# debug_mem_access_master_flat

$ cat src/rtl/debug_mem_access_master_pkg.sv
// Shared definitions for the debug access bus initiator: bus bit positions,
// FSM state encoding and a helper that assembles the 56-bit access word.
package debug_access_pkg;

    localparam int DA_BUS_W    = 56;
    localparam int DA_EN       = 55;
    localparam int DA_WE       = 49;
    localparam int DA_TRIG     = 48;
    localparam int DA_ADDR_LSB = 32;
    localparam int DA_ADDR_MSB = 47;
    localparam int DA_DATA_MSB = 31;
    localparam int DA_ADDR_W   = DA_ADDR_MSB - DA_ADDR_LSB + 1;
    localparam int DA_DATA_W   = DA_DATA_MSB + 1;

    typedef enum logic [2:0] {
        IDLE,
        SETUP,
        TRIG,
        SAMPLE,
        RELEASE,
        RESP
    } da_state_e;

    // Assemble an access word; bits [54:50] are never set.
    function automatic logic [DA_BUS_W-1:0] da_pack(
        input logic                 en,
        input logic                 we,
        input logic                 trig,
        input logic [DA_ADDR_W-1:0] addr,
        input logic [DA_DATA_W-1:0] data
    );
        logic [DA_BUS_W-1:0] b;
        b                          = '0;
        b[DA_EN]                   = en;
        b[DA_WE]                   = we;
        b[DA_TRIG]                 = trig;
        b[DA_ADDR_MSB:DA_ADDR_LSB] = addr;
        b[DA_DATA_MSB:0]           = data;
        return b;
    endfunction

endpackage

$ cat src/rtl/debug_mem_access_master_if.sv
// Command, response and access-bus signals between the debug host side,
// the initiator and the SRAM wrapper.
interface debug_mem_access_master_if #(
    parameter int ADDR_WIDTH = 16
);
    import debug_access_pkg::*;

    logic                  cmd_valid;
    logic                  cmd_ready;
    logic                  cmd_write;
    logic [ADDR_WIDTH-1:0] cmd_addr;
    logic [31:0]           cmd_wdata;
    logic [7:0]            cmd_len;

    logic                  rsp_valid;
    logic                  rsp_ready;
    logic [31:0]           rsp_rdata;
    logic [ADDR_WIDTH-1:0] rsp_addr;
    logic                  rsp_err;

    logic [DA_BUS_W-1:0]   access_bits_out;
    logic [DA_BUS_W-1:0]   access_bits_in;

    modport master (
        input  cmd_valid, cmd_write, cmd_addr, cmd_wdata, cmd_len,
        output cmd_ready,
        output rsp_valid, rsp_rdata, rsp_addr, rsp_err,
        input  rsp_ready,
        output access_bits_out,
        input  access_bits_in
    );

    modport slave (
        output cmd_valid, cmd_write, cmd_addr, cmd_wdata, cmd_len,
        input  cmd_ready,
        input  rsp_valid, rsp_rdata, rsp_addr, rsp_err,
        output rsp_ready,
        input  access_bits_out,
        output access_bits_in
    );

endinterface

$ cat src/rtl/debug_mem_access_master.sv
// Debug access bus initiator. Takes one host command at a time, sequences
// enable / setup / trigger / release on the 56-bit access bus, captures the
// returned word and offers it on the response port. Every output is a flop.
// Optional feature macro: DBG_ACCESS_BURST_EN (multi-beat commands using cmd_len).
module debug_mem_access_master
    import debug_access_pkg::*;
#(
    parameter int ADDR_WIDTH  = 16,
    parameter int TRIG_CYCLES = 4,
    parameter int REL_CYCLES  = 2
) (
    input  logic                      clk,
    input  logic                      resetn,
    output logic                      busy,
    debug_mem_access_master_if.master bus
);

    // One counter serves both TRIG and RELEASE dwell times.
    localparam int CNT_MAX = (TRIG_CYCLES > REL_CYCLES) ? TRIG_CYCLES : REL_CYCLES;
    localparam int CNT_W   = (CNT_MAX > 2) ? $clog2(CNT_MAX) : 1;

    da_state_e             state_q, state_d;
    logic [CNT_W-1:0]      cnt_q, cnt_d;
    logic                  write_q, write_d;
    logic [ADDR_WIDTH-1:0] addr_q, addr_d;
    logic [31:0]           wdata_q, wdata_d;
    logic [31:0]           rdata_q, rdata_d;
    logic                  err_q, err_d;
    logic                  cmd_ready_q, cmd_ready_d;
    logic                  busy_q, busy_d;
    logic                  rsp_valid_q, rsp_valid_d;
    logic [DA_BUS_W-1:0]   bus_q, bus_d;
    logic                  en_d, trig_d;
    logic                  more_beats;

    // Responder bits above the address echo carry nothing this block uses.
    logic unused_in;
    assign unused_in = ^bus.access_bits_in[DA_BUS_W-1:DA_ADDR_MSB+1];

`ifdef DBG_ACCESS_BURST_EN
    // Beats still to run for the current command, including the one in flight.
    logic [7:0] beats_q, beats_d;
    assign more_beats = (beats_q > 8'd1);

    // Beat counter register.
    always_ff @(posedge clk or negedge resetn) begin
        if (!resetn) beats_q <= '0;
        else         beats_q <= beats_d;
    end

    // Load on accept (zero length means one beat), step down per handshake.
    always_comb begin
        beats_d = beats_q;
        if (state_q == IDLE && bus.cmd_valid && cmd_ready_q)
            beats_d = (bus.cmd_len == 8'd0) ? 8'd1 : bus.cmd_len;
        else if (state_q == RESP && bus.rsp_ready && rsp_valid_q && more_beats)
            beats_d = beats_q - 8'd1;
    end
`else
    logic unused_len;
    assign unused_len = ^bus.cmd_len;
    assign more_beats = 1'b0;
`endif

    // State, counter, latched command and registered outputs.
    always_ff @(posedge clk or negedge resetn) begin
        if (!resetn) begin
            state_q     <= IDLE;
            cnt_q       <= '0;
            write_q     <= 1'b0;
            addr_q      <= '0;
            wdata_q     <= '0;
            rdata_q     <= '0;
            err_q       <= 1'b0;
            cmd_ready_q <= 1'b0;
            busy_q      <= 1'b0;
            rsp_valid_q <= 1'b0;
            bus_q       <= '0;
        end else begin
            state_q     <= state_d;
            cnt_q       <= cnt_d;
            write_q     <= write_d;
            addr_q      <= addr_d;
            wdata_q     <= wdata_d;
            rdata_q     <= rdata_d;
            err_q       <= err_d;
            cmd_ready_q <= cmd_ready_d;
            busy_q      <= busy_d;
            rsp_valid_q <= rsp_valid_d;
            bus_q       <= bus_d;
        end
    end

    // Next state, command latching, sampling, and next values of the output flops.
    always_comb begin
        state_d = state_q;
        cnt_d   = cnt_q;
        write_d = write_q;
        addr_d  = addr_q;
        wdata_d = wdata_q;
        rdata_d = rdata_q;
        err_d   = err_q;

        unique case (state_q)
            IDLE: begin
                if (bus.cmd_valid && cmd_ready_q) begin
                    write_d = bus.cmd_write;
                    addr_d  = bus.cmd_addr;
                    wdata_d = bus.cmd_wdata;
                    state_d = SETUP;
                end
            end
            SETUP: begin
                cnt_d   = CNT_W'(TRIG_CYCLES - 1);
                state_d = TRIG;
            end
            TRIG: begin
                if (cnt_q == '0) state_d = SAMPLE;
                else             cnt_d   = cnt_q - CNT_W'(1);
            end
            SAMPLE: begin
                // Writes echo the data that was driven; reads take the responder word.
                rdata_d = write_q ? wdata_q : bus.access_bits_in[DA_DATA_MSB:0];
                err_d   = (bus.access_bits_in[DA_ADDR_MSB:DA_ADDR_LSB] != DA_ADDR_W'(addr_q));
                cnt_d   = CNT_W'(REL_CYCLES - 1);
                state_d = RELEASE;
            end
            RELEASE: begin
                if (cnt_q == '0) state_d = RESP;
                else             cnt_d   = cnt_q - CNT_W'(1);
            end
            RESP: begin
                if (bus.rsp_ready && rsp_valid_q) begin
                    if (more_beats) begin
                        addr_d  = addr_q + ADDR_WIDTH'(1);
                        state_d = SETUP;
                    end else begin
                        state_d = IDLE;
                    end
                end
            end
            default: state_d = IDLE;
        endcase

        // Outputs are decoded from the state being entered so they register with it.
        en_d        = (state_d == SETUP) || (state_d == TRIG) ||
                      (state_d == SAMPLE) || (state_d == RELEASE);
        trig_d      = (state_d == TRIG);
        bus_d       = en_d ? da_pack(1'b1, write_d, trig_d, DA_ADDR_W'(addr_d), wdata_d)
                           : '0;
        cmd_ready_d = (state_d == IDLE);
        busy_d      = (state_d != IDLE);
        rsp_valid_d = (state_d == RESP);
    end

    assign bus.cmd_ready       = cmd_ready_q;
    assign bus.rsp_valid       = rsp_valid_q;
    assign bus.rsp_rdata       = rdata_q;
    assign bus.rsp_addr        = addr_q;
    assign bus.rsp_err         = err_q;
    assign bus.access_bits_out = bus_q;
    assign busy                = busy_q;

endmodule
$ cat src/flat_wrapper.sv
// flat-port wrapper written by rule: the top's interface ports become plain ports
module debug_mem_access_master_flat import debug_access_pkg::*;
#(
    parameter int ADDR_WIDTH  = 16,
    parameter int TRIG_CYCLES = 4,
    parameter int REL_CYCLES  = 2
)
  (clk, resetn, busy, bus_cmd_valid, bus_cmd_write, bus_cmd_addr, bus_cmd_wdata, bus_cmd_len, bus_cmd_ready, bus_rsp_valid, bus_rsp_rdata, bus_rsp_addr, bus_rsp_err, bus_rsp_ready, bus_access_bits_out, bus_access_bits_in);
  debug_mem_access_master_if #(.ADDR_WIDTH(ADDR_WIDTH)) bus_i ();
  input  logic clk;
  input  logic resetn;
  output logic busy;
  input wire logic [$bits(bus_i.cmd_valid)-1:0] bus_cmd_valid;
  input wire logic [$bits(bus_i.cmd_write)-1:0] bus_cmd_write;
  input wire logic [$bits(bus_i.cmd_addr)-1:0] bus_cmd_addr;
  input wire logic [$bits(bus_i.cmd_wdata)-1:0] bus_cmd_wdata;
  input wire logic [$bits(bus_i.cmd_len)-1:0] bus_cmd_len;
  output wire logic [$bits(bus_i.cmd_ready)-1:0] bus_cmd_ready;
  output wire logic [$bits(bus_i.rsp_valid)-1:0] bus_rsp_valid;
  output wire logic [$bits(bus_i.rsp_rdata)-1:0] bus_rsp_rdata;
  output wire logic [$bits(bus_i.rsp_addr)-1:0] bus_rsp_addr;
  output wire logic [$bits(bus_i.rsp_err)-1:0] bus_rsp_err;
  input wire logic [$bits(bus_i.rsp_ready)-1:0] bus_rsp_ready;
  output wire logic [$bits(bus_i.access_bits_out)-1:0] bus_access_bits_out;
  input wire logic [$bits(bus_i.access_bits_in)-1:0] bus_access_bits_in;
  assign bus_i.cmd_valid = bus_cmd_valid;
  assign bus_i.cmd_write = bus_cmd_write;
  assign bus_i.cmd_addr = bus_cmd_addr;
  assign bus_i.cmd_wdata = bus_cmd_wdata;
  assign bus_i.cmd_len = bus_cmd_len;
  assign bus_cmd_ready = bus_i.cmd_ready;
  assign bus_rsp_valid = bus_i.rsp_valid;
  assign bus_rsp_rdata = bus_i.rsp_rdata;
  assign bus_rsp_addr = bus_i.rsp_addr;
  assign bus_rsp_err = bus_i.rsp_err;
  assign bus_i.rsp_ready = bus_rsp_ready;
  assign bus_access_bits_out = bus_i.access_bits_out;
  assign bus_i.access_bits_in = bus_access_bits_in;
  debug_mem_access_master #(.ADDR_WIDTH(ADDR_WIDTH), .TRIG_CYCLES(TRIG_CYCLES), .REL_CYCLES(REL_CYCLES)) u_core (.clk(clk), .resetn(resetn), .busy(busy), .bus(bus_i));
endmodule
$ cat config.mk
export PLATFORM = sky130hd
export DESIGN_NAME = debug_mem_access_master_flat
export DESIGN_NICKNAME = d
export VERILOG_FILES = /design/src/rtl/debug_mem_access_master_pkg.sv /design/src/rtl/debug_mem_access_master_if.sv /design/src/rtl/debug_mem_access_master.sv /design/src/flat_wrapper.sv
export SDC_FILE = /design/constraint.sdc
export NUM_CORES = 1
export LEC_CHECK = 0
export CAP_MARGIN = 10
export CORE_MARGIN = 10
export CORE_UTILIZATION = 33
export CTS_CLUSTER_SIZE = 16
export DETAILED_ROUTE_END_ITERATION = 7
export GPL_TIMING_DRIVEN = 1
export PLACE_DENSITY_LB_ADDON = 0.12
export RECOVER_POWER = 25
export SLEW_MARGIN = 25
export SYNTH_ARGS = -nofsm -noshare
export SYNTH_HDL_FRONTEND = slang
export SYNTH_SLANG_ARGS = --single-unit
export TNS_END_PERCENT = 5
$ cat constraint.sdc
create_clock -name clk -period 2.3 [get_ports clk]
set_input_delay 0.46 -clock clk [delete_from_list [all_inputs] [get_ports clk]]
set_output_delay 0.46 -clock clk [all_outputs]
set_load 0.05 [all_outputs]
# nbitserialadd

**src/rtl/nbitadd_pkg.sv**
```systemverilog
// Shared types for the bit-serial adder: FSM state encoding.
package nbitadd_pkg;
  typedef enum logic [1:0] {IDLE, RUN, DONE} add_state_t;
endpackage

```
**src/rtl/fulladd.sv**
```systemverilog
// Single-bit full adder cell, combinational; the one arithmetic cell of the serial adder.
module fulladd (
  input  logic a,
  input  logic b,
  input  logic cin,
  output logic s,
  output logic cout
);
  assign s    = a ^ b ^ cin;
  assign cout = (a & b) | (cin & (a ^ b));
endmodule

```
**src/rtl/nbitserialadd.sv**
```systemverilog
// Bit-serial n-bit adder: LSB-first through one full-adder cell and a carry flop.
// Optional SERIAL_ADD_SAT_EN: saturate y to all-ones on carry-out.
module nbitserialadd
  import nbitadd_pkg::*;
#(
  parameter int n = 4
) (
  input  logic         clk,
  input  logic         rst_n,
  input  logic         start,
  input  logic [n-1:0] a,
  input  logic [n-1:0] b,
  output logic [n-1:0] y,
  output logic         cout,
  output logic         busy,
  output logic         done
);
  localparam int CW = $clog2(n + 1);

  add_state_t   state, state_nx;
  logic [n-1:0] opa, opb, acc, acc_nx;
  logic [CW-1:0] cnt;
  logic         carry, fa_s, fa_c, load, last;

  fulladd u_fa (.a(opa[0]), .b(opb[0]), .cin(carry), .s(fa_s), .cout(fa_c));

  assign last = (state == RUN) && (cnt == CW'(n - 1));

  // Sum bit enters at the MSB so after n shifts bit 0 sits at acc[0]; also valid for n=1.
  always_comb begin
    acc_nx        = acc >> 1;
    acc_nx[n-1]   = fa_s;
  end

  always_comb begin
    state_nx = state;
    load     = 1'b0;
    case (state)
      IDLE: if (start) begin
        load     = 1'b1;
        state_nx = RUN;
      end
      RUN:  if (last) state_nx = DONE;
      DONE: begin
        load     = start;
        state_nx = start ? RUN : IDLE;
      end
      default: state_nx = IDLE;
    endcase
  end

  always_ff @(posedge clk or negedge rst_n) begin
    if (!rst_n) begin
      state <= IDLE;
      opa   <= '0;
      opb   <= '0;
      acc   <= '0;
      carry <= 1'b0;
      cnt   <= '0;
      y     <= '0;
      cout  <= 1'b0;
    end else begin
      state <= state_nx;
      if (load) begin
        opa   <= a;
        opb   <= b;
        acc   <= '0;
        carry <= 1'b0;
        cnt   <= '0;
      end else if (state == RUN) begin
        acc   <= acc_nx;
        carry <= fa_c;
        opa   <= opa >> 1;
        opb   <= opb >> 1;
        cnt   <= cnt + CW'(1);
        if (last) begin
`ifdef SERIAL_ADD_SAT_EN
          y <= fa_c ? '1 : acc_nx;
`else
          y <= acc_nx;
`endif
          cout <= fa_c;
        end
      end
    end
  end

  assign busy = (state == RUN);
  assign done = (state == DONE);
endmodule

```
**config.mk**
```make
export PLATFORM = sky130hd
export DESIGN_NAME = nbitserialadd
export DESIGN_NICKNAME = d
export VERILOG_FILES = /design/src/rtl/nbitadd_pkg.sv /design/src/rtl/fulladd.sv /design/src/rtl/nbitserialadd.sv
export SDC_FILE = /design/constraint.sdc
export NUM_CORES = 1
export LEC_CHECK = 0
export CAP_MARGIN = 0
export CORE_MARGIN = 5
export CORE_UTILIZATION = 45
export CTS_CLUSTER_SIZE = 10
export DETAILED_ROUTE_END_ITERATION = 10
export PLACE_DENSITY_LB_ADDON = 0.2
export SLEW_MARGIN = 30
export SYNTH_ARGS = -nofsm -noshare
export SYNTH_HDL_FRONTEND = slang
export SYNTH_SLANG_ARGS = --single-unit
export TNS_END_PERCENT = 5
```
**constraint.sdc**
```tcl
create_clock -name clk -period 3.45 [get_ports clk]
set_input_delay 0.345 -clock clk [delete_from_list [all_inputs] [get_ports clk]]
set_output_delay 0.345 -clock clk [all_outputs]
set_load 0.02 [all_outputs]
```
# uart_receiver

## src/rtl/uart_receiver.sv

```systemverilog
// 8N1 UART receiver sampling a 16x-oversampled serial line.
// Each correctly framed byte is presented on data_in together with a one-cycle rx_done strobe.
module uart_receiver #(
    parameter int DBIT    = 8,
    parameter int SB_TICK = 16
) (
    input  logic       clk_in,
    input  logic       reset,
    input  logic       clk_baud,
    input  logic       rx_in,
    output logic [7:0] data_in,
    output logic       rx_done,
    output logic       frame_error,
    output logic       busy
);

    typedef enum logic [1:0] {
        IDLE  = 2'b00,
        START = 2'b01,
        DATA  = 2'b10,
        STOP  = 2'b11
    } state_t;

    localparam logic [3:0] STOP_LAST = 4'(SB_TICK - 1);
    localparam logic [2:0] IDX_LAST  = 3'(DBIT - 1);

    state_t     state_q, state_d;
    logic [3:0] cnt_q, cnt_d;
    logic [2:0] idx_q, idx_d;
    logic [7:0] sh_q, sh_d;
    logic [7:0] data_q, data_d;
    logic       done_q, done_d;
    logic       ferr_q, ferr_d;
    logic       busy_q, busy_d;
    logic       sync1_q, sync2_q;
    logic       rx_s;

    assign rx_s        = sync2_q;
    assign data_in     = data_q;
    assign rx_done     = done_q;
    assign frame_error = ferr_q;
    assign busy        = busy_q;

    // Next-state and output decode for the receive FSM
    always_comb begin
        state_d = state_q;
        cnt_d   = cnt_q;
        idx_d   = idx_q;
        sh_d    = sh_q;
        data_d  = data_q;
        done_d  = 1'b0;
        ferr_d  = 1'b0;
        case (state_q)
            IDLE: begin
                // Start detection runs every clk_in cycle, not only on ticks
                if (!rx_s) begin
                    state_d = START;
                    cnt_d   = 4'd0;
                end else begin
                    state_d = IDLE;
                end
            end
            START: begin
                if (clk_baud) begin
                    if (cnt_q == 4'd7) begin
                        if (!rx_s) begin
                            state_d = DATA;
                            cnt_d   = 4'd0;
                            idx_d   = 3'd0;
                        end else begin
                            state_d = IDLE;
                        end
                    end else begin
                        cnt_d = cnt_q + 4'd1;
                    end
                end else begin
                    cnt_d = cnt_q;
                end
            end
            DATA: begin
                if (clk_baud) begin
                    if (cnt_q == 4'd15) begin
                        sh_d  = {rx_s, sh_q[7:1]};
                        cnt_d = 4'd0;
                        if (idx_q == IDX_LAST) begin
                            state_d = STOP;
                        end else begin
                            idx_d = idx_q + 3'd1;
                        end
                    end else begin
                        cnt_d = cnt_q + 4'd1;
                    end
                end else begin
                    cnt_d = cnt_q;
                end
            end
            STOP: begin
                if (clk_baud) begin
                    if (cnt_q == STOP_LAST) begin
                        state_d = IDLE;
                        if (rx_s) begin
                            data_d = sh_q;
                            done_d = 1'b1;
                        end else begin
                            ferr_d = 1'b1;
                        end
                    end else begin
                        cnt_d = cnt_q + 4'd1;
                    end
                end else begin
                    cnt_d = cnt_q;
                end
            end
            default: begin
                state_d = IDLE;
            end
        endcase
        busy_d = (state_d != IDLE);
    end

    // State, datapath and output registers plus the rx_in synchronizer
    always_ff @(posedge clk_in or posedge reset) begin
        if (reset) begin
            state_q <= IDLE;
            cnt_q   <= 4'd0;
            idx_q   <= 3'd0;
            sh_q    <= 8'h00;
            data_q  <= 8'h00;
            done_q  <= 1'b0;
            ferr_q  <= 1'b0;
            busy_q  <= 1'b0;
            sync1_q <= 1'b1;
            sync2_q <= 1'b1;
        end else begin
            state_q <= state_d;
            cnt_q   <= cnt_d;
            idx_q   <= idx_d;
            sh_q    <= sh_d;
            data_q  <= data_d;
            done_q  <= done_d;
            ferr_q  <= ferr_d;
            busy_q  <= busy_d;
            sync1_q <= rx_in;
            sync2_q <= sync1_q;
        end
    end

endmodule
```

## config.mk

```make
export PLATFORM = sky130hd
export DESIGN_NAME = uart_receiver
export DESIGN_NICKNAME = d
export VERILOG_FILES = /design/src/rtl/uart_receiver.sv
export SDC_FILE = /design/constraint.sdc
export NUM_CORES = 1
export LEC_CHECK = 0
export ABC_AREA = 1
export CORE_MARGIN = 10
export CORE_UTILIZATION = 50
export CTS_CLUSTER_DIAMETER = 40
export DETAILED_ROUTE_END_ITERATION = 7
export PLACE_DENSITY = 0.75
export SETUP_SLACK_MARGIN = 0.5
export SKIP_LAST_GASP = 1
export SYNTH_ARGS = -nofsm -noshare
export SYNTH_HDL_FRONTEND = slang
export SYNTH_SLANG_ARGS = --single-unit
```

## constraint.sdc

```tcl
create_clock -name clk_in -period 1.3 [get_ports clk_in]
set_input_delay 0.39 -clock clk_in [delete_from_list [all_inputs] [get_ports clk_in]]
set_output_delay 0.39 -clock clk_in [all_outputs]
set_load 0.02 [all_outputs]
```

==> uart_receiver/congestion_map.png <==
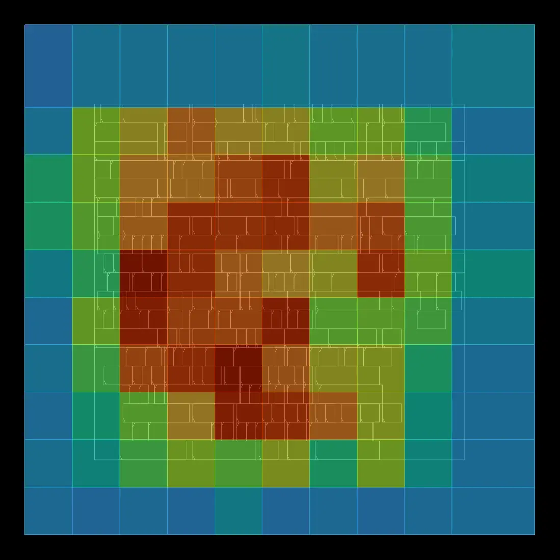
DR WL/cell: 17.7 µm
grt met2 use: 23.8%

==> impl_metrics.tcl, uart_receiver <==
# yosys + openroad results
set metrics [dict create \
    max_slew_margin_pct 73.4 \
    synthTopLogicFamily "simple AND/OR/NAND/NOR gates" \
    crit_fanout 3 \
    violations "setup timing" \
    die_h_um 74.1 \
    static-leakage-power_nw 1.10 \
    drv_cap 0 \
    status "finished, violations left" \
    final.setup.worst_slack_ns -0.141 \
    internal_power_w 0.00250 \
    taps 31 \
    cp_top_family "flip-flops" \
    xor_share_pct 0 \
    finalSetupViolCount 30 \
    n_clock_buffer 6 \
]
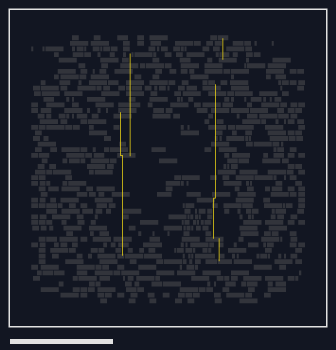
(debug_mem_access_master_flat/m4.png)
Scale bar: 50 µm.
The longest straight run is 55.2 µm. The layer carries 217 µm of wire. 3 nets have wire on it. The wires run mostly vertical.

==> impl_metrics.tcl, debug_mem_access_master_flat <==
# yosys + openroad results
set metrics [dict create \
    wl_met3_mm 1.68 \
    cp-start-kind "flip-flop" \
    power.total_w 0.0150 \
    place_inst 845 \
    num-nonclk-buffers 217 \
    status "finished, final reports clean" \
    internal_power_w 0.00847 \
    power_switching_w 0.00648 \
    seq-cell-share_pct 40.5 \
    gp_congestion 0.753 \
    clockRootBuffer "clkbuf_16" \
    post-route-drc-count 0 \
    post-route-util_pct 50.1 \
    flop_area_um2 3530 \
    static-leakage-power_nw 3.96 \
    dr.first_iter.drc_count 111 \
    top_area_cell "dfrtp_1" \
    crit_start "u_core.bus.rsp_addr[2]" \
    most_common_cell "dfrtp_1" \
    cts_setup_buffers 0 \
    synth-seq-cells 141 \
    power_leader "combinational cells" \
    fa_ha_area_share_pct 0.213 \
    regToRegSetupSlack_ns 0.37 \
    cp-end-kind "output pin" \
    worst_slew_pin_slew_ns 1.47 \
    finalSetupViolCount 0 \
]
==> nbitserialadd/ff_map.png <==
Scale bar: 20 µm.
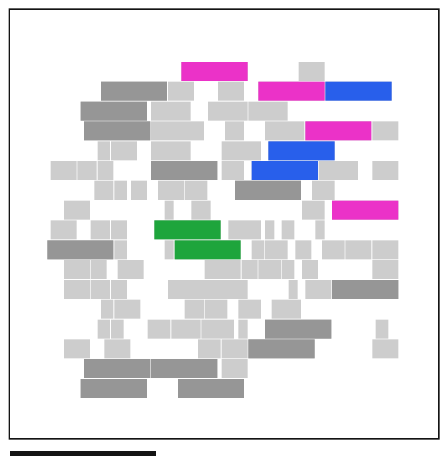
Green stands for `state`, flops 2. Magenta stands for `y`, flops 4. Blue stands for `acc`, flops 3.
fraction of area in registers: 42.2%
Register Area: 551 µm²

==> impl_metrics.tcl, nbitserialadd <==
# yosys + openroad results
set metrics [dict create \
    synthTopLogicFamily "multiplexers" \
    power_density_nw_per_um2 945 \
    core_area_um2 2230 \
    gp_congestion 0.741 \
    nonClkBufAreaFrac_pct 13.4 \
    status "finished, final reports clean" \
    use_met3_pct 3.07 \
    grt_pass1_vias 731 \
    switching_share_pct 35.2 \
    highest_layer "met4" \
    cts_resized 0 \
    reg.largest.list "opa (4), opb (4), y (4)" \
    setup_tns_ns 0 \
    yosysTopAreaCellShare_pct 51.5 \
    xor_share_pct 0.819 \
    synthCells 83 \
    power.total_w 0.00123 \
    ys_area_um2 1070 \
    dr.first_iter.drc_count 13 \
    crit_chain "nand2b_4 -> inv_6 -> clkdlybuf4s50_1" \
    io_buffers 17 \
    finalMaxSlewViolations 0 \
]

==> screenshots <==
The metal 2 layer.
(a)
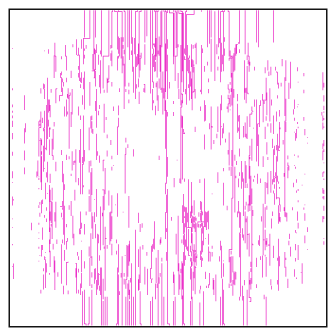
(b)
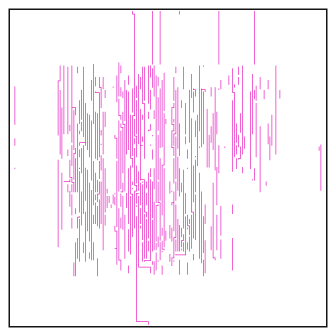
(c)
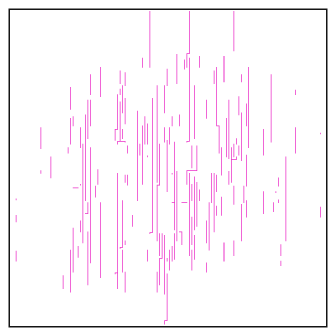
| from | picture |
|---|---|
| nbitserialadd | (c) |
| uart_receiver | (b) |
| debug_mem_access_master_flat | (a) |

Key to (c):
91 nets have wire on it. The layer carries 801 µm of wire. The wires run mostly vertical.


# qspi_xfer_ctrl

==> qspi_xfer_ctrl/m1.png <==
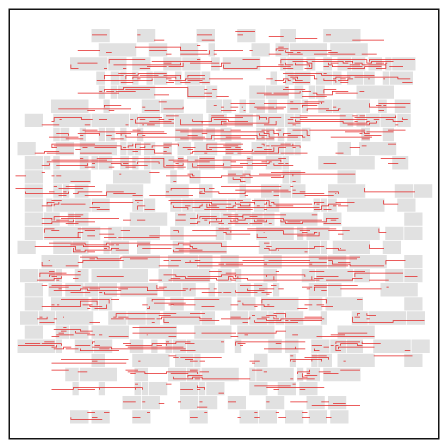

## config.mk

```make
export PLATFORM = sky130hd
export DESIGN_NAME = qspi_xfer_ctrl
export DESIGN_NICKNAME = d
export VERILOG_FILES = /design/src/rtl/qspi_pkg.sv /design/src/rtl/qspi_phase_cnt.sv /design/src/rtl/qspi_xfer_ctrl.sv
export SDC_FILE = /design/constraint.sdc
export NUM_CORES = 1
export LEC_CHECK = 0
export CAP_MARGIN = 10
export CORE_UTILIZATION = 45
export CTS_BUF_LIST = sky130_fd_sc_hd__clkbuf_4
export DETAILED_ROUTE_END_ITERATION = 16
export PLACE_DENSITY = 0.72
export SLEW_MARGIN = 20
export SYNTH_ARGS = -nofsm -noshare
export SYNTH_HDL_FRONTEND = slang
export SYNTH_HIERARCHICAL = 1
export SYNTH_SLANG_ARGS = --single-unit
```

## constraint.sdc

```tcl
create_clock -name clk_i -period 5.32 [get_ports clk_i]
set_clock_uncertainty 0.15 [all_clocks]
set_input_delay 1.064 -clock clk_i [delete_from_list [all_inputs] [get_ports clk_i]]
set_output_delay 1.064 -clock clk_i [all_outputs]
set_load 0.01 [all_outputs]
```

## src/rtl/qspi_pkg.sv

```systemverilog
// Shared types and constants for the quad-SPI read transfer controller.
// Contents:
//   qspi_state_e  - transfer sequencer states
//   CMD_NIB       - opcode length in nibbles
//   RSIZE_MAX     - largest legal read length in bits
//   rsize_legal() - read-length legality check (non-zero, <= RSIZE_MAX, nibble aligned)
package qspi_pkg;

  typedef enum logic [2:0] {
    IDLE  = 3'd0,
    CMD   = 3'd1,
    ADDR  = 3'd2,
    DUMMY = 3'd3,
    DATA  = 3'd4,
    DONE  = 3'd5
  } qspi_state_e;

  localparam int CMD_NIB   = 2;
  localparam int RSIZE_MAX = 32;

  function automatic logic rsize_legal(input logic [5:0] rsize);
    return (rsize != 6'd0) && (rsize <= 6'(RSIZE_MAX)) && (rsize[1:0] == 2'b00);
  endfunction

endpackage

```

## src/rtl/qspi_phase_cnt.sv

```systemverilog
// Phase length counter for the quad-SPI sequencer.
// Ports:
//   clk_i    in  core clock
//   rst_ni   in  synchronous active-low reset
//   load     in  load load_val this cycle (wins over decrement)
//   load_val in  phase length minus one
//   zero     out count has reached zero (last cycle of the phase)
module qspi_phase_cnt (
  input  logic       clk_i,
  input  logic       rst_ni,
  input  logic       load,
  input  logic [5:0] load_val,
  output logic       zero
);

  logic [5:0] cnt_r;

  // Load, otherwise count down and park at zero.
  always_ff @(posedge clk_i) begin
    if (!rst_ni) begin
      cnt_r <= 6'd0;
    end else if (load) begin
      cnt_r <= load_val;
    end else if (cnt_r != 6'd0) begin
      cnt_r <= cnt_r - 6'd1;
    end else begin
      cnt_r <= cnt_r;
    end
  end

  assign zero = (cnt_r == 6'd0);

endmodule

```

## src/rtl/qspi_xfer_ctrl.sv

```systemverilog
// Quad-SPI read transfer controller: sequences CMD, ADDR, optional DUMMY and
// DATA phases on four lanes, one transfer at a time.
// Ports:
//   clk_i, rst_ni          core clock, synchronous active-low reset
//   req_i, cmd_i, addr_i   request with opcode and address (MSB nibble first)
//   dummy_i, rsize_i       dummy cycle count, read length in bits
//   lsb_i                  shifter bit order, latched on accept
//   abort_i                kill the transfer in flight
//   ack_o, done_o, err_o   single-cycle host status pulses
//   cs_no, sclk_en_o       flash chip select (active low), SCLK gate enable
//   sdo_o, sdo_oe_o        lane data and lane output enables
//   rx_busy_o, rx_lsb_o, rx_rsize_o  receive shifter controls
// All outputs are registered; they are derived from the next state so they
// line up with the state they describe.
module qspi_xfer_ctrl
  import qspi_pkg::*;
#(
  parameter int ADDR_W  = 24,
  parameter int MAX_DUM = 15
) (
  input  logic              clk_i,
  input  logic              rst_ni,
  input  logic              req_i,
  input  logic [7:0]        cmd_i,
  input  logic [ADDR_W-1:0] addr_i,
  input  logic [3:0]        dummy_i,
  input  logic [5:0]        rsize_i,
  input  logic              lsb_i,
  input  logic              abort_i,
  output logic              ack_o,
  output logic              done_o,
  output logic              err_o,
  output logic              cs_no,
  output logic              sclk_en_o,
  output logic [3:0]        sdo_o,
  output logic [3:0]        sdo_oe_o,
  output logic              rx_busy_o,
  output logic              rx_lsb_o,
  output logic [5:0]        rx_rsize_o
);

  localparam int SH_W     = 8 + ADDR_W;
  localparam int ADDR_NIB = ADDR_W / 4;

  qspi_state_e     state_r;
  qspi_state_e     state_nxt_s;
  logic [SH_W-1:0] shreg_r;
  logic [3:0]      dummy_r;
  logic            legal_s;
  logic            accept_s;
  logic            reject_s;
  logic            cnt_load_s;
  logic            cnt_zero_s;
  logic [6:0]      len_s;
  logic [5:0]      cnt_val_s;
  logic            nxt_drive_s;
  logic            nxt_active_s;

  assign legal_s  = rsize_legal(rsize_i) && (32'(dummy_i) <= 32'(MAX_DUM));
  assign accept_s = (state_r == IDLE) && req_i && legal_s;
  assign reject_s = (state_r == IDLE) && req_i && !legal_s;

  // Phase lengths are formed in 7 bits so the minus-one never wraps.
  assign cnt_val_s = 6'(len_s - 7'd1);

  assign nxt_drive_s  = (state_nxt_s == CMD) || (state_nxt_s == ADDR);
  assign nxt_active_s = nxt_drive_s || (state_nxt_s == DUMMY) || (state_nxt_s == DATA);

  qspi_phase_cnt u_phase_cnt (
    .clk_i    (clk_i),
    .rst_ni   (rst_ni),
    .load     (cnt_load_s),
    .load_val (cnt_val_s),
    .zero     (cnt_zero_s)
  );

  // Next-state and phase counter load selection; abort wins outside IDLE.
  always_comb begin
    state_nxt_s = state_r;
    cnt_load_s  = 1'b0;
    len_s       = 7'd1;
    if (abort_i && (state_r != IDLE)) begin
      state_nxt_s = IDLE;
    end else begin
      case (state_r)
        IDLE: begin
          if (accept_s) begin
            state_nxt_s = CMD;
            cnt_load_s  = 1'b1;
            len_s       = 7'(CMD_NIB);
          end else begin
            state_nxt_s = IDLE;
          end
        end
        CMD: begin
          if (cnt_zero_s) begin
            state_nxt_s = ADDR;
            cnt_load_s  = 1'b1;
            len_s       = 7'(ADDR_NIB);
          end else begin
            state_nxt_s = CMD;
          end
        end
        ADDR: begin
          if (cnt_zero_s) begin
            cnt_load_s = 1'b1;
            if (dummy_r != 4'd0) begin
              state_nxt_s = DUMMY;
              len_s       = {3'b000, dummy_r};
            end else begin
              state_nxt_s = DATA;
              len_s       = {3'b000, rx_rsize_o[5:2]} + 7'd1;
            end
          end else begin
            state_nxt_s = ADDR;
          end
        end
        DUMMY: begin
          if (cnt_zero_s) begin
            state_nxt_s = DATA;
            cnt_load_s  = 1'b1;
            len_s       = {3'b000, rx_rsize_o[5:2]} + 7'd1;
          end else begin
            state_nxt_s = DUMMY;
          end
        end
        DATA: begin
          if (cnt_zero_s) begin
            state_nxt_s = DONE;
          end else begin
            state_nxt_s = DATA;
          end
        end
        DONE:    state_nxt_s = IDLE;
        default: state_nxt_s = IDLE;
      endcase
    end
  end

  // State register, latched request fields, nibble shifter and registered outputs.
  always_ff @(posedge clk_i) begin
    if (!rst_ni) begin
      state_r    <= IDLE;
      shreg_r    <= '0;
      dummy_r    <= 4'd0;
      rx_rsize_o <= 6'd0;
      rx_lsb_o   <= 1'b0;
      ack_o      <= 1'b0;
      done_o     <= 1'b0;
      err_o      <= 1'b0;
      cs_no      <= 1'b1;
      sclk_en_o  <= 1'b0;
      sdo_o      <= 4'h0;
      sdo_oe_o   <= 4'h0;
      rx_busy_o  <= 1'b0;
    end else begin
      state_r   <= state_nxt_s;
      ack_o     <= accept_s;
      err_o     <= reject_s;
      done_o    <= (state_nxt_s == DONE);
      cs_no     <= !nxt_active_s;
      sdo_oe_o  <= nxt_drive_s ? 4'hF : 4'h0;
      rx_busy_o <= (state_nxt_s == DATA);
      // The first DATA cycle primes the shifter index and gets no SCLK edge.
      sclk_en_o <= nxt_drive_s || (state_nxt_s == DUMMY) ||
                   ((state_nxt_s == DATA) && (state_r == DATA));
      if (accept_s) begin
        sdo_o      <= cmd_i[7:4];
        shreg_r    <= {cmd_i[3:0], addr_i, 4'h0};
        dummy_r    <= dummy_i;
        rx_rsize_o <= rsize_i;
        rx_lsb_o   <= lsb_i;
      end else if (nxt_drive_s) begin
        sdo_o   <= shreg_r[SH_W-1 -: 4];
        shreg_r <= {shreg_r[SH_W-5:0], 4'h0};
      end else begin
        sdo_o <= 4'h0;
      end
    end
  end

endmodule
```

# branch_pattern_table

===== src/rtl/rv32i_types.sv =====
// ============================================================================
// Module      : rv32i_types (package)
// Description : Shared RV32I front-end types. Carries the prediction_choice
//               enum used by the branch predictors, the default geometry of
//               the pattern history table and the counter reset-value helper.
// Revision    : 1.1 - added pattern history table constants and helper
// ============================================================================
`default_nettype none

package rv32i_types;

  // Direction prediction handed from the predictor to fetch.
  typedef enum logic {
    no_take = 1'b0,
    take    = 1'b1
  } prediction_choice;

  localparam int BPT_DEFAULT_ENTRIES   = 64;
  localparam int BPT_DEFAULT_CTR_WIDTH = 2;

  // Weakly-not-taken value for a counter of ctr_width bits: the largest value
  // whose MSB is still 0. Evaluates to 0 for a 1-bit counter.
  function automatic int bpt_ctr_reset_val(input int ctr_width);
    return (1 << (ctr_width - 1)) - 1;
  endfunction

endpackage

`default_nettype wire


===== src/rtl/bpt_sat_counter.sv =====
// ============================================================================
// Module      : bpt_sat_counter
// Description : Combinational saturating up/down counter step. Given the
//               current counter value and the resolved branch outcome it
//               produces the trained value and the prediction the current
//               value represents (its MSB).
// Ports       : cur   - current counter value
//               taken - resolved outcome, 1 = taken
//               nxt   - trained counter value (saturates at 0 and at all-ones)
//               pred  - prediction encoded by cur
// Revision    : 1.0 - initial release
// ============================================================================
`default_nettype none

module bpt_sat_counter
  import rv32i_types::*;
#(
  parameter int CTR_WIDTH = BPT_DEFAULT_CTR_WIDTH
) (
  input  logic [CTR_WIDTH-1:0] cur,
  input  logic                 taken,
  output logic [CTR_WIDTH-1:0] nxt,
  output prediction_choice     pred
);

  localparam logic [CTR_WIDTH-1:0] CTR_MAX = '1;

  always_comb begin
    nxt  = cur;
    pred = prediction_choice'(cur[CTR_WIDTH-1]);
    if (taken) begin
      if (cur != CTR_MAX) begin
        nxt = cur + CTR_WIDTH'(1);
      end
    end else begin
      if (cur != '0) begin
        nxt = cur - CTR_WIDTH'(1);
      end
    end
  end

endmodule

`default_nettype wire


===== src/rtl/branch_pattern_table.sv =====
// ============================================================================
// Module      : branch_pattern_table
// Description : Pattern history table of ENTRIES saturating counters for the
//               fetch stage. The fetch PC is looked up combinationally; the
//               execute stage returns the looked-up index together with the
//               resolved outcome to train that entry.
// Ports       : clk, reset (async, active low), flush (sync clear)
//               pred_pc            - fetch PC to predict
//               pred_taken         - prediction for pred_pc (same cycle)
//               pred_idx           - table index used for pred_pc
//               update_valid/_idx/_taken - training request from execute
//               update_mispredict  - registered: pre-update prediction of the
//                                    trained entry disagreed with the outcome
//               ghr_out            - global history (BPT_GSHARE_EN only)
// Options     : `define BPT_GSHARE_EN to XOR a GHR_WIDTH-bit non-speculative
//               global history into the lookup index (gshare).
// Revision    : 1.0 - initial release
// ============================================================================
`default_nettype none

module branch_pattern_table
  import rv32i_types::*;
#(
  parameter  int ENTRIES   = BPT_DEFAULT_ENTRIES,
  parameter  int CTR_WIDTH = BPT_DEFAULT_CTR_WIDTH,
  parameter  int GHR_WIDTH = 6,
  localparam int IDX_W     = $clog2(ENTRIES)
) (
  input  logic             clk,
  input  logic             reset,
  input  logic             flush,
  input  logic [31:0]      pred_pc,
  output prediction_choice pred_taken,
  output logic [IDX_W-1:0] pred_idx,
  input  logic             update_valid,
  input  logic [IDX_W-1:0] update_idx,
  input  logic             update_taken,
  output logic             update_mispredict
`ifdef BPT_GSHARE_EN
  ,
  output logic [GHR_WIDTH-1:0] ghr_out
`endif
);

  localparam logic [CTR_WIDTH-1:0] CTR_RESET = CTR_WIDTH'(bpt_ctr_reset_val(CTR_WIDTH));

  logic [CTR_WIDTH-1:0] table_q [ENTRIES];
  logic [CTR_WIDTH-1:0] table_d [ENTRIES];
  logic                 update_mispredict_q;
  logic                 update_mispredict_d;

  logic [IDX_W-1:0]     pc_idx;
  logic [CTR_WIDTH-1:0] ctr_next;
  prediction_choice     ctr_old_pred;

  // Word-aligned PC: bits [1:0] and everything above the index are not used.
  logic unused_pc_bits;
  assign unused_pc_bits = ^{pred_pc[31:IDX_W+2], pred_pc[1:0]};

  assign pc_idx = pred_pc[IDX_W+1:2];

  // Single training path: the entry named by update_idx is stepped once.
  bpt_sat_counter #(
    .CTR_WIDTH (CTR_WIDTH)
  ) u_sat_counter (
    .cur   (table_q[update_idx]),
    .taken (update_taken),
    .nxt   (ctr_next),
    .pred  (ctr_old_pred)
  );

  // Lookup reads the flops directly, so a same-cycle update to the same
  // entry is seen only after the edge.
  assign pred_taken        = prediction_choice'(table_q[pred_idx][CTR_WIDTH-1]);
  assign update_mispredict = update_mispredict_q;

  always_comb begin
    table_d             = table_q;
    update_mispredict_d = 1'b0;
    if (flush) begin
      // Flush dominates: a coincident update is discarded.
      for (int i = 0; i < ENTRIES; i++) begin
        table_d[i] = CTR_RESET;
      end
    end else if (update_valid) begin
      table_d[update_idx] = ctr_next;
      update_mispredict_d = (ctr_old_pred == take) != update_taken;
    end
  end

  always_ff @(posedge clk or negedge reset) begin
    if (!reset) begin
      for (int i = 0; i < ENTRIES; i++) begin
        table_q[i] <= CTR_RESET;
      end
      update_mispredict_q <= 1'b0;
    end else begin
      table_q             <= table_d;
      update_mispredict_q <= update_mispredict_d;
    end
  end

`ifdef BPT_GSHARE_EN
  logic [GHR_WIDTH-1:0] ghr_q;
  logic [GHR_WIDTH-1:0] ghr_d;

  // History is shifted with resolved outcomes only, so it never needs repair.
  always_comb begin
    ghr_d = ghr_q;
    if (flush) begin
      ghr_d = '0;
    end else if (update_valid) begin
      ghr_d = (ghr_q << 1) | GHR_WIDTH'(update_taken);
    end
  end

  always_ff @(posedge clk or negedge reset) begin
    if (!reset) begin
      ghr_q <= '0;
    end else begin
      ghr_q <= ghr_d;
    end
  end

  // Training uses the returned update_idx, so later history shifts cannot
  // redirect an update to a different entry.
  assign pred_idx = pc_idx ^ IDX_W'(ghr_q);
  assign ghr_out  = ghr_q;
`else
  // History length only matters when gshare indexing is built in.
  logic [GHR_WIDTH-1:0] unused_ghr_width;
  assign unused_ghr_width = '0;

  assign pred_idx = pc_idx;
`endif

endmodule

`default_nettype wire


===== config.mk =====
export PLATFORM = sky130hd
export DESIGN_NAME = branch_pattern_table
export DESIGN_NICKNAME = d
export VERILOG_FILES = /design/src/rtl/rv32i_types.sv /design/src/rtl/bpt_sat_counter.sv /design/src/rtl/branch_pattern_table.sv
export SDC_FILE = /design/constraint.sdc
export NUM_CORES = 1
export LEC_CHECK = 0
export CAP_MARGIN = 20
export CELL_PAD_IN_SITES_DETAIL_PLACEMENT = 1
export CELL_PAD_IN_SITES_GLOBAL_PLACEMENT = 1
export CORE_UTILIZATION = 35
export CTS_BUF_LIST = sky130_fd_sc_hd__clkbuf_16
export DETAILED_ROUTE_END_ITERATION = 12
export PLACE_DENSITY_LB_ADDON = 0.1
export SLEW_MARGIN = 15
export SYNTH_ARGS = -nofsm -noshare
export SYNTH_HDL_FRONTEND = slang
export SYNTH_HIERARCHICAL = 1
export SYNTH_SLANG_ARGS = --single-unit

===== constraint.sdc =====
create_clock -name clk -period 4.83 [get_ports clk]
set_clock_uncertainty 0.1 [all_clocks]
set_input_delay 0.966 -clock clk [delete_from_list [all_inputs] [get_ports clk]]
set_output_delay 0.966 -clock clk [all_outputs]
set_load 0.01 [all_outputs]

# reg_load_ctrl

<file path="src/rtl/reg_load_ctrl.sv">
// reg_load_ctrl
// Serial-load controller for a bank of WIDTH DFlop cells. Bits arrive LSB
// first on a valid/ready serial link; each accepted bit is steered into one
// cell by a one-hot load enable while din carries the bit to every cell.
// In IDLE a clr request drives all load enables with din=0 for one cycle.
//
// Optional feature macro: PARITY_CHECK_EN
//   defined   -> after the WIDTH data bits a parity bit is accepted in the
//                PAR state. It is compared against the XOR of the data bits,
//                and a mismatch sets the sticky perr flag.
//   undefined -> no PAR state, SHIFT goes straight to DONE, perr is tied to 0.
//
// Ports
//   clk        in   clock, all state updates on posedge
//   arst       in   asynchronous reset, active-high
//   start      in   begin a WIDTH-bit serial load (IDLE only)
//   abort      in   cancel an in-progress load (SHIFT/PAR only)
//   clr        in   one-cycle clear of the whole bank (IDLE only, start wins)
//   ser_in     in   serial data bit, LSB first
//   ser_valid  in   ser_in holds a valid bit
//   ser_ready  out  controller accepts a bit this cycle
//   load       out  [WIDTH] per-cell load enables (combinational)
//   din        out  common data bit to all cells
//   busy       out  high in any state other than IDLE
//   done       out  one-cycle pulse on load completion
//   perr       out  sticky parity-error flag
//   bit_idx    out  [clog2(WIDTH)] index of the next cell to load
module reg_load_ctrl #(
  parameter int WIDTH = 8
) (
  input  logic                     clk,
  input  logic                     arst,
  input  logic                     start,
  input  logic                     abort,
  input  logic                     clr,
  input  logic                     ser_in,
  input  logic                     ser_valid,
  output logic                     ser_ready,
  output logic [WIDTH-1:0]         load,
  output logic                     din,
  output logic                     busy,
  output logic                     done,
  output logic                     perr,
  output logic [$clog2(WIDTH)-1:0] bit_idx
);

  localparam int IW = $clog2(WIDTH);
  localparam logic [IW-1:0] LAST_IDX = IW'(WIDTH - 1);

  typedef enum logic [1:0] {
    IDLE  = 2'd0,
    SHIFT = 2'd1,
`ifdef PARITY_CHECK_EN
    PAR   = 2'd2,
`endif
    DONE  = 2'd3
  } state_t;

  state_t          state_r, state_s;
  logic [IW-1:0]   bit_idx_r, bit_idx_s;
  logic [WIDTH-1:0] load_s;
  logic            din_s;

  // Running parity update for one accepted data bit.
  function automatic logic parity_step(input logic acc, input logic b);
    return acc ^ b;
  endfunction

  // One-hot load enable for the cell addressed by idx.
  function automatic logic [WIDTH-1:0] one_hot(input logic [IW-1:0] idx);
    return WIDTH'(1) << idx;
  endfunction

`ifdef PARITY_CHECK_EN
  logic par_r, par_s;
  logic perr_r, perr_s;
`endif

  // Next-state and output decode for the load FSM.
  always_comb begin
    state_s   = state_r;
    bit_idx_s = bit_idx_r;
    ser_ready = 1'b0;
    load_s    = {WIDTH{1'b0}};
    din_s     = 1'b0;
    busy      = 1'b1;
    done      = 1'b0;
`ifdef PARITY_CHECK_EN
    par_s     = par_r;
    perr_s    = perr_r;
`endif
    case (state_r)
      IDLE: begin
        busy = 1'b0;
        if (start) begin
          state_s   = SHIFT;
          bit_idx_s = {IW{1'b0}};
`ifdef PARITY_CHECK_EN
          par_s     = 1'b0;
          perr_s    = 1'b0;
`endif
        end else if (clr) begin
          // Every cell loads din=0 in this single cycle.
          load_s = {WIDTH{1'b1}};
          din_s  = 1'b0;
        end else begin
          state_s = IDLE;
        end
      end
      SHIFT: begin
        din_s = ser_in;
        if (abort) begin
          // Abort beats a simultaneous valid bit; loaded cells keep values.
          state_s   = IDLE;
          bit_idx_s = {IW{1'b0}};
        end else begin
          ser_ready = 1'b1;
          if (ser_valid) begin
            load_s = one_hot(bit_idx_r);
`ifdef PARITY_CHECK_EN
            par_s  = parity_step(par_r, ser_in);
`endif
            if (bit_idx_r == LAST_IDX) begin
              // Index returns to 0 without touching cell 0 again.
              bit_idx_s = {IW{1'b0}};
`ifdef PARITY_CHECK_EN
              state_s   = PAR;
`else
              state_s   = DONE;
`endif
            end else begin
              bit_idx_s = bit_idx_r + IW'(1);
            end
          end else begin
            state_s = SHIFT;
          end
        end
      end
`ifdef PARITY_CHECK_EN
      PAR: begin
        if (abort) begin
          state_s = IDLE;
        end else begin
          ser_ready = 1'b1;
          if (ser_valid) begin
            if (ser_in != par_r) begin
              perr_s = 1'b1;
            end else begin
              perr_s = perr_r;
            end
            state_s = DONE;
          end else begin
            state_s = PAR;
          end
        end
      end
`endif
      DONE: begin
        done    = 1'b1;
        state_s = IDLE;
      end
      default: begin
        busy    = 1'b0;
        state_s = IDLE;
      end
    endcase
  end

  // Bank drive is forced quiet while reset is asserted.
  assign load    = arst ? {WIDTH{1'b0}} : load_s;
  assign din     = arst ? 1'b0 : din_s;
  assign bit_idx = bit_idx_r;

  // FSM state and bit index registers.
  always_ff @(posedge clk or posedge arst) begin
    if (arst) begin
      state_r   <= IDLE;
      bit_idx_r <= {IW{1'b0}};
    end else begin
      state_r   <= state_s;
      bit_idx_r <= bit_idx_s;
    end
  end

`ifdef PARITY_CHECK_EN
  // Parity accumulator and sticky error flag.
  always_ff @(posedge clk or posedge arst) begin
    if (arst) begin
      par_r  <= 1'b0;
      perr_r <= 1'b0;
    end else begin
      par_r  <= par_s;
      perr_r <= perr_s;
    end
  end

  assign perr = perr_r;
`else
  assign perr = 1'b0;
`endif

endmodule

</file>
<file path="config.mk">
export PLATFORM = sky130hd
export DESIGN_NAME = reg_load_ctrl
export DESIGN_NICKNAME = d
export VERILOG_FILES = /design/src/rtl/reg_load_ctrl.sv
export SDC_FILE = /design/constraint.sdc
export NUM_CORES = 1
export LEC_CHECK = 0
export CAP_MARGIN = 10
export CORE_AREA = 2 2 39 41
export DETAILED_ROUTE_END_ITERATION = 16
export DIE_AREA = 0 0 41 43
export GPL_TIMING_DRIVEN = 0
export PLACE_DENSITY = 0.72
export SLEW_MARGIN = 10
export SYNTH_ARGS = -nofsm -noshare
export SYNTH_HDL_FRONTEND = slang
export SYNTH_SLANG_ARGS = --single-unit
</file>
<file path="constraint.sdc">
create_clock -name clk -period 2.71 [get_ports clk]
set_input_delay 0.4065 -clock clk [delete_from_list [all_inputs] [get_ports clk]]
set_output_delay 0.4065 -clock clk [all_outputs]
set_load 0.02 [all_outputs]
</file>
# vc_tag_ctrl

--- src/rtl/vc_tag_ctrl.sv ---
// vc_tag_ctrl: lookup/replacement controller for the 4-way fully-associative
// victim cache tag store. Tracks per-way valid bits and a 3-bit tree PLRU, serves
// LOOKUP/INSERT requests and drives the tag array write port on inserts.
// Optional build macro: VC_INVALIDATE_ON_HIT_EN (LOOKUP hit invalidates the way).
// tag_load/tag_way/tag_wdata and req_ready decode the current state; resp_* are registered.
module vc_tag_ctrl #(
    parameter int unsigned TAG_W = 11
) (
    input  logic             clk,
    input  logic             rst_n,
    input  logic             req_valid,
    output logic             req_ready,
    input  logic             req_op,
    input  logic [TAG_W-1:0] req_tag,
    output logic             resp_valid,
    input  logic             resp_ready,
    output logic             resp_hit,
    output logic [1:0]       resp_way,
    output logic             resp_evict,
    output logic [TAG_W-1:0] resp_evict_tag,
    input  logic [TAG_W-1:0] tag_out_a,
    input  logic [TAG_W-1:0] tag_out_b,
    input  logic [TAG_W-1:0] tag_out_c,
    input  logic [TAG_W-1:0] tag_out_d,
    output logic             tag_load,
    output logic [1:0]       tag_way,
    output logic [TAG_W-1:0] tag_wdata
);

    localparam int unsigned NUM_WAYS = 4;
    localparam int unsigned WAY_W    = 2;
    localparam int unsigned PLRU_W   = 3;

    typedef enum logic [1:0] {
        S_IDLE = 2'd0,
        S_CMP  = 2'd1,
        S_RESP = 2'd2
    } state_t;

    state_t              state_q, state_d;
    logic                op_q, op_d;
    logic [TAG_W-1:0]    tag_q, tag_d;
    logic [NUM_WAYS-1:0] valid_q, valid_d;
    logic [PLRU_W-1:0]   plru_q, plru_d;

    logic                resp_valid_d, resp_hit_d, resp_evict_d;
    logic [WAY_W-1:0]    resp_way_d;
    logic [TAG_W-1:0]    resp_evict_tag_d;

    logic [TAG_W-1:0]    way_tag [NUM_WAYS];
    logic [NUM_WAYS-1:0] match;
    logic                hit;
    logic [WAY_W-1:0]    hit_way;
    logic [WAY_W-1:0]    victim;

    // PLRU victim: b0 picks the half, b1/b2 pick the way within it
    function automatic logic [WAY_W-1:0] plru_victim(input logic [PLRU_W-1:0] p);
        if (p[0]) return p[2] ? 2'd3 : 2'd2;
        else      return p[1] ? 2'd1 : 2'd0;
    endfunction

    // PLRU access update: point the tree away from the touched way
    function automatic logic [PLRU_W-1:0] plru_touch(input logic [PLRU_W-1:0] p,
                                                      input logic [WAY_W-1:0]  w);
        logic [PLRU_W-1:0] r;
        r    = p;
        r[0] = (w < 2'd2);
        if (w < 2'd2) r[1] = (w == 2'd0);
        else          r[2] = (w == 2'd2);
        return r;
    endfunction

    assign way_tag[0] = tag_out_a;
    assign way_tag[1] = tag_out_b;
    assign way_tag[2] = tag_out_c;
    assign way_tag[3] = tag_out_d;

    // Tag compare against valid ways, lowest matching way and fill victim
    always_comb begin
        match   = '0;
        hit_way = '0;
        victim  = plru_victim(plru_q);
        for (int i = 0; i < int'(NUM_WAYS); i++) begin
            match[i] = valid_q[i] && (way_tag[i] == tag_q);
        end
        for (int i = int'(NUM_WAYS) - 1; i >= 0; i--) begin
            if (match[i]) hit_way = WAY_W'(i);
        end
        for (int i = int'(NUM_WAYS) - 1; i >= 0; i--) begin
            if (!valid_q[i]) victim = WAY_W'(i);
        end
    end

    assign hit = |match;

    // Next-state, datapath updates and array write strobe
    always_comb begin
        state_d          = state_q;
        op_d             = op_q;
        tag_d            = tag_q;
        valid_d          = valid_q;
        plru_d           = plru_q;
        resp_valid_d     = resp_valid;
        resp_hit_d       = resp_hit;
        resp_way_d       = resp_way;
        resp_evict_d     = resp_evict;
        resp_evict_tag_d = resp_evict_tag;
        req_ready        = 1'b0;
        tag_load         = 1'b0;
        tag_way          = '0;
        tag_wdata        = '0;

        case (state_q)
            S_IDLE: begin
                req_ready = 1'b1;
                if (req_valid) begin
                    op_d    = req_op;
                    tag_d   = req_tag;
                    state_d = S_CMP;
                end
            end
            S_CMP: begin
                state_d          = S_RESP;
                resp_valid_d     = 1'b1;
                resp_hit_d       = hit;
                resp_way_d       = hit ? hit_way : '0;
                resp_evict_d     = 1'b0;
                resp_evict_tag_d = '0;
                if (!op_q) begin
                    if (hit) begin
`ifdef VC_INVALIDATE_ON_HIT_EN
                        valid_d[hit_way] = 1'b0;
`else
                        plru_d = plru_touch(plru_q, hit_way);
`endif
                    end
                end else if (hit) begin
                    plru_d = plru_touch(plru_q, hit_way);
                end else begin
                    tag_load         = 1'b1;
                    tag_way          = victim;
                    tag_wdata        = tag_q;
                    resp_way_d       = victim;
                    resp_evict_d     = valid_q[victim];
                    resp_evict_tag_d = way_tag[victim];
                    valid_d[victim]  = 1'b1;
                    plru_d           = plru_touch(plru_q, victim);
                end
            end
            S_RESP: begin
                if (resp_ready) begin
                    resp_valid_d = 1'b0;
                    state_d      = S_IDLE;
                end
            end
            default: state_d = S_IDLE;
        endcase
    end

    // State and response registers
    always_ff @(posedge clk or negedge rst_n) begin
        if (!rst_n) begin
            state_q        <= S_IDLE;
            op_q           <= 1'b0;
            tag_q          <= '0;
            valid_q        <= '0;
            plru_q         <= '0;
            resp_valid     <= 1'b0;
            resp_hit       <= 1'b0;
            resp_way       <= '0;
            resp_evict     <= 1'b0;
            resp_evict_tag <= '0;
        end else begin
            state_q        <= state_d;
            op_q           <= op_d;
            tag_q          <= tag_d;
            valid_q        <= valid_d;
            plru_q         <= plru_d;
            resp_valid     <= resp_valid_d;
            resp_hit       <= resp_hit_d;
            resp_way       <= resp_way_d;
            resp_evict     <= resp_evict_d;
            resp_evict_tag <= resp_evict_tag_d;
        end
    end

endmodule

--- config.mk ---
export PLATFORM = sky130hd
export DESIGN_NAME = vc_tag_ctrl
export DESIGN_NICKNAME = d
export VERILOG_FILES = /design/src/rtl/vc_tag_ctrl.sv
export SDC_FILE = /design/constraint.sdc
export NUM_CORES = 1
export LEC_CHECK = 0
export ABC_AREA = 1
export ABC_CLOCK_PERIOD_IN_PS = 1700
export CAP_MARGIN = 5
export CORE_ASPECT_RATIO = 1.5
export CORE_MARGIN = 1
export CORE_UTILIZATION = 44
export CTS_BUF_LIST = sky130_fd_sc_hd__clkbuf_16
export DETAILED_ROUTE_END_ITERATION = 6
export PLACE_DENSITY = 0.78
export SETUP_SLACK_MARGIN = 0.4
export SLEW_MARGIN = 20
export SYNTH_ARGS = -nofsm -noshare
export SYNTH_HDL_FRONTEND = slang
export SYNTH_SLANG_ARGS = --single-unit
--- constraint.sdc ---
create_clock -name clk -period 1.7 [get_ports clk]
set_clock_uncertainty 0.05 [all_clocks]
set_input_delay 0.34 -clock clk [delete_from_list [all_inputs] [get_ports clk]]
set_output_delay 0.34 -clock clk [all_outputs]
set_load 0.005 [all_outputs]
==> reg_load_ctrl/m3.png <==
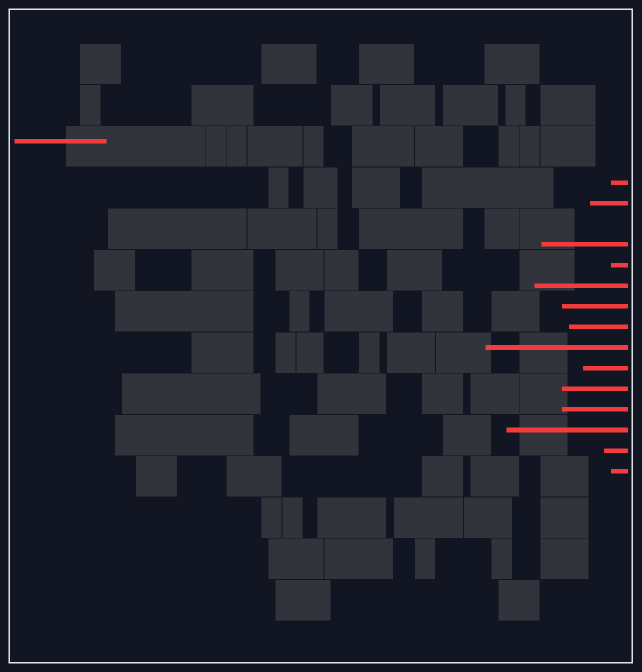
The layer carries 58.0 µm of wire. 15 nets have wire on it. The longest straight run is 9.10 µm.
via count: 437
GRT met3 Usage: 3.14%

==> reg_load_ctrl/m1.png <==
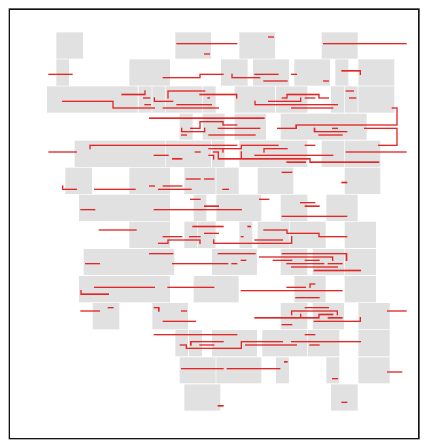
The wires run mostly horizontal. 68 nets have wire on it.

==> impl_metrics.tcl, reg_load_ctrl <==
# yosys + openroad results
set metrics [dict create \
    n_all_inverters 7 \
    topCellsByArea "dfrtp_1 25%, ha_1 15%, inv_1 5.3%" \
    place_inst 88 \
    status "finished, final reports clean" \
    drt-total-wl_mm 1.05 \
    cts_max_path_buffers 2 \
    synthMuxAreaShare_pct 8.52 \
    grt_max_degree 9 \
    max_freq_mhz 384 \
    crit_arrival_ns 2.20 \
    finalInstanceArea_um2 746 \
    worstHoldPathType "in2async" \
    synthesis.nets 64 \
    endpoint "ser_ready" \
    synthSimpleGateAreaFrac_pct 23.3 \
    power_leader "combinational cells" \
    clockRootBuffer "clkbuf_4" \
    p_seq_share_pct 31.9 \
    chipWidth_um 41 \
    place_area_um2 729 \
    grt_pass1_vias 401 \
    grt_use_met2_pct 22.5 \
    power_density_nw_per_um2 363 \
    dieArea_um2 1760 \
]
==> qspi_xfer_ctrl/ff_map.png <==
Scale bar: 20 µm.
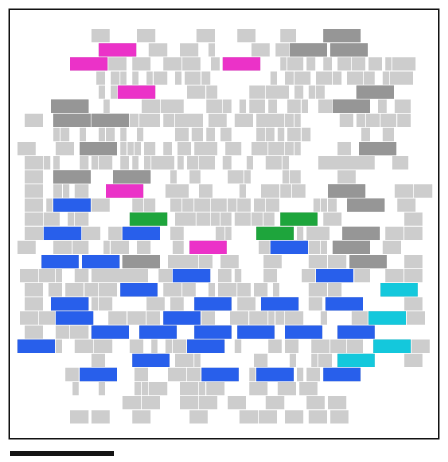
Cyan stands for `sdo_o`, flops 4, where bottom right. Blue stands for `shreg_r`, flops 28. Magenta stands for `rx_rsize_o`, flops 6. Green stands for `state_r`, flops 3.
Seq. pwr: 0.000498 W
Core Util, Final: 60.5%

Notes on qspi_xfer_ctrl/m1.png above:
The longest straight run is 46.0 µm. The layer carries 3040 µm of wire. The wires run mostly horizontal.
GRT met1 Usage: 26.9%
via count: 2458
DRT Wirelength: 6.27 mm

==> impl_metrics.tcl, qspi_xfer_ctrl <==
# yosys + openroad results
set metrics [dict create \
    flop_area_um2 1180 \
    p_comb_share_pct 22.7 \
    finalHoldViolCount 0 \
    cts_setup_buffers 0 \
    post-route-drc-count 0 \
    crit_fanout 28 \
    clock_sinks 59 \
    reg.largest.list "shreg_r (28), rx_rsize_o (6), u_phase_cnt/cnt_r (6)" \
    cp_slowest_stage_delay_ns 0.79 \
    diodes 0 \
    status "finished, final reports clean" \
    synth_cell_types 59 \
    power_leader "registers" \
    grt_max_degree 39 \
    required_ns 5.44 \
    cts.htree.levels 3 \
    internal_power_w 0.000795 \
    vias_per_cell 5.44 \
    grt_pass1_wl_mm 10.4 \
    gr-total-overflow 0 \
    crit_arrival_ns 3.84 \
]
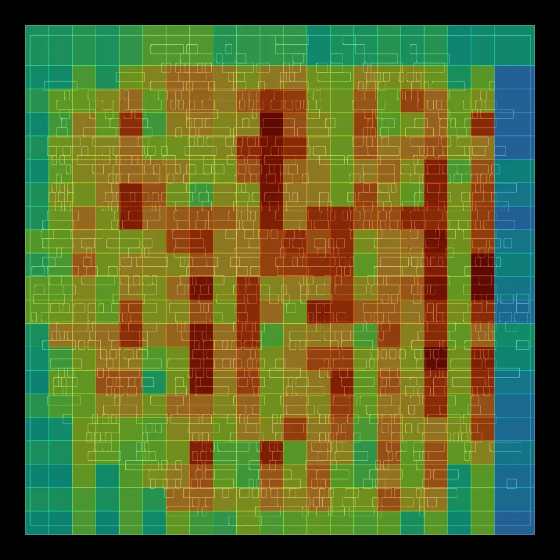
(branch_pattern_table/congestion_map.png)
DR WL/cell: 24.0 µm
GRT met1 Usage: 32.2%

==> impl_metrics.tcl, branch_pattern_table <==
# yosys + openroad results
set metrics [dict create \
    wl_met3_mm 1.08 \
    cp_top_family "buffers and inverters" \
    busiest_layer "met2" \
    taps 275 \
    synthTopCellsByCount "117 x nand2_1, 65 x dfrtp_1, 65 x o21ai_0" \
    clock_latency_ns 0.44 \
    edf_count 0 \
    drive_above_1_share_pct 22.9 \
    num-nets-final 838 \
    clkTransAtPathRegs_ns 0.06 \
    status "finished, final reports clean" \
    grt_use_met2_pct 41.0 \
    p_comb_w 0.000308 \
    dr.pass1.iters 5 \
    initCoreUtil_pct 36.0 \
    synth_cell_types 51 \
    worst_slew_pin_slew_ns 1.12 \
    async_flop_share_pct 100 \
    place_area_um2 8210 \
    compound_area_share_pct 16.1 \
    powerClk_w 0.00126 \
]
==> vc_tag_ctrl/m1.png <==
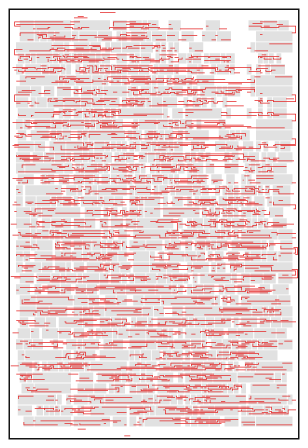
The longest straight run is 28.1 µm. The wires run mostly horizontal. The layer holds 31% of the routed length. 815 nets have wire on it.

==> impl_metrics.tcl, vc_tag_ctrl <==
# yosys + openroad results
set metrics [dict create \
    clock_sinks 37 \
    final.setup.worst_slack_ns -0.861 \
    finalSetupViolCount 36 \
    drv_cap 0 \
    synthCells 546 \
    power_leader "combinational cells" \
    setup_tns_ns -22.73 \
    post-route-drc-count 5 \
    p_comb_share_pct 71.4 \
    lay_top_count "nand2_1" \
    avgSynthCellArea_um2 5.79 \
    critPathKind "in2out" \
    reg2reg_from "tag_q[9]" \
    power_frac_clock_pct 11.7 \
    comb_cells 413 \
    crit_chain "clkdlybuf4s50_1 -> xnor2_2 -> nand2_1 -> nor2_1 -> nand3_1 -> nand2_2 -> nor2_4 -> nand2_4 -> buf_6 -> buf_12 -> nor2_4 -> buf_2" \
    n_clock_buffer 5 \
    cp-end-kind "output pin" \
    wl_met3_mm 1.82 \
    fin_cells 874 \
    num-nonclk-buffers 253 \
    status "finished, violations left" \
    violations "DRC, setup timing" \
    crit_arrival_ns 2.17 \
    diodes 0 \
    edf_count 0 \
]

# mem_arbiter

### src/rtl/mem_arbiter.sv
// mem_arbiter: serializes fetch and load/store requests onto one memory port, one transaction outstanding.
// Define MEMARB_STARVE_GUARD_EN to force a fetch grant after STARVE_LIMIT consecutive data grants.
module mem_arbiter #(
  parameter int STARVE_LIMIT = 4
) (
  input  logic        clk,
  input  logic        rst,
  input  logic        iReq,
  input  logic [31:0] iAddr,
  input  logic        iKill,
  output logic        iValid,
  output logic [31:0] iRdata,
  input  logic        dReq,
  input  logic        dWen,
  input  logic [31:0] dAddr,
  input  logic [31:0] dWdata,
  input  logic [2:0]  dSize,
  output logic        dValid,
  output logic [31:0] dRdata,
  output logic        memReq,
  output logic        memWen,
  output logic [31:0] memAddr,
  output logic [31:0] memWdata,
  output logic [2:0]  memSize,
  input  logic        memGnt,
  input  logic        memRvalid,
  input  logic [31:0] memRdata
);
  typedef enum logic [1:0] {IDLE, ISSUE, WAIT} state_t;
  state_t state, stateNext;
  logic ownerData, drop, dropNext, grantD, grantI, forceFetch, killFetch, arb;
  assign killFetch = iKill && !ownerData;
  assign grantD = dReq && !forceFetch;
  assign grantI = iReq && !grantD;
  assign arb = state == IDLE && (grantD || grantI);
  assign memReq = state == ISSUE;
  assign iRdata = memRdata;
  assign dRdata = memRdata;
  // A kill arriving alongside the response suppresses it before the drop flag can register.
  assign iValid = !rst && state == WAIT && memRvalid && !ownerData && !drop && !iKill;
  assign dValid = !rst && state == WAIT && memRvalid && ownerData;
  always_comb begin
    stateNext = state;
    dropNext = 1'b0;
    if (state == IDLE) begin
      stateNext = arb ? ISSUE : IDLE;
    end else if (state == ISSUE) begin
      stateNext = memGnt ? WAIT : (killFetch ? IDLE : ISSUE);
      dropNext = memGnt && killFetch;
    end else begin
      stateNext = memRvalid ? IDLE : WAIT;
      dropNext = !memRvalid && (drop || killFetch);
    end
  end
  always_ff @(posedge clk) begin
    if (rst) begin
      state <= IDLE;
      ownerData <= 1'b0;
      drop <= 1'b0;
      memWen <= 1'b0;
      memAddr <= '0;
      memWdata <= '0;
      memSize <= '0;
    end else begin
      state <= stateNext;
      drop <= dropNext;
      if (arb) begin
        ownerData <= grantD;
        memWen <= grantD && dWen;
        memAddr <= grantD ? dAddr : iAddr;
        memWdata <= grantD ? dWdata : '0;
        memSize <= grantD ? dSize : 3'b010;
      end else if (stateNext == IDLE) begin
        memWen <= 1'b0;
      end
    end
  end
`ifdef MEMARB_STARVE_GUARD_EN
  logic [3:0] starveCnt;
  assign forceFetch = iReq && starveCnt == 4'(STARVE_LIMIT);
  always_ff @(posedge clk) begin
    if (rst) starveCnt <= '0;
    else if (state == IDLE && (iReq || dReq)) starveCnt <= (grantD && iReq) ? starveCnt + 4'd1 : '0;
  end
`else
  assign forceFetch = 1'b0;
`endif
endmodule

### config.mk
export PLATFORM = sky130hd
export DESIGN_NAME = mem_arbiter
export DESIGN_NICKNAME = d
export VERILOG_FILES = /design/src/rtl/mem_arbiter.sv
export SDC_FILE = /design/constraint.sdc
export NUM_CORES = 1
export LEC_CHECK = 0
export CAP_MARGIN = 20
export CORE_MARGIN = 8
export CORE_UTILIZATION = 37
export CTS_CLUSTER_SIZE = 12
export DETAILED_ROUTE_END_ITERATION = 10
export PLACE_DENSITY = 0.89
export SYNTH_ARGS = -nofsm -noshare
export SYNTH_HDL_FRONTEND = slang
export SYNTH_SLANG_ARGS = --single-unit
export TNS_END_PERCENT = 30
### constraint.sdc
create_clock -name clk -period 2.6 [get_ports clk]
set_clock_uncertainty 0.1 [all_clocks]
set_input_delay 0.26 -clock clk [delete_from_list [all_inputs] [get_ports clk]]
set_output_delay 0.26 -clock clk [all_outputs]
set_load 0.01 [all_outputs]
# pipe_ctrl

==> config.mk <==
export PLATFORM = sky130hd
export DESIGN_NAME = pipe_ctrl
export DESIGN_NICKNAME = d
export VERILOG_FILES = /design/src/rtl/pipe_ctrl.sv
export SDC_FILE = /design/constraint.sdc
export NUM_CORES = 1
export LEC_CHECK = 0
export CORE_AREA = 5 5 42 44
export DETAILED_ROUTE_END_ITERATION = 10
export DIE_AREA = 0 0 47 49
export PLACE_DENSITY = 0.68
export SYNTH_ARGS = -nofsm -noshare
export SYNTH_HDL_FRONTEND = slang
export SYNTH_SLANG_ARGS = --single-unit
==> constraint.sdc <==
create_clock -name clk -period 2.8 [get_ports clk]
set_input_delay 0.42 -clock clk [delete_from_list [all_inputs] [get_ports clk]]
set_output_delay 0.42 -clock clk [all_outputs]
set_load 0.02 [all_outputs]
==> src/rtl/pipe_ctrl.sv <==
// Pipeline stall/flush controller: reset hold, per-stage stall with global or
// partial freeze, latched interrupt flush. Optional watchdog via PIPE_WDOG_EN.
module pipe_ctrl #(
  parameter int STAGES        = 4,
  parameter int RST_HOLD      = 4,
  parameter int FREEZE_ALL    = 1,
  parameter int STALL_TIMEOUT = 1024
) (
  input  logic              clk,
  input  logic              rst,
  input  logic [STAGES-1:0] stall_req,
  input  logic              int_ask,
  input  logic              rst_ask,
  output logic [STAGES-1:0] stage_rst,
  output logic [STAGES-1:0] stage_stop,
  output logic              grp_rst,
  output logic              grp_stop,
  output logic              int_ack,
  output logic              hold_busy,
  output logic              stall_timeout
);

  localparam int          HW   = $clog2(RST_HOLD + 1);
  localparam int unsigned LAST = STAGES - 1;

  typedef enum logic [1:0] {
    MODE_IDLE,
    MODE_HOLD,
    MODE_STALL,
    MODE_FLUSH
  } mode_t;

  logic [HW-1:0] hold_cnt;
  logic          int_pend;
  logic          pend_next;
  mode_t         mode;
  int unsigned   k_hi;

  always_comb begin
    k_hi = 0;
    for (int unsigned i = 0; i < STAGES; i++) begin
      if (stall_req[i]) k_hi = i;
    end

    mode = MODE_IDLE;
    if (hold_cnt != '0)             mode = MODE_HOLD;
    else if (|stall_req)            mode = MODE_STALL;
    else if (int_ask || int_pend)   mode = MODE_FLUSH;

    stage_rst  = '0;
    stage_stop = '0;
    grp_rst    = 1'b0;
    grp_stop   = 1'b0;
    int_ack    = 1'b0;
    pend_next  = 1'b0;

    case (mode)
      MODE_HOLD: begin
        stage_rst = '1;
        grp_rst   = 1'b1;
        pend_next = int_pend;
      end
      MODE_STALL: begin
        // Interrupt seen while stalled is remembered and flushed once the pipe moves.
        pend_next = int_pend | int_ask;
        if (FREEZE_ALL != 0) begin
          stage_stop = '1;
          grp_stop   = 1'b1;
        end else begin
          // Freeze everything up to the stalling stage and bubble the one after it.
          for (int unsigned j = 0; j < STAGES; j++) begin
            stage_stop[j] = (j <= k_hi);
            stage_rst[j]  = (j == k_hi + 1);
          end
          grp_stop = (k_hi == LAST);
        end
      end
      MODE_FLUSH: begin
        stage_rst = '1;
        int_ack   = 1'b1;
      end
      default: ;
    endcase
  end

  assign hold_busy = (hold_cnt != '0);

  always_ff @(posedge clk or posedge rst) begin
    if (rst) begin
      hold_cnt <= HW'(RST_HOLD);
      int_pend <= 1'b0;
    end else if (rst_ask) begin
      hold_cnt <= HW'(RST_HOLD);
      int_pend <= 1'b0;
    end else begin
      if (hold_cnt != '0) hold_cnt <= hold_cnt - 1'b1;
      int_pend <= pend_next;
    end
  end

`ifdef PIPE_WDOG_EN
  localparam int CW = $clog2(STALL_TIMEOUT + 1);

  logic [CW-1:0] stall_cnt;
  logic [CW-1:0] stall_cnt_nxt;
  logic          wdog_flag;

  always_comb begin
    stall_cnt_nxt = '0;
    if (mode == MODE_STALL) begin
      stall_cnt_nxt = (stall_cnt == CW'(STALL_TIMEOUT)) ? stall_cnt : stall_cnt + 1'b1;
    end
  end

  always_ff @(posedge clk or posedge rst) begin
    if (rst) begin
      stall_cnt <= '0;
      wdog_flag <= 1'b0;
    end else if (rst_ask) begin
      stall_cnt <= '0;
      wdog_flag <= 1'b0;
    end else begin
      stall_cnt <= stall_cnt_nxt;
      if (stall_cnt_nxt == CW'(STALL_TIMEOUT)) wdog_flag <= 1'b1;
    end
  end

  assign stall_timeout = wdog_flag;
`else
  assign stall_timeout = 1'b0;
`endif

endmodule

==> pipe_ctrl/m2.png <==
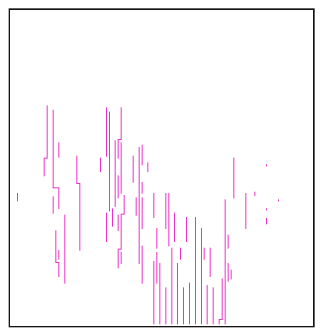
49 nets have wire on it. The layer holds 54% of the routed length. The layer carries 375 µm of wire. The longest straight run is 19.2 µm. The wires run mostly vertical.
DRT Wirelength: 699 µm
via count: 264
grt met2 use: 9.50%

==> impl_metrics.tcl, pipe_ctrl <==
# yosys + openroad results
set metrics [dict create \
    synthTopLogicFamily "buffers and inverters" \
    power_leader "combinational cells" \
    ys_warn_count 0 \
    status "finished, final reports clean" \
    avgSynthCellArea_um2 9.40 \
    num-nonclk-buffers 19 \
    cts_resized 0 \
    power_density_nw_per_um2 1030 \
    lay_top_count "clkdlybuf4s50_1" \
    synth-seq-area-share_pct 30.8 \
    cts_tree "yes" \
    switching_share_pct 42.7 \
    synthMuxAreaShare_pct 0 \
    met1_usage_pct 6.21 \
    n_clock_buffer 4 \
    comb_share_pct 28.7 \
    powerClk_w 0.0000767 \
    p_comb_w 0.000343 \
    hold_buffers 0 \
    wl_met3_um 47 \
    seq-cell-share_pct 20.0 \
    finalSetupViolCount 0 \
]
==> mem_arbiter/m2.png <==
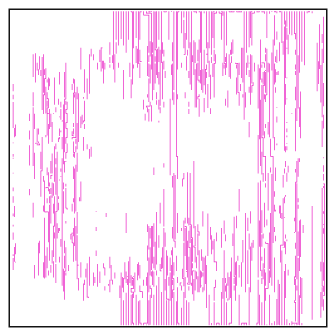
The layer holds 50% of the routed length. The layer carries 5950 µm of wire. The wires run mostly vertical.
via count: 3155
grt met2 use: 30.1%
DRT Wirelength: 11.9 mm

==> impl_metrics.tcl, mem_arbiter <==
# yosys + openroad results
set metrics [dict create \
    clock_latency_ns 0.33 \
    gp_congestion 0.850 \
    setup_tns_ns 0 \
    async_flop_share_pct 0 \
    synthCells 399 \
    initCoreUtil_pct 37.8 \
    finalHoldViolCount 0 \
    hold_depth 3 \
    finalSetupViolCount 0 \
    topCellsByArea "dfxtp_1 39%, buf_4 13%, a211oi_2 10%" \
    power_leader "registers" \
    power_switching_w 0.000822 \
    status "finished, final reports clean" \
    reg.largest.list "memAddr (32), memWdata (32), memSize (3)" \
    grt_max_degree 72 \
    cp_slowest_stage_delay_ns 0.61 \
    ys.flop_type "dfxtp_1" \
    met2_length_mm 5.95 \
]

# dmem_arbiter_flat

$ cat config.mk
export PLATFORM = sky130hd
export DESIGN_NAME = dmem_arbiter_flat
export DESIGN_NICKNAME = d
export VERILOG_FILES = /design/src/rtl/dmem_arb_pkg.sv /design/src/rtl/dmem_arbiter_if.sv /design/src/rtl/rr_arbiter2.sv /design/src/rtl/dmem_arbiter.sv /design/src/flat_wrapper.sv
export SDC_FILE = /design/constraint.sdc
export NUM_CORES = 1
export LEC_CHECK = 0
export ABC_AREA = 1
export CAP_MARGIN = 10
export CORE_AREA = 3 3 231 233
export CTS_BUF_LIST = sky130_fd_sc_hd__clkbuf_2
export CTS_CLUSTER_SIZE = 24
export DETAILED_ROUTE_END_ITERATION = 12
export DIE_AREA = 0 0 234 236
export PLACE_DENSITY_LB_ADDON = 0.15
export SLEW_MARGIN = 0
export SYNTH_ARGS = -nofsm -noshare
export SYNTH_HDL_FRONTEND = slang
export SYNTH_SLANG_ARGS = --single-unit
$ cat constraint.sdc
create_clock -name clk -period 2.7 [get_ports clk]
set_clock_uncertainty 0.1 [all_clocks]
set_input_delay 0.54 -clock clk [delete_from_list [all_inputs] [get_ports clk]]
set_output_delay 0.54 -clock clk [all_outputs]
set_load 0.005 [all_outputs]
$ cat src/rtl/dmem_arb_pkg.sv
// Shared types and constants for the two-port data-memory arbiter.
package dmem_arb_pkg;

    localparam logic [63:0] ADDR_LIMIT_DEFAULT = 64'd1016;

    typedef logic [1:0] state_t;
    localparam state_t IDLE   = 2'd0;
    localparam state_t ACCESS = 2'd1;
    localparam state_t RESP   = 2'd2;

    typedef logic port_idx_t;

endpackage

$ cat src/rtl/dmem_arbiter_if.sv
// Request/response bundle for both requester ports plus the memory-side strobes.
interface dmem_arbiter_if;
    logic        req0_valid, req1_valid;
    logic        req0_write, req1_write;
    logic [63:0] req0_addr, req1_addr;
    logic [63:0] req0_wdata, req1_wdata;
    logic        req0_ready, req1_ready;

    logic        rsp0_valid, rsp1_valid;
    logic [63:0] rsp0_rdata, rsp1_rdata;
    logic        rsp0_err, rsp1_err;
    logic        rsp0_ready, rsp1_ready;

    logic [63:0] mem_address, mem_write_data;
    logic        mem_read, mem_write;
    logic [63:0] mem_read_data;

    modport slave (
        input  req0_valid, req1_valid, req0_write, req1_write,
        input  req0_addr, req1_addr, req0_wdata, req1_wdata,
        output req0_ready, req1_ready,
        output rsp0_valid, rsp1_valid, rsp0_rdata, rsp1_rdata, rsp0_err, rsp1_err,
        input  rsp0_ready, rsp1_ready,
        output mem_address, mem_write_data, mem_read, mem_write,
        input  mem_read_data
    );

    modport master (
        output req0_valid, req1_valid, req0_write, req1_write,
        output req0_addr, req1_addr, req0_wdata, req1_wdata,
        input  req0_ready, req1_ready,
        input  rsp0_valid, rsp1_valid, rsp0_rdata, rsp1_rdata, rsp0_err, rsp1_err,
        output rsp0_ready, rsp1_ready,
        input  mem_address, mem_write_data, mem_read, mem_write,
        output mem_read_data
    );
endinterface

$ cat src/rtl/rr_arbiter2.sv
// Two-way round-robin pick: a lone requester wins, a tie goes to the port not granted last.
module rr_arbiter2
    import dmem_arb_pkg::*;
(
    input  logic      valid0,
    input  logic      valid1,
    input  port_idx_t last_grant,
    output port_idx_t grant
);
    always_comb begin
        grant = 1'b0;
        if (valid0 && valid1)
            grant = ~last_grant;
        else if (valid1)
            grant = 1'b1;
    end
endmodule

$ cat src/rtl/dmem_arbiter.sv
// Arbitrates two requesters onto one 1 KB doubleword memory, one transaction in flight.
// Latency: strobe one cycle after accept, response the cycle after; requests stall while busy, response held until taken.
module dmem_arbiter
    import dmem_arb_pkg::*;
#(
    parameter logic [63:0] ADDR_LIMIT = ADDR_LIMIT_DEFAULT
) (
    input  logic           clk,
    input  logic           reset,
    dmem_arbiter_if.slave  bus
);
    state_t      state_q;
    port_idx_t   last_q, port_q, grant;
    logic        write_q, err_q;
    logic [63:0] addr_q, wdata_q, rdata_q;

    logic        idle, in_access, rsp_vld, rsp_rdy, accept;
    logic        req_write;
    logic [63:0] req_addr, req_wdata;

    rr_arbiter2 u_rr (
        .valid0     (bus.req0_valid),
        .valid1     (bus.req1_valid),
        .last_grant (last_q),
        .grant      (grant)
    );

    // Handshake outputs are masked during reset so an aborted cycle never completes a transfer.
    assign idle      = (state_q == IDLE) && !reset;
    assign in_access = (state_q == ACCESS) && !reset;
    assign rsp_vld   = (state_q == RESP) && !reset;

    assign bus.req0_ready = idle && bus.req0_valid && (grant == 1'b0);
    assign bus.req1_ready = idle && bus.req1_valid && (grant == 1'b1);
    assign accept         = bus.req0_ready || bus.req1_ready;

    assign req_write = grant ? bus.req1_write : bus.req0_write;
    assign req_addr  = grant ? bus.req1_addr  : bus.req0_addr;
    assign req_wdata = grant ? bus.req1_wdata : bus.req0_wdata;

    assign bus.mem_read       = in_access && !write_q;
    assign bus.mem_write      = in_access && write_q;
    assign bus.mem_address    = in_access ? addr_q  : 64'd0;
    assign bus.mem_write_data = in_access ? wdata_q : 64'd0;

    assign bus.rsp0_valid = rsp_vld && (port_q == 1'b0);
    assign bus.rsp1_valid = rsp_vld && (port_q == 1'b1);
    assign bus.rsp0_rdata = bus.rsp0_valid ? rdata_q : 64'd0;
    assign bus.rsp1_rdata = bus.rsp1_valid ? rdata_q : 64'd0;
    assign bus.rsp0_err   = bus.rsp0_valid && err_q;
    assign bus.rsp1_err   = bus.rsp1_valid && err_q;
    assign rsp_rdy        = port_q ? bus.rsp1_ready : bus.rsp0_ready;

    always_ff @(posedge clk) begin
        if (reset) begin
            state_q <= IDLE;
            last_q  <= 1'b1;
            port_q  <= 1'b0;
            write_q <= 1'b0;
            err_q   <= 1'b0;
            addr_q  <= 64'd0;
            wdata_q <= 64'd0;
            rdata_q <= 64'd0;
        end else begin
            case (state_q)
                IDLE: begin
                    if (accept) begin
                        port_q  <= grant;
                        last_q  <= grant;
                        write_q <= req_write;
                        addr_q  <= req_addr;
                        wdata_q <= req_wdata;
                        rdata_q <= 64'd0;
                        if (req_addr <= ADDR_LIMIT) begin
                            err_q   <= 1'b0;
                            state_q <= ACCESS;
                        end else begin
                            err_q   <= 1'b1;
                            state_q <= RESP;
                        end
                    end
                end
                ACCESS: begin
                    rdata_q <= write_q ? 64'd0 : bus.mem_read_data;
                    state_q <= RESP;
                end
                RESP: begin
                    if (rsp_rdy)
                        state_q <= IDLE;
                end
                default: state_q <= IDLE;
            endcase
        end
    end
endmodule

$ cat src/flat_wrapper.sv
// flat-port wrapper written by rule: the top's interface ports become plain ports
module dmem_arbiter_flat import dmem_arb_pkg::*;
#(
    parameter logic [63:0] ADDR_LIMIT = ADDR_LIMIT_DEFAULT
)
  (clk, reset, bus_req0_valid, bus_req1_valid, bus_req0_write, bus_req1_write, bus_req0_addr, bus_req1_addr, bus_req0_wdata, bus_req1_wdata, bus_req0_ready, bus_req1_ready, bus_rsp0_valid, bus_rsp1_valid, bus_rsp0_rdata, bus_rsp1_rdata, bus_rsp0_err, bus_rsp1_err, bus_rsp0_ready, bus_rsp1_ready, bus_mem_address, bus_mem_write_data, bus_mem_read, bus_mem_write, bus_mem_read_data);
  dmem_arbiter_if bus_i ();
  input  logic clk;
  input  logic reset;
  input wire logic [$bits(bus_i.req0_valid)-1:0] bus_req0_valid;
  input wire logic [$bits(bus_i.req1_valid)-1:0] bus_req1_valid;
  input wire logic [$bits(bus_i.req0_write)-1:0] bus_req0_write;
  input wire logic [$bits(bus_i.req1_write)-1:0] bus_req1_write;
  input wire logic [$bits(bus_i.req0_addr)-1:0] bus_req0_addr;
  input wire logic [$bits(bus_i.req1_addr)-1:0] bus_req1_addr;
  input wire logic [$bits(bus_i.req0_wdata)-1:0] bus_req0_wdata;
  input wire logic [$bits(bus_i.req1_wdata)-1:0] bus_req1_wdata;
  output wire logic [$bits(bus_i.req0_ready)-1:0] bus_req0_ready;
  output wire logic [$bits(bus_i.req1_ready)-1:0] bus_req1_ready;
  output wire logic [$bits(bus_i.rsp0_valid)-1:0] bus_rsp0_valid;
  output wire logic [$bits(bus_i.rsp1_valid)-1:0] bus_rsp1_valid;
  output wire logic [$bits(bus_i.rsp0_rdata)-1:0] bus_rsp0_rdata;
  output wire logic [$bits(bus_i.rsp1_rdata)-1:0] bus_rsp1_rdata;
  output wire logic [$bits(bus_i.rsp0_err)-1:0] bus_rsp0_err;
  output wire logic [$bits(bus_i.rsp1_err)-1:0] bus_rsp1_err;
  input wire logic [$bits(bus_i.rsp0_ready)-1:0] bus_rsp0_ready;
  input wire logic [$bits(bus_i.rsp1_ready)-1:0] bus_rsp1_ready;
  output wire logic [$bits(bus_i.mem_address)-1:0] bus_mem_address;
  output wire logic [$bits(bus_i.mem_write_data)-1:0] bus_mem_write_data;
  output wire logic [$bits(bus_i.mem_read)-1:0] bus_mem_read;
  output wire logic [$bits(bus_i.mem_write)-1:0] bus_mem_write;
  input wire logic [$bits(bus_i.mem_read_data)-1:0] bus_mem_read_data;
  assign bus_i.req0_valid = bus_req0_valid;
  assign bus_i.req1_valid = bus_req1_valid;
  assign bus_i.req0_write = bus_req0_write;
  assign bus_i.req1_write = bus_req1_write;
  assign bus_i.req0_addr = bus_req0_addr;
  assign bus_i.req1_addr = bus_req1_addr;
  assign bus_i.req0_wdata = bus_req0_wdata;
  assign bus_i.req1_wdata = bus_req1_wdata;
  assign bus_req0_ready = bus_i.req0_ready;
  assign bus_req1_ready = bus_i.req1_ready;
  assign bus_rsp0_valid = bus_i.rsp0_valid;
  assign bus_rsp1_valid = bus_i.rsp1_valid;
  assign bus_rsp0_rdata = bus_i.rsp0_rdata;
  assign bus_rsp1_rdata = bus_i.rsp1_rdata;
  assign bus_rsp0_err = bus_i.rsp0_err;
  assign bus_rsp1_err = bus_i.rsp1_err;
  assign bus_i.rsp0_ready = bus_rsp0_ready;
  assign bus_i.rsp1_ready = bus_rsp1_ready;
  assign bus_mem_address = bus_i.mem_address;
  assign bus_mem_write_data = bus_i.mem_write_data;
  assign bus_mem_read = bus_i.mem_read;
  assign bus_mem_write = bus_i.mem_write;
  assign bus_i.mem_read_data = bus_mem_read_data;
  dmem_arbiter #(.ADDR_LIMIT(ADDR_LIMIT)) u_core (.clk(clk), .reset(reset), .bus(bus_i));
endmodule
# sync_fifo_core_flat

<file path="src/rtl/sync_fifo_pkg.sv">
// Shared width helpers and flag reset values for the synchronous FIFO.
package sync_fifo_pkg;

  localparam logic EMPTY_RST     = 1'b1;
  localparam logic FULL_RST      = 1'b0;
  localparam logic PROG_FULL_RST = 1'b0;

  // Pointer width; a depth of 1 still gets one address bit.
  function automatic int unsigned ptr_width(input int unsigned depth);
    return (depth <= 1) ? 1 : $clog2(depth);
  endfunction

  function automatic int unsigned cnt_width(input int unsigned depth);
    return $clog2(depth + 1);
  endfunction

endpackage

</file>
<file path="src/rtl/sync_fifo_if.sv">
// FIFO producer/consumer bundle. SYNC_FIFO_STATUS_EN adds overflow/underflow pulses.
interface sync_fifo_if #(
  parameter int unsigned DATA_WIDTH = 8
) ();

  logic [DATA_WIDTH-1:0] wr_data;
  logic                  wr_en;
  logic                  full;
  logic                  prog_full;
  logic [DATA_WIDTH-1:0] rd_data;
  logic                  rd_en;
  logic                  empty;
`ifdef SYNC_FIFO_STATUS_EN
  logic                  overflow;
  logic                  underflow;

  modport master (output wr_data, wr_en, rd_en,
                  input  full, prog_full, rd_data, empty, overflow, underflow);
  modport slave  (input  wr_data, wr_en, rd_en,
                  output full, prog_full, rd_data, empty, overflow, underflow);
`else
  modport master (output wr_data, wr_en, rd_en,
                  input  full, prog_full, rd_data, empty);
  modport slave  (input  wr_data, wr_en, rd_en,
                  output full, prog_full, rd_data, empty);
`endif

endinterface

</file>
<file path="src/rtl/sync_fifo_ram.sv">
// DEPTH x DATA_WIDTH storage: synchronous write port, registered read port.
module sync_fifo_ram #(
  parameter int unsigned DATA_WIDTH = 8,
  parameter int unsigned DEPTH      = 10,
  parameter int unsigned ADDR_W     = 4
) (
  input  logic                  clk,
  input  logic                  rst,
  input  logic                  we_i,
  input  logic [ADDR_W-1:0]     waddr_i,
  input  logic [DATA_WIDTH-1:0] wdata_i,
  input  logic                  re_i,
  input  logic [ADDR_W-1:0]     raddr_i,
  output logic [DATA_WIDTH-1:0] rdata_o
);

  logic [DATA_WIDTH-1:0] mem_q [DEPTH];
  logic [DATA_WIDTH-1:0] rdata_q;

  // Storage array carries no reset; only the read register is cleared.
  always_ff @(posedge clk) begin
    if (we_i) begin
      mem_q[waddr_i] <= wdata_i;
    end
  end

  always_ff @(posedge clk) begin
    if (rst) begin
      rdata_q <= '0;
    end else if (re_i) begin
      rdata_q <= mem_q[raddr_i];
    end
  end

  assign rdata_o = rdata_q;

endmodule

</file>
<file path="src/rtl/sync_fifo_core.sv">
// Single-clock FIFO with registered full/empty/prog_full flags and any depth >= 2.
// Optional SYNC_FIFO_STATUS_EN adds registered overflow/underflow pulses.
module sync_fifo_core
  import sync_fifo_pkg::*;
#(
  parameter int unsigned DATA_WIDTH       = 8,
  parameter int unsigned BUFFER_DEPTH     = 10,
  parameter int unsigned PROG_FULL_THRESH = BUFFER_DEPTH - 1
) (
  input logic        clk,
  input logic        rst,
  sync_fifo_if.slave bus
);

  localparam int unsigned PTR_W = ptr_width(BUFFER_DEPTH);
  localparam int unsigned CNT_W = cnt_width(BUFFER_DEPTH);

  logic [PTR_W-1:0] wr_ptr_q, wr_ptr_d;
  logic [PTR_W-1:0] rd_ptr_q, rd_ptr_d;
  logic [CNT_W-1:0] cnt_q, cnt_d;
  logic             full_q, empty_q, prog_full_q;
  logic             wr_acc, rd_acc;

  // Pointers wrap at BUFFER_DEPTH-1 rather than at a binary boundary.
  function automatic logic [PTR_W-1:0] ptr_inc(input logic [PTR_W-1:0] p);
    return (p == PTR_W'(BUFFER_DEPTH - 1)) ? '0 : p + PTR_W'(1);
  endfunction

  assign wr_acc = bus.wr_en & ~full_q  & ~rst;
  assign rd_acc = bus.rd_en & ~empty_q & ~rst;

  always_comb begin
    wr_ptr_d = wr_ptr_q;
    rd_ptr_d = rd_ptr_q;
    cnt_d    = cnt_q;
    if (wr_acc) wr_ptr_d = ptr_inc(wr_ptr_q);
    if (rd_acc) rd_ptr_d = ptr_inc(rd_ptr_q);
    case ({wr_acc, rd_acc})
      2'b10:   cnt_d = cnt_q + CNT_W'(1);
      2'b01:   cnt_d = cnt_q - CNT_W'(1);
      default: cnt_d = cnt_q;
    endcase
  end

  // Flags are derived from the next count so they track the count after each edge.
  always_ff @(posedge clk) begin
    if (rst) begin
      wr_ptr_q    <= '0;
      rd_ptr_q    <= '0;
      cnt_q       <= '0;
      empty_q     <= EMPTY_RST;
      full_q      <= FULL_RST;
      prog_full_q <= PROG_FULL_RST;
    end else begin
      wr_ptr_q    <= wr_ptr_d;
      rd_ptr_q    <= rd_ptr_d;
      cnt_q       <= cnt_d;
      empty_q     <= (cnt_d == '0);
      full_q      <= (cnt_d == CNT_W'(BUFFER_DEPTH));
      prog_full_q <= (cnt_d >= CNT_W'(PROG_FULL_THRESH));
    end
  end

  sync_fifo_ram #(
    .DATA_WIDTH (DATA_WIDTH),
    .DEPTH      (BUFFER_DEPTH),
    .ADDR_W     (PTR_W)
  ) u_ram (
    .clk     (clk),
    .rst     (rst),
    .we_i    (wr_acc),
    .waddr_i (wr_ptr_q),
    .wdata_i (bus.wr_data),
    .re_i    (rd_acc),
    .raddr_i (rd_ptr_q),
    .rdata_o (bus.rd_data)
  );

  assign bus.full      = full_q;
  assign bus.empty     = empty_q;
  assign bus.prog_full = prog_full_q;

`ifdef SYNC_FIFO_STATUS_EN
  logic overflow_q, underflow_q;

  always_ff @(posedge clk) begin
    if (rst) begin
      overflow_q  <= 1'b0;
      underflow_q <= 1'b0;
    end else begin
      overflow_q  <= bus.wr_en & full_q;
      underflow_q <= bus.rd_en & empty_q;
    end
  end

  assign bus.overflow  = overflow_q;
  assign bus.underflow = underflow_q;
`endif

endmodule

</file>
<file path="src/flat_wrapper.sv">
// flat-port wrapper written by rule: the top's interface ports become plain ports
module sync_fifo_core_flat import sync_fifo_pkg::*;
#(
  parameter int unsigned DATA_WIDTH       = 8,
  parameter int unsigned BUFFER_DEPTH     = 10,
  parameter int unsigned PROG_FULL_THRESH = BUFFER_DEPTH - 1
)
  (clk, rst, bus_wr_data, bus_wr_en, bus_rd_en, bus_full, bus_prog_full, bus_rd_data, bus_empty);
  sync_fifo_if #(.DATA_WIDTH(DATA_WIDTH)) bus_i ();
  input logic clk;
  input logic rst;
  input wire logic [$bits(bus_i.wr_data)-1:0] bus_wr_data;
  input wire logic [$bits(bus_i.wr_en)-1:0] bus_wr_en;
  input wire logic [$bits(bus_i.rd_en)-1:0] bus_rd_en;
  output wire logic [$bits(bus_i.full)-1:0] bus_full;
  output wire logic [$bits(bus_i.prog_full)-1:0] bus_prog_full;
  output wire logic [$bits(bus_i.rd_data)-1:0] bus_rd_data;
  output wire logic [$bits(bus_i.empty)-1:0] bus_empty;
  assign bus_i.wr_data = bus_wr_data;
  assign bus_i.wr_en = bus_wr_en;
  assign bus_i.rd_en = bus_rd_en;
  assign bus_full = bus_i.full;
  assign bus_prog_full = bus_i.prog_full;
  assign bus_rd_data = bus_i.rd_data;
  assign bus_empty = bus_i.empty;
  sync_fifo_core #(.DATA_WIDTH(DATA_WIDTH), .BUFFER_DEPTH(BUFFER_DEPTH), .PROG_FULL_THRESH(PROG_FULL_THRESH)) u_core (.clk(clk), .rst(rst), .bus(bus_i));
endmodule
</file>
<file path="config.mk">
export PLATFORM = sky130hd
export DESIGN_NAME = sync_fifo_core_flat
export DESIGN_NICKNAME = d
export VERILOG_FILES = /design/src/rtl/sync_fifo_pkg.sv /design/src/rtl/sync_fifo_if.sv /design/src/rtl/sync_fifo_ram.sv /design/src/rtl/sync_fifo_core.sv /design/src/flat_wrapper.sv
export SDC_FILE = /design/constraint.sdc
export NUM_CORES = 1
export LEC_CHECK = 0
export CAP_MARGIN = 20
export CORE_ASPECT_RATIO = 0.7
export CORE_MARGIN = 2
export CORE_UTILIZATION = 40
export DETAILED_ROUTE_END_ITERATION = 8
export DONT_BUFFER_PORTS = 1
export GPL_ROUTABILITY_DRIVEN = 0
export PLACE_DENSITY = 0.66
export SLEW_MARGIN = 20
export SYNTH_ARGS = -nofsm -noshare
export SYNTH_HDL_FRONTEND = slang
export SYNTH_HIERARCHICAL = 1
export SYNTH_SLANG_ARGS = --single-unit
export TNS_END_PERCENT = 1
</file>
<file path="constraint.sdc">
create_clock -name clk -period 3.3 [get_ports clk]
set_input_delay 0.99 -clock clk [delete_from_list [all_inputs] [get_ports clk]]
set_output_delay 0.99 -clock clk [all_outputs]
set_load 0.02 [all_outputs]
</file>
# serial_load_ctrl_flat

===== config.mk =====
export PLATFORM = sky130hd
export DESIGN_NAME = serial_load_ctrl_flat
export DESIGN_NICKNAME = d
export VERILOG_FILES = /design/src/rtl/serial_load_ctrl_pkg.sv /design/src/rtl/serial_load_ctrl_if.sv /design/src/rtl/serial_load_ctrl_frame_counter.sv /design/src/rtl/serial_load_ctrl.sv /design/src/flat_wrapper.sv
export SDC_FILE = /design/constraint.sdc
export NUM_CORES = 1
export LEC_CHECK = 0
export CAP_MARGIN = 20
export CORE_UTILIZATION = 35
export DETAILED_ROUTE_END_ITERATION = 6
export PLACE_DENSITY = 0.73
export SETUP_SLACK_MARGIN = 0.4
export SLEW_MARGIN = 20
export SYNTH_ARGS = -nofsm -noshare
export SYNTH_HDL_FRONTEND = slang
export SYNTH_SLANG_ARGS = --single-unit

===== constraint.sdc =====
create_clock -name clk -period 1.16 [get_ports clk]
set_input_delay 0.232 -clock clk [delete_from_list [all_inputs] [get_ports clk]]
set_output_delay 0.232 -clock clk [all_outputs]
set_load 0.05 [all_outputs]

===== src/rtl/serial_load_ctrl_pkg.sv =====
// Shared types and frame sizing for the serial load controller.
// Define SERIAL_PARITY_EN to append an even-parity bit to every frame.
package serial_pkg;

   typedef enum logic [1:0] {IDLE, SHIFT, DONE} ser_state_t;

   localparam int SER_WIDTH = 5;

   function automatic int frame_len(input int width);
`ifdef SERIAL_PARITY_EN
      return width + 1;
`else
      return width;
`endif
   endfunction

endpackage


===== src/rtl/serial_load_ctrl_if.sv =====
// Parallel-word valid/ready handshake into the serial load controller.
// The word width tracks the controller WIDTH parameter.
interface serial_load_ctrl_if
   import serial_pkg::*;
#(
   parameter int WIDTH = SER_WIDTH
);

   logic [WIDTH-1:0] in_data;
   logic             in_valid;
   logic             in_ready;

   modport master (
      output in_data,
      output in_valid,
      input  in_ready
   );

   modport slave (
      input  in_data,
      input  in_valid,
      output in_ready
   );

endinterface


===== src/rtl/serial_load_ctrl_frame_counter.sv =====
// Mod-N frame bit counter with synchronous active-low clear,
// load-zero and a terminal-count flag at N-1.
module frame_counter
   import serial_pkg::*;
#(
   parameter int N = SER_WIDTH
) (
   input  logic clk,
   input  logic clr,
   input  logic load_zero,
   input  logic en,
   output logic tc
);

   localparam int W = $clog2(N + 1);

   logic [W-1:0] cnt_d;
   logic [W-1:0] cnt_q;

   assign tc = (cnt_q == W'(N - 1));

   always_comb begin
      cnt_d = cnt_q;
      if (load_zero) begin
         cnt_d = '0;
      end else if (en) begin
         cnt_d = tc ? '0 : cnt_q + 1'b1;
      end
   end

   always_ff @(posedge clk) begin
      if (!clr) begin
         cnt_q <= '0;
      end else begin
         cnt_q <= cnt_d;
      end
   end

endmodule


===== src/rtl/serial_load_ctrl.sv =====
// Serialises a handshaked parallel word onto D/E for a shift register.
// Define SERIAL_PARITY_EN to append an even-parity bit to every frame.
module serial_load_ctrl
   import serial_pkg::*;
#(
   parameter int WIDTH     = SER_WIDTH,
   parameter bit MSB_FIRST = 1'b1
) (
   input  logic               clk,
   input  logic               clr,
   serial_load_ctrl_if.slave  in_if,
   output logic               D,
   output logic               E,
   output logic               busy,
   output logic               done
);

   localparam int FL = frame_len(WIDTH);

   ser_state_t    state_d;
   ser_state_t    state_q;
   logic [FL-1:0] sreg_d;
   logic [FL-1:0] sreg_q;
   logic [FL-1:0] load_w;
   logic [FL-1:0] shft_w;
   logic          e_d;
   logic          e_q;
   logic          done_d;
   logic          done_q;
   logic          hs;
   logic          cnt_ld;
   logic          cnt_en;
   logic          cnt_tc;

   // Zeros shift in behind the head, so D is a plain flop output
   // and idles low once the frame has drained.
   if (MSB_FIRST) begin : g_msb
`ifdef SERIAL_PARITY_EN
      assign load_w = {in_if.in_data, ^in_if.in_data};
`else
      assign load_w = in_if.in_data;
`endif
      assign shft_w = {sreg_q[FL-2:0], 1'b0};
      assign D      = sreg_q[FL-1];
   end else begin : g_lsb
`ifdef SERIAL_PARITY_EN
      assign load_w = {^in_if.in_data, in_if.in_data};
`else
      assign load_w = in_if.in_data;
`endif
      assign shft_w = {1'b0, sreg_q[FL-1:1]};
      assign D      = sreg_q[0];
   end

   assign in_if.in_ready = (state_q == IDLE) & clr;
   assign hs             = in_if.in_valid & in_if.in_ready;
   assign E              = e_q;
   assign done           = done_q;
   assign busy           = (state_q != IDLE);

   frame_counter #(
      .N (FL)
   ) u_cnt (
      .clk       (clk),
      .clr       (clr),
      .load_zero (cnt_ld),
      .en        (cnt_en),
      .tc        (cnt_tc)
   );

   always_comb begin
      state_d = state_q;
      sreg_d  = sreg_q;
      cnt_ld  = 1'b0;
      cnt_en  = 1'b0;
      unique case (state_q)
         IDLE: begin
            if (hs) begin
               sreg_d  = load_w;
               cnt_ld  = 1'b1;
               state_d = SHIFT;
            end
         end
         SHIFT: begin
            sreg_d = shft_w;
            cnt_en = 1'b1;
            if (cnt_tc) begin
               state_d = DONE;
            end
         end
         DONE: begin
            state_d = IDLE;
         end
         default: begin
            state_d = IDLE;
         end
      endcase
      e_d    = (state_d == SHIFT);
      done_d = (state_d == DONE);
   end

   always_ff @(posedge clk) begin
      if (!clr) begin
         state_q <= IDLE;
         sreg_q  <= '0;
         e_q     <= 1'b0;
         done_q  <= 1'b0;
      end else begin
         state_q <= state_d;
         sreg_q  <= sreg_d;
         e_q     <= e_d;
         done_q  <= done_d;
      end
   end

endmodule


===== src/flat_wrapper.sv =====
// flat-port wrapper written by rule: the top's interface ports become plain ports
module serial_load_ctrl_flat import serial_pkg::*;
#(
   parameter int WIDTH     = SER_WIDTH,
   parameter bit MSB_FIRST = 1'b1
)
  (clk, clr, D, E, busy, done, in_if_in_data, in_if_in_valid, in_if_in_ready);
  serial_load_ctrl_if #(.WIDTH(WIDTH)) in_if_i ();
  input  logic clk;
  input  logic clr;
  output logic D;
  output logic E;
  output logic busy;
  output logic done;
  input wire logic [$bits(in_if_i.in_data)-1:0] in_if_in_data;
  input wire logic [$bits(in_if_i.in_valid)-1:0] in_if_in_valid;
  output wire logic [$bits(in_if_i.in_ready)-1:0] in_if_in_ready;
  assign in_if_i.in_data = in_if_in_data;
  assign in_if_i.in_valid = in_if_in_valid;
  assign in_if_in_ready = in_if_i.in_ready;
  serial_load_ctrl #(.WIDTH(WIDTH), .MSB_FIRST(MSB_FIRST)) u_core (.clk(clk), .clr(clr), .in_if(in_if_i), .D(D), .E(E), .busy(busy), .done(done));
endmodule

# md_issue_ctrl

[config.mk]
export PLATFORM = sky130hd
export DESIGN_NAME = md_issue_ctrl
export DESIGN_NICKNAME = d
export VERILOG_FILES = /design/src/rtl/md_pkg.sv /design/src/rtl/md_issue_ctrl.sv
export SDC_FILE = /design/constraint.sdc
export NUM_CORES = 1
export LEC_CHECK = 0
export CORE_ASPECT_RATIO = 0.7
export CORE_MARGIN = 1
export CORE_UTILIZATION = 40
export CTS_BUF_LIST = sky130_fd_sc_hd__clkbuf_4
export DETAILED_ROUTE_END_ITERATION = 8
export PLACE_DENSITY = 0.93
export SKIP_LAST_GASP = 1
export SYNTH_ARGS = -nofsm -noshare
export SYNTH_HDL_FRONTEND = slang
export SYNTH_SLANG_ARGS = --single-unit
[constraint.sdc]
create_clock -name clk -period 3.04 [get_ports clk]
set_input_delay 0.608 -clock clk [delete_from_list [all_inputs] [get_ports clk]]
set_output_delay 0.608 -clock clk [all_outputs]
set_load 0.03 [all_outputs]
[src/rtl/md_pkg.sv]
// Shared definitions for the HI/LO multiply/divide issue path.
// Op encodings, issuer state encoding and op-class helpers.
package md_pkg;

  localparam logic [2:0] MD_NONE  = 3'b000;
  localparam logic [2:0] MD_READ  = 3'b001;
  localparam logic [2:0] MD_MTLO  = 3'b010;
  localparam logic [2:0] MD_MTHI  = 3'b011;
  localparam logic [2:0] MD_DIV   = 3'b100;
  localparam logic [2:0] MD_DIVU  = 3'b101;
  localparam logic [2:0] MD_MULT  = 3'b110;
  localparam logic [2:0] MD_MULTU = 3'b111;

  typedef enum logic [1:0] {
    IDLE,
    ISSUE,
    WAIT
  } md_state_t;

  function automatic logic is_md_arith(
    input logic [2:0] op
  );
    return op[2];
  endfunction

  function automatic logic is_md_write(
    input logic [2:0] op
  );
    return op[2:1] == 2'b01;
  endfunction

endpackage

[src/rtl/md_issue_ctrl.sv]
// E-stage issuer for the HI/LO multiply/divide unit.
// Issues ops, tracks the in-flight op and stalls on hazards.
import md_pkg::*;

module md_issue_ctrl #(
  parameter int DW          = 32,
  parameter int TIMEOUT_CYC = 15,
  parameter int CNT_W       = 4
) (
  input  logic          clk,
  input  logic          reset,
  input  logic          op_valid,
  input  logic [2:0]    op_code,
  input  logic          op_sel_hi,
  input  logic [DW-1:0] op_a,
  input  logic [DW-1:0] op_b,
  input  logic          flush,
  input  logic          xalu_busy,
  input  logic [DW-1:0] xalu_hi,
  input  logic [DW-1:0] xalu_lo,
  output logic [2:0]    xalu_op,
  output logic [DW-1:0] xalu_a,
  output logic [DW-1:0] xalu_b,
  output logic          stall,
  output logic [DW-1:0] rd_data,
  output logic          rd_valid,
  output logic          timeout_err
);

  md_state_t        state;
  logic [2:0]       op_q;
  logic [CNT_W-1:0] cnt;
  logic             op_live;
  logic             accept;

  assign op_live = op_valid
                && (op_code != MD_NONE)
                && !flush;
  assign stall   = op_live
                && ((state != IDLE) || xalu_busy);
  assign accept  = op_live && !stall;

  // A flush in the ISSUE cycle keeps the op away from the unit.
  assign xalu_op = (state == ISSUE && !flush)
                 ? op_q : MD_NONE;

  always_ff @(posedge clk) begin
    if (reset) begin
      state       <= IDLE;
      op_q        <= MD_NONE;
      xalu_a      <= '0;
      xalu_b      <= '0;
      rd_data     <= '0;
      rd_valid    <= 1'b0;
      timeout_err <= 1'b0;
      cnt         <= '0;
    end else begin
      rd_valid <= 1'b0;
      unique case (state)
        IDLE: begin
          if (accept) begin
            if (op_code == MD_READ) begin
              rd_data  <= op_sel_hi ? xalu_hi
                                    : xalu_lo;
              rd_valid <= 1'b1;
            end else begin
              op_q   <= op_code;
              xalu_a <= op_a;
              xalu_b <= op_b;
              state  <= ISSUE;
            end
          end
        end
        ISSUE: begin
          if (flush || is_md_write(op_q)) begin
            state <= IDLE;
          end else begin
            state <= WAIT;
            cnt   <= '0;
          end
        end
        WAIT: begin
          if (!xalu_busy) begin
            state <= IDLE;
          end else if (cnt == CNT_W'(TIMEOUT_CYC - 1)) begin
            // Give up tracking; the unit itself keeps running.
            timeout_err <= 1'b1;
            state       <= IDLE;
          end else begin
            cnt <= cnt + 1'b1;
          end
        end
        default: state <= IDLE;
      endcase
    end
  end

endmodule


==> layout pictures side by side <==
Routing congestion map.
image #1
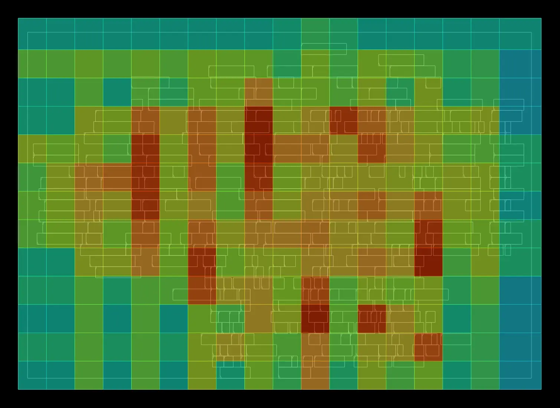
image #2
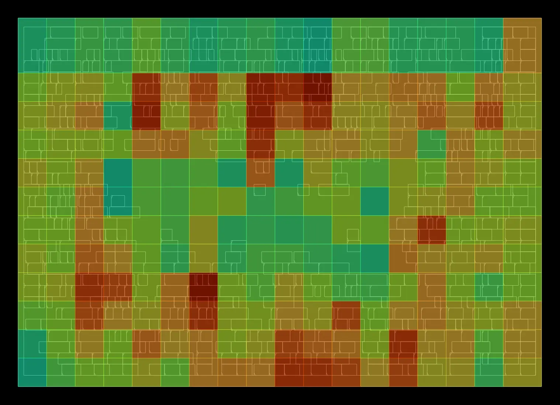
image #3
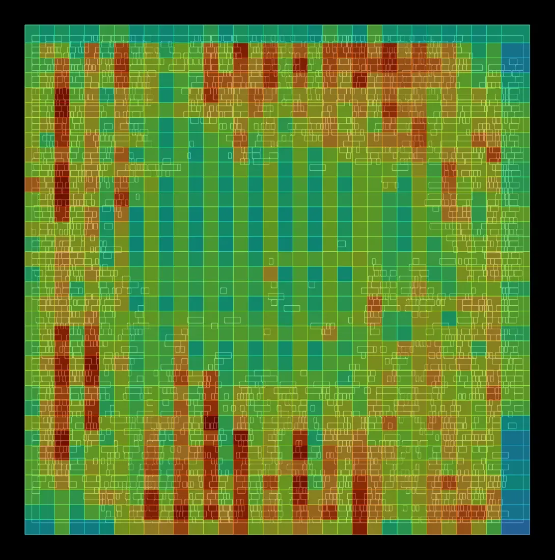
For sync_fifo_core_flat, see image #1.
For dmem_arbiter_flat, see image #3.
For md_issue_ctrl, see image #2.

==> dmem_arbiter_flat/m3.png <==
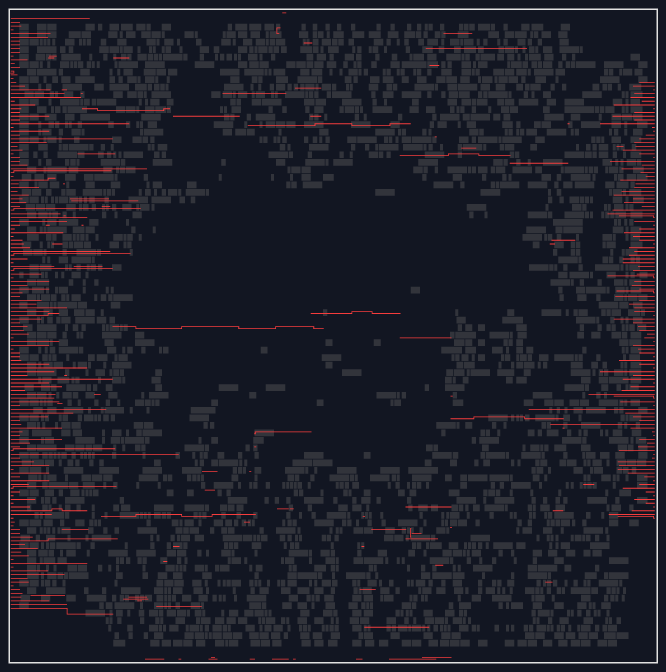
The longest straight run is 60.5 µm. 318 nets have wire on it. The wires run mostly horizontal. The layer holds 7.1% of the routed length. The layer carries 3530 µm of wire.
DRT Wirelength: 49.8 mm
via count: 13300
GRT met3 Usage: 5.47%

==> impl_metrics.tcl, dmem_arbiter_flat <==
# yosys + openroad results
set metrics [dict create \
    powerClk_w 0.00181 \
    power_density_nw_per_um2 363 \
    chipWidth_um 234 \
    place_area_um2 17200 \
    synthTopCellsByCount "292 x nor2_1, 270 x nand2_1, 221 x inv_1" \
    ys.flop_type "dfxtp_1" \
    synthMuxAreaShare_pct 0 \
    fin_cells 3176 \
    worstHoldPathType "in2reg" \
    status "finished, violations left" \
    num_rows 83 \
    cts_tree "yes" \
    fill_cells 5497 \
    warning_count 30 \
    synth-seq-cells 198 \
    min_period_ns 3.27 \
    finalSetupViolCount 264 \
    logic_area_um2 4830 \
    top_area_cell "dfxtp_1" \
    cp_num_cells 5 \
    avgSynthCellArea_um2 6.28 \
    numCtsBuffers 17 \
    final.setup.worst_slack_ns -0.573 \
    power_leader "registers" \
    violations "setup timing" \
    power.total_w 0.00737 \
    min_to "u_core.addr_q[1]" \
]
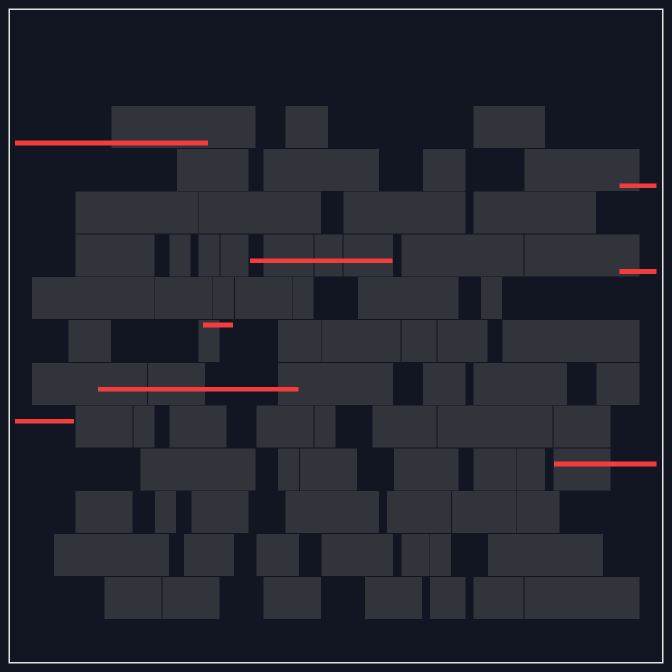
(serial_load_ctrl_flat/m3.png)
The longest straight run is 12.4 µm. The layer holds 4.4% of the routed length. 7 nets have wire on it. The wires run mostly horizontal. The layer carries 48.5 µm of wire.

==> impl_metrics.tcl, serial_load_ctrl_flat <==
# yosys + openroad results
set metrics [dict create \
    status "finished, violations left" \
    violations "setup timing" \
    synthSimpleGateAreaFrac_pct 18.6 \
    min_period_ns 1.30 \
    synthTopLogicFamily "simple AND/OR/NAND/NOR gates" \
    final.setup.worst_slack_ns -0.138 \
    antenna_left 0 \
    flop_area_um2 251 \
    clock_latency_ns 0.27 \
    wl_met3_um 48 \
    dieArea_um2 1720 \
    fin_skew_ns 0.00585 \
    critPathKind "reg2out" \
    num-nets-final 87 \
    clockRootBuffer "clkbuf_4" \
    power_frac_clock_pct 31.9 \
    crit_fanout 3 \
    cp_num_cells 3 \
    max_freq_mhz 770 \
    finalSetupViolCount 6 \
    diodes 0 \
    avgRoutedWirePerCell_um 12.1 \
    required_ns 0.93 \
    area_delta_synth_final_pct 63.7 \
    fin_cells 91 \
    dr.pass1.iters 4 \
    cts_tree "yes" \
    n_all_inverters 4 \
    place_area_um2 771 \
]
==> sync_fifo_core_flat/m2.png <==
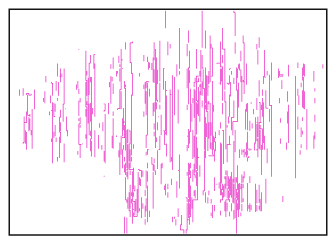
The wires run mostly vertical. The layer holds 41% of the routed length. The longest straight run is 41.1 µm. 261 nets have wire on it. The layer carries 3330 µm of wire.

==> impl_metrics.tcl, sync_fifo_core_flat <==
# yosys + openroad results
set metrics [dict create \
    synthesis.nets 318 \
    hold_buffers 0 \
    max_slew_margin_pct 49.6 \
    regMostFlops "u_core/u_ram/mem_q" \
    hold_depth 2 \
    status "finished, final reports clean" \
    cts.htree.levels 3 \
    endpoint "u_core/bus.empty" \
    cp_top_family "adder cells" \
    switching_share_pct 20.8 \
    max_freq_mhz 362 \
    crit_fanout 6 \
    warning_count 27 \
    p_seq_share_pct 53.5 \
    cp_slowest_stage_delay_ns 0.32 \
    async_flop_share_pct 0 \
    largest_register_ffs 80 \
]
==> md_issue_ctrl/m1.png <==
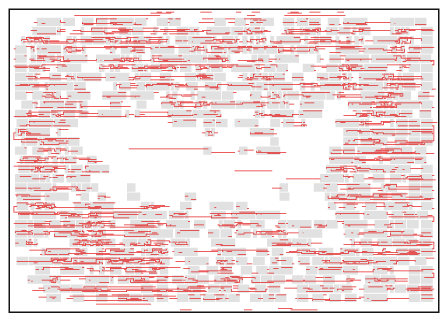
The layer carries 5190 µm of wire. The longest straight run is 39.6 µm. 742 nets have wire on it. The layer holds 41% of the routed length. The wires run mostly horizontal.
DRT Wirelength: 12.5 mm
GRT met1 Usage: 23.8%
via count: 4187

==> impl_metrics.tcl, md_issue_ctrl <==
# yosys + openroad results
set metrics [dict create \
    status "finished, final reports clean" \
    place_inst 821 \
    diodes 0 \
    post-route-util_pct 65.5 \
    required_ns 2.43 \
    reg2reg_from "state[1]" \
    reg.largest.list "rd_data (32), xalu_a (32), xalu_b (32)" \
    drv_cap 0 \
    final.setup.worst_slack_ns 0.156 \
    async_flop_share_pct 0 \
    avgSynthCellArea_um2 8.99 \
    ir_worst_vdd_mv 0.326 \
    antenna_found_initial 0 \
    synthTopCellsByCount "129 x nand2_1, 107 x dfxtp_1, 68 x a21oi_1" \
    fill_cells 815 \
    finalSetupViolCount 0 \
    n_all_inverters 3 \
    wl_met1_mm 5.19 \
    nonClkBufAreaFrac_pct 35.7 \
    reg2reg_to "rd_data[24]" \
    yosysTopAreaCellShare_pct 49.3 \
    comb_share_pct 28.5 \
    grt_pass1_wl_mm 19.1 \
    chipWidth_um 127 \
    power_leader "registers" \
    dr.pass1.iters 4 \
    logic_area_um2 1950 \
    syn_area_um2 4340 \
    finalHoldViolCount 0 \
]

# op_dispatch

==> config.mk <==
export PLATFORM = sky130hd
export DESIGN_NAME = op_dispatch
export DESIGN_NICKNAME = d
export VERILOG_FILES = /design/src/rtl/op_dispatch_pkg.sv /design/src/rtl/op_dispatch.sv
export SDC_FILE = /design/constraint.sdc
export NUM_CORES = 1
export LEC_CHECK = 0
export CORE_MARGIN = 2
export CORE_UTILIZATION = 29
export CTS_CLUSTER_DIAMETER = 80
export DETAILED_ROUTE_END_ITERATION = 7
export GPL_ROUTABILITY_DRIVEN = 0
export SYNTH_ARGS = -nofsm -noshare
export SYNTH_HDL_FRONTEND = slang
export SYNTH_SLANG_ARGS = --single-unit
export TNS_END_PERCENT = 10
==> constraint.sdc <==
create_clock -name clk -period 1.9 [get_ports clk]
set_input_delay 0.38 -clock clk [delete_from_list [all_inputs] [get_ports clk]]
set_output_delay 0.38 -clock clk [all_outputs]
set_load 0.1 [all_outputs]
==> src/rtl/op_dispatch_pkg.sv <==
// Shared constants for the order dispatcher: opcode encodings, one-hot state
// indices, order-pulse bit positions and the answer timeout.
package op_dispatch_pkg;

  typedef enum logic [2:0] {
    OpAdd    = 3'b000,
    OpSub    = 3'b001,
    OpMul    = 3'b010,
    OpDiv    = 3'b011,
    OpAnd    = 3'b100,
    OpAddAbs = 3'b101,
    OpSubAbs = 3'b110,
    OpCmp    = 3'b111
  } opcode_e;

  // One-hot state bit positions.
  localparam int unsigned StIdleIdx  = 0;
  localparam int unsigned StIssueIdx = 1;
  localparam int unsigned StWaitIdx  = 2;
  localparam int unsigned StDoneIdx  = 3;
  localparam int unsigned StOvfIdx   = 4;
  localparam int unsigned NumStates  = 5;

  typedef enum logic [NumStates-1:0] {
    StIdle  = 5'b00001,
    StIssue = 5'b00010,
    StWait  = 5'b00100,
    StDone  = 5'b01000,
    StOvf   = 5'b10000
  } state_e;

  // Order pulse bit positions.
  localparam int unsigned OrdAdd    = 0;
  localparam int unsigned OrdSub    = 1;
  localparam int unsigned OrdMul    = 2;
  localparam int unsigned OrdDiv    = 3;
  localparam int unsigned OrdAnd    = 4;
  localparam int unsigned NumOrders = 5;

  // Cycles allowed in WAIT before declaring overflow.
  localparam int unsigned TimeoutCycles = 100;
  localparam int unsigned CntW          = 7;
  localparam logic [CntW-1:0] CntLast   = CntW'(TimeoutCycles - 1);

  // Map an opcode onto the single controller order it issues.
  function automatic logic [NumOrders-1:0] order_onehot(opcode_e op);
    logic [NumOrders-1:0] ord;
    ord = '0;
    unique case (op)
      OpAdd, OpAddAbs:        ord[OrdAdd] = 1'b1;
      OpSub, OpSubAbs, OpCmp: ord[OrdSub] = 1'b1;
      OpMul:                  ord[OrdMul] = 1'b1;
      OpDiv:                  ord[OrdDiv] = 1'b1;
      OpAnd:                  ord[OrdAnd] = 1'b1;
      default:                ord = '0;
    endcase
    return ord;
  endfunction

  function automatic logic is_abs_op(opcode_e op);
    return (op == OpAddAbs) || (op == OpSubAbs);
  endfunction

endpackage

==> src/rtl/op_dispatch.sv <==
// Order dispatcher: accepts one opcode from the PU, issues a single order pulse
// to the arithmetic controller, then waits for its answer or a timeout.
module op_dispatch
  import op_dispatch_pkg::*;
(
  input  logic       clk,
  input  logic       reset,
  input  logic       start_from_pu,
  input  logic [2:0] opcode_from_pu,
  input  logic       clear_a_from_pu,
  input  logic       au_answer_from_ctrl,
  input  logic       reg_b_sign_from_ctrl,
  output logic       order_add_to_ctrl,
  output logic       order_sub_to_ctrl,
  output logic       order_mul_to_ctrl,
  output logic       order_div_to_ctrl,
  output logic       order_and_to_ctrl,
  output logic       ctrl_abs_to_ctrl,
  output logic       busy_to_pu,
  output logic       done_to_pu,
  output logic       overflow_to_pu,
  output logic       result_sign_to_pu
);

  state_e                r_state;
  logic [CntW-1:0]       r_cnt;
  opcode_e               r_opcode;
  logic [NumOrders-1:0]  r_order;
  logic                  r_busy;
  logic                  r_done;
  logic                  r_ovf;
  logic                  r_sign;

  opcode_e w_opcode_in;
  assign w_opcode_in = opcode_e'(opcode_from_pu);

  // Dispatcher FSM; all outputs are registered alongside the state.
  always_ff @(posedge clk) begin
    if (reset) begin
      r_state  <= StIdle;
      r_cnt    <= '0;
      r_opcode <= OpAdd;
      r_order  <= '0;
      r_busy   <= 1'b0;
      r_done   <= 1'b0;
      r_ovf    <= 1'b0;
      r_sign   <= 1'b0;
    end else if (clear_a_from_pu) begin
      // Abort wins over start and answer; result sign is kept.
      r_state  <= StIdle;
      r_cnt    <= '0;
      r_order  <= '0;
      r_busy   <= 1'b0;
      r_done   <= 1'b0;
      r_ovf    <= 1'b0;
    end else begin
      r_order <= '0;
      r_done  <= 1'b0;
      r_ovf   <= 1'b0;
      unique case (r_state)
        StIdle: begin
          if (start_from_pu) begin
            // Order pulse is registered here so it is visible in ISSUE.
            r_opcode <= w_opcode_in;
            r_order  <= order_onehot(w_opcode_in);
            r_busy   <= 1'b1;
            r_state  <= StIssue;
          end
        end
        StIssue: begin
          r_cnt   <= '0;
          r_state <= StWait;
        end
        StWait: begin
          // The answer wins over the timeout in the same cycle.
          if (au_answer_from_ctrl) begin
            r_sign  <= reg_b_sign_from_ctrl;
            r_done  <= 1'b1;
            r_state <= StDone;
          end else if (r_cnt == CntLast) begin
            r_ovf   <= 1'b1;
            r_state <= StOvf;
          end else begin
            r_cnt <= r_cnt + 7'd1;
          end
        end
        StDone, StOvf: begin
          r_cnt   <= '0;
          r_busy  <= 1'b0;
          r_state <= StIdle;
        end
        default: begin
          r_cnt   <= '0;
          r_busy  <= 1'b0;
          r_state <= StIdle;
        end
      endcase
    end
  end

  assign order_add_to_ctrl = r_order[OrdAdd];
  assign order_sub_to_ctrl = r_order[OrdSub];
  assign order_mul_to_ctrl = r_order[OrdMul];
  assign order_div_to_ctrl = r_order[OrdDiv];
  assign order_and_to_ctrl = r_order[OrdAnd];
  // Busy covers ISSUE..DONE/OVF exactly, so abs mode tracks the same window.
  assign ctrl_abs_to_ctrl  = r_busy & is_abs_op(r_opcode);
  assign busy_to_pu        = r_busy;
  assign done_to_pu        = r_done;
  assign overflow_to_pu    = r_ovf;
  assign result_sign_to_pu = r_sign;

endmodule
==> impl_metrics.tcl <==
# yosys + openroad results
set metrics [dict create \
    hold_depth 2 \
    min_period_ns 1.71 \
    drt-total-wl_mm 2.31 \
    fill_cells 366 \
    status "finished, final reports clean" \
    reg2reg_from "r_state[3]" \
    pg_seq_w 0.000515 \
    async_flop_share_pct 0 \
    ys_area_um2 1080 \
    n_all_inverters 2 \
    worstRegToRegCells 4 \
    finalInstanceArea_um2 1410 \
    min_to "r_opcode[2]" \
    diodes 0 \
    power_leader "registers" \
    drive_above_1_share_pct 25.2 \
    crit_slowest_cell "or4b_4" \
    fin_cells 187 \
    synthCells 112 \
    flop-count 24 \
]
==> op_dispatch/m1.png <==
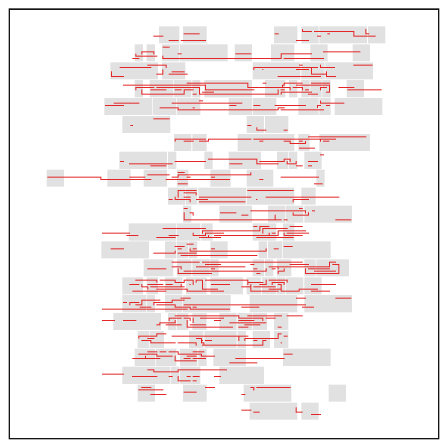
The wires run mostly horizontal. The layer holds 45% of the routed length.



## Gallery

Metal 4.
shot_01.png
Scale bar: 20 µm.
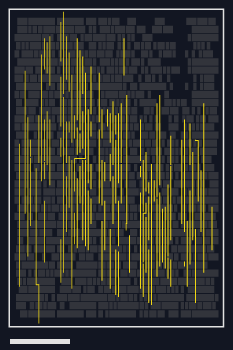
shot_02.png
Scale bar: 20 µm.
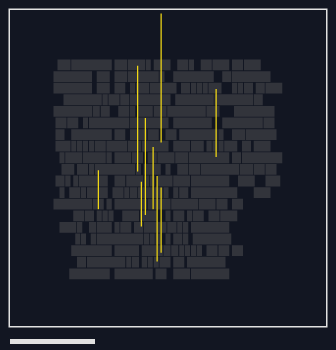
shot_03.png
Scale bar: 50 µm.
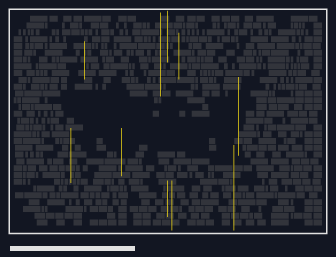
shot_04.png
Scale bar: 20 µm.
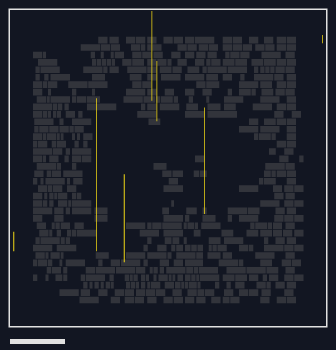
shot_05.png
Scale bar: 50 µm.
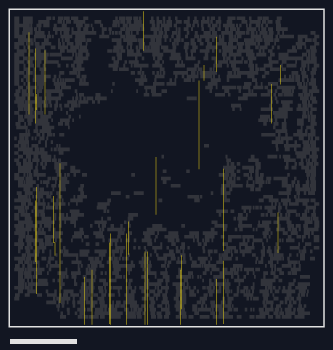
shot_06.png
Scale bar: 50 µm.
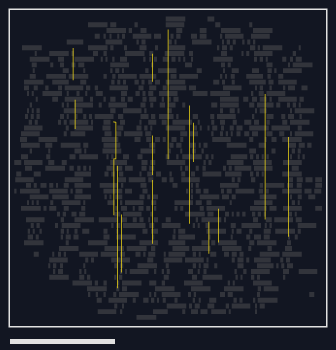
shot_03.png -> md_issue_ctrl
shot_04.png -> mem_arbiter
shot_02.png -> uart_receiver
shot_05.png -> dmem_arbiter_flat
shot_06.png -> branch_pattern_table
shot_01.png -> vc_tag_ctrl

Key to shot_02.png:
The wires run mostly vertical. The layer holds 3.6% of the routed length. 8 nets have wire on it. The layer carries 161 µm of wire.


## Gallery

The metal 2 layer.
picture 1
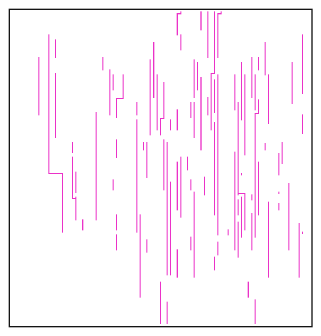
picture 2
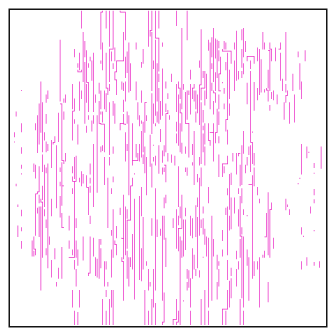
picture 3
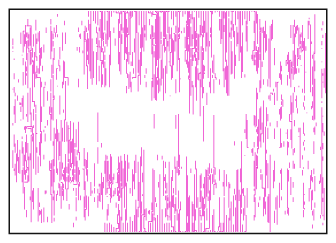
picture 4
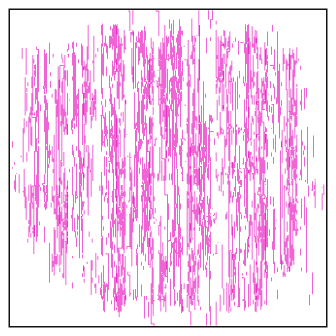
picture 5
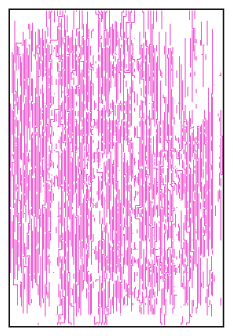
picture 6
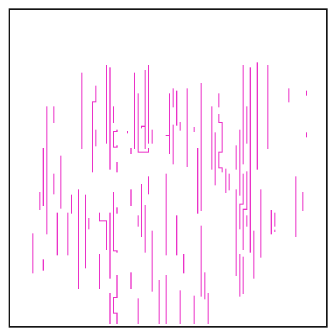
- branch_pattern_table = picture 4
- serial_load_ctrl_flat = picture 6
- vc_tag_ctrl = picture 5
- reg_load_ctrl = picture 1
- qspi_xfer_ctrl = picture 2
- md_issue_ctrl = picture 3

Power figures rest on the tool's default switching activity, not on a simulated workload.
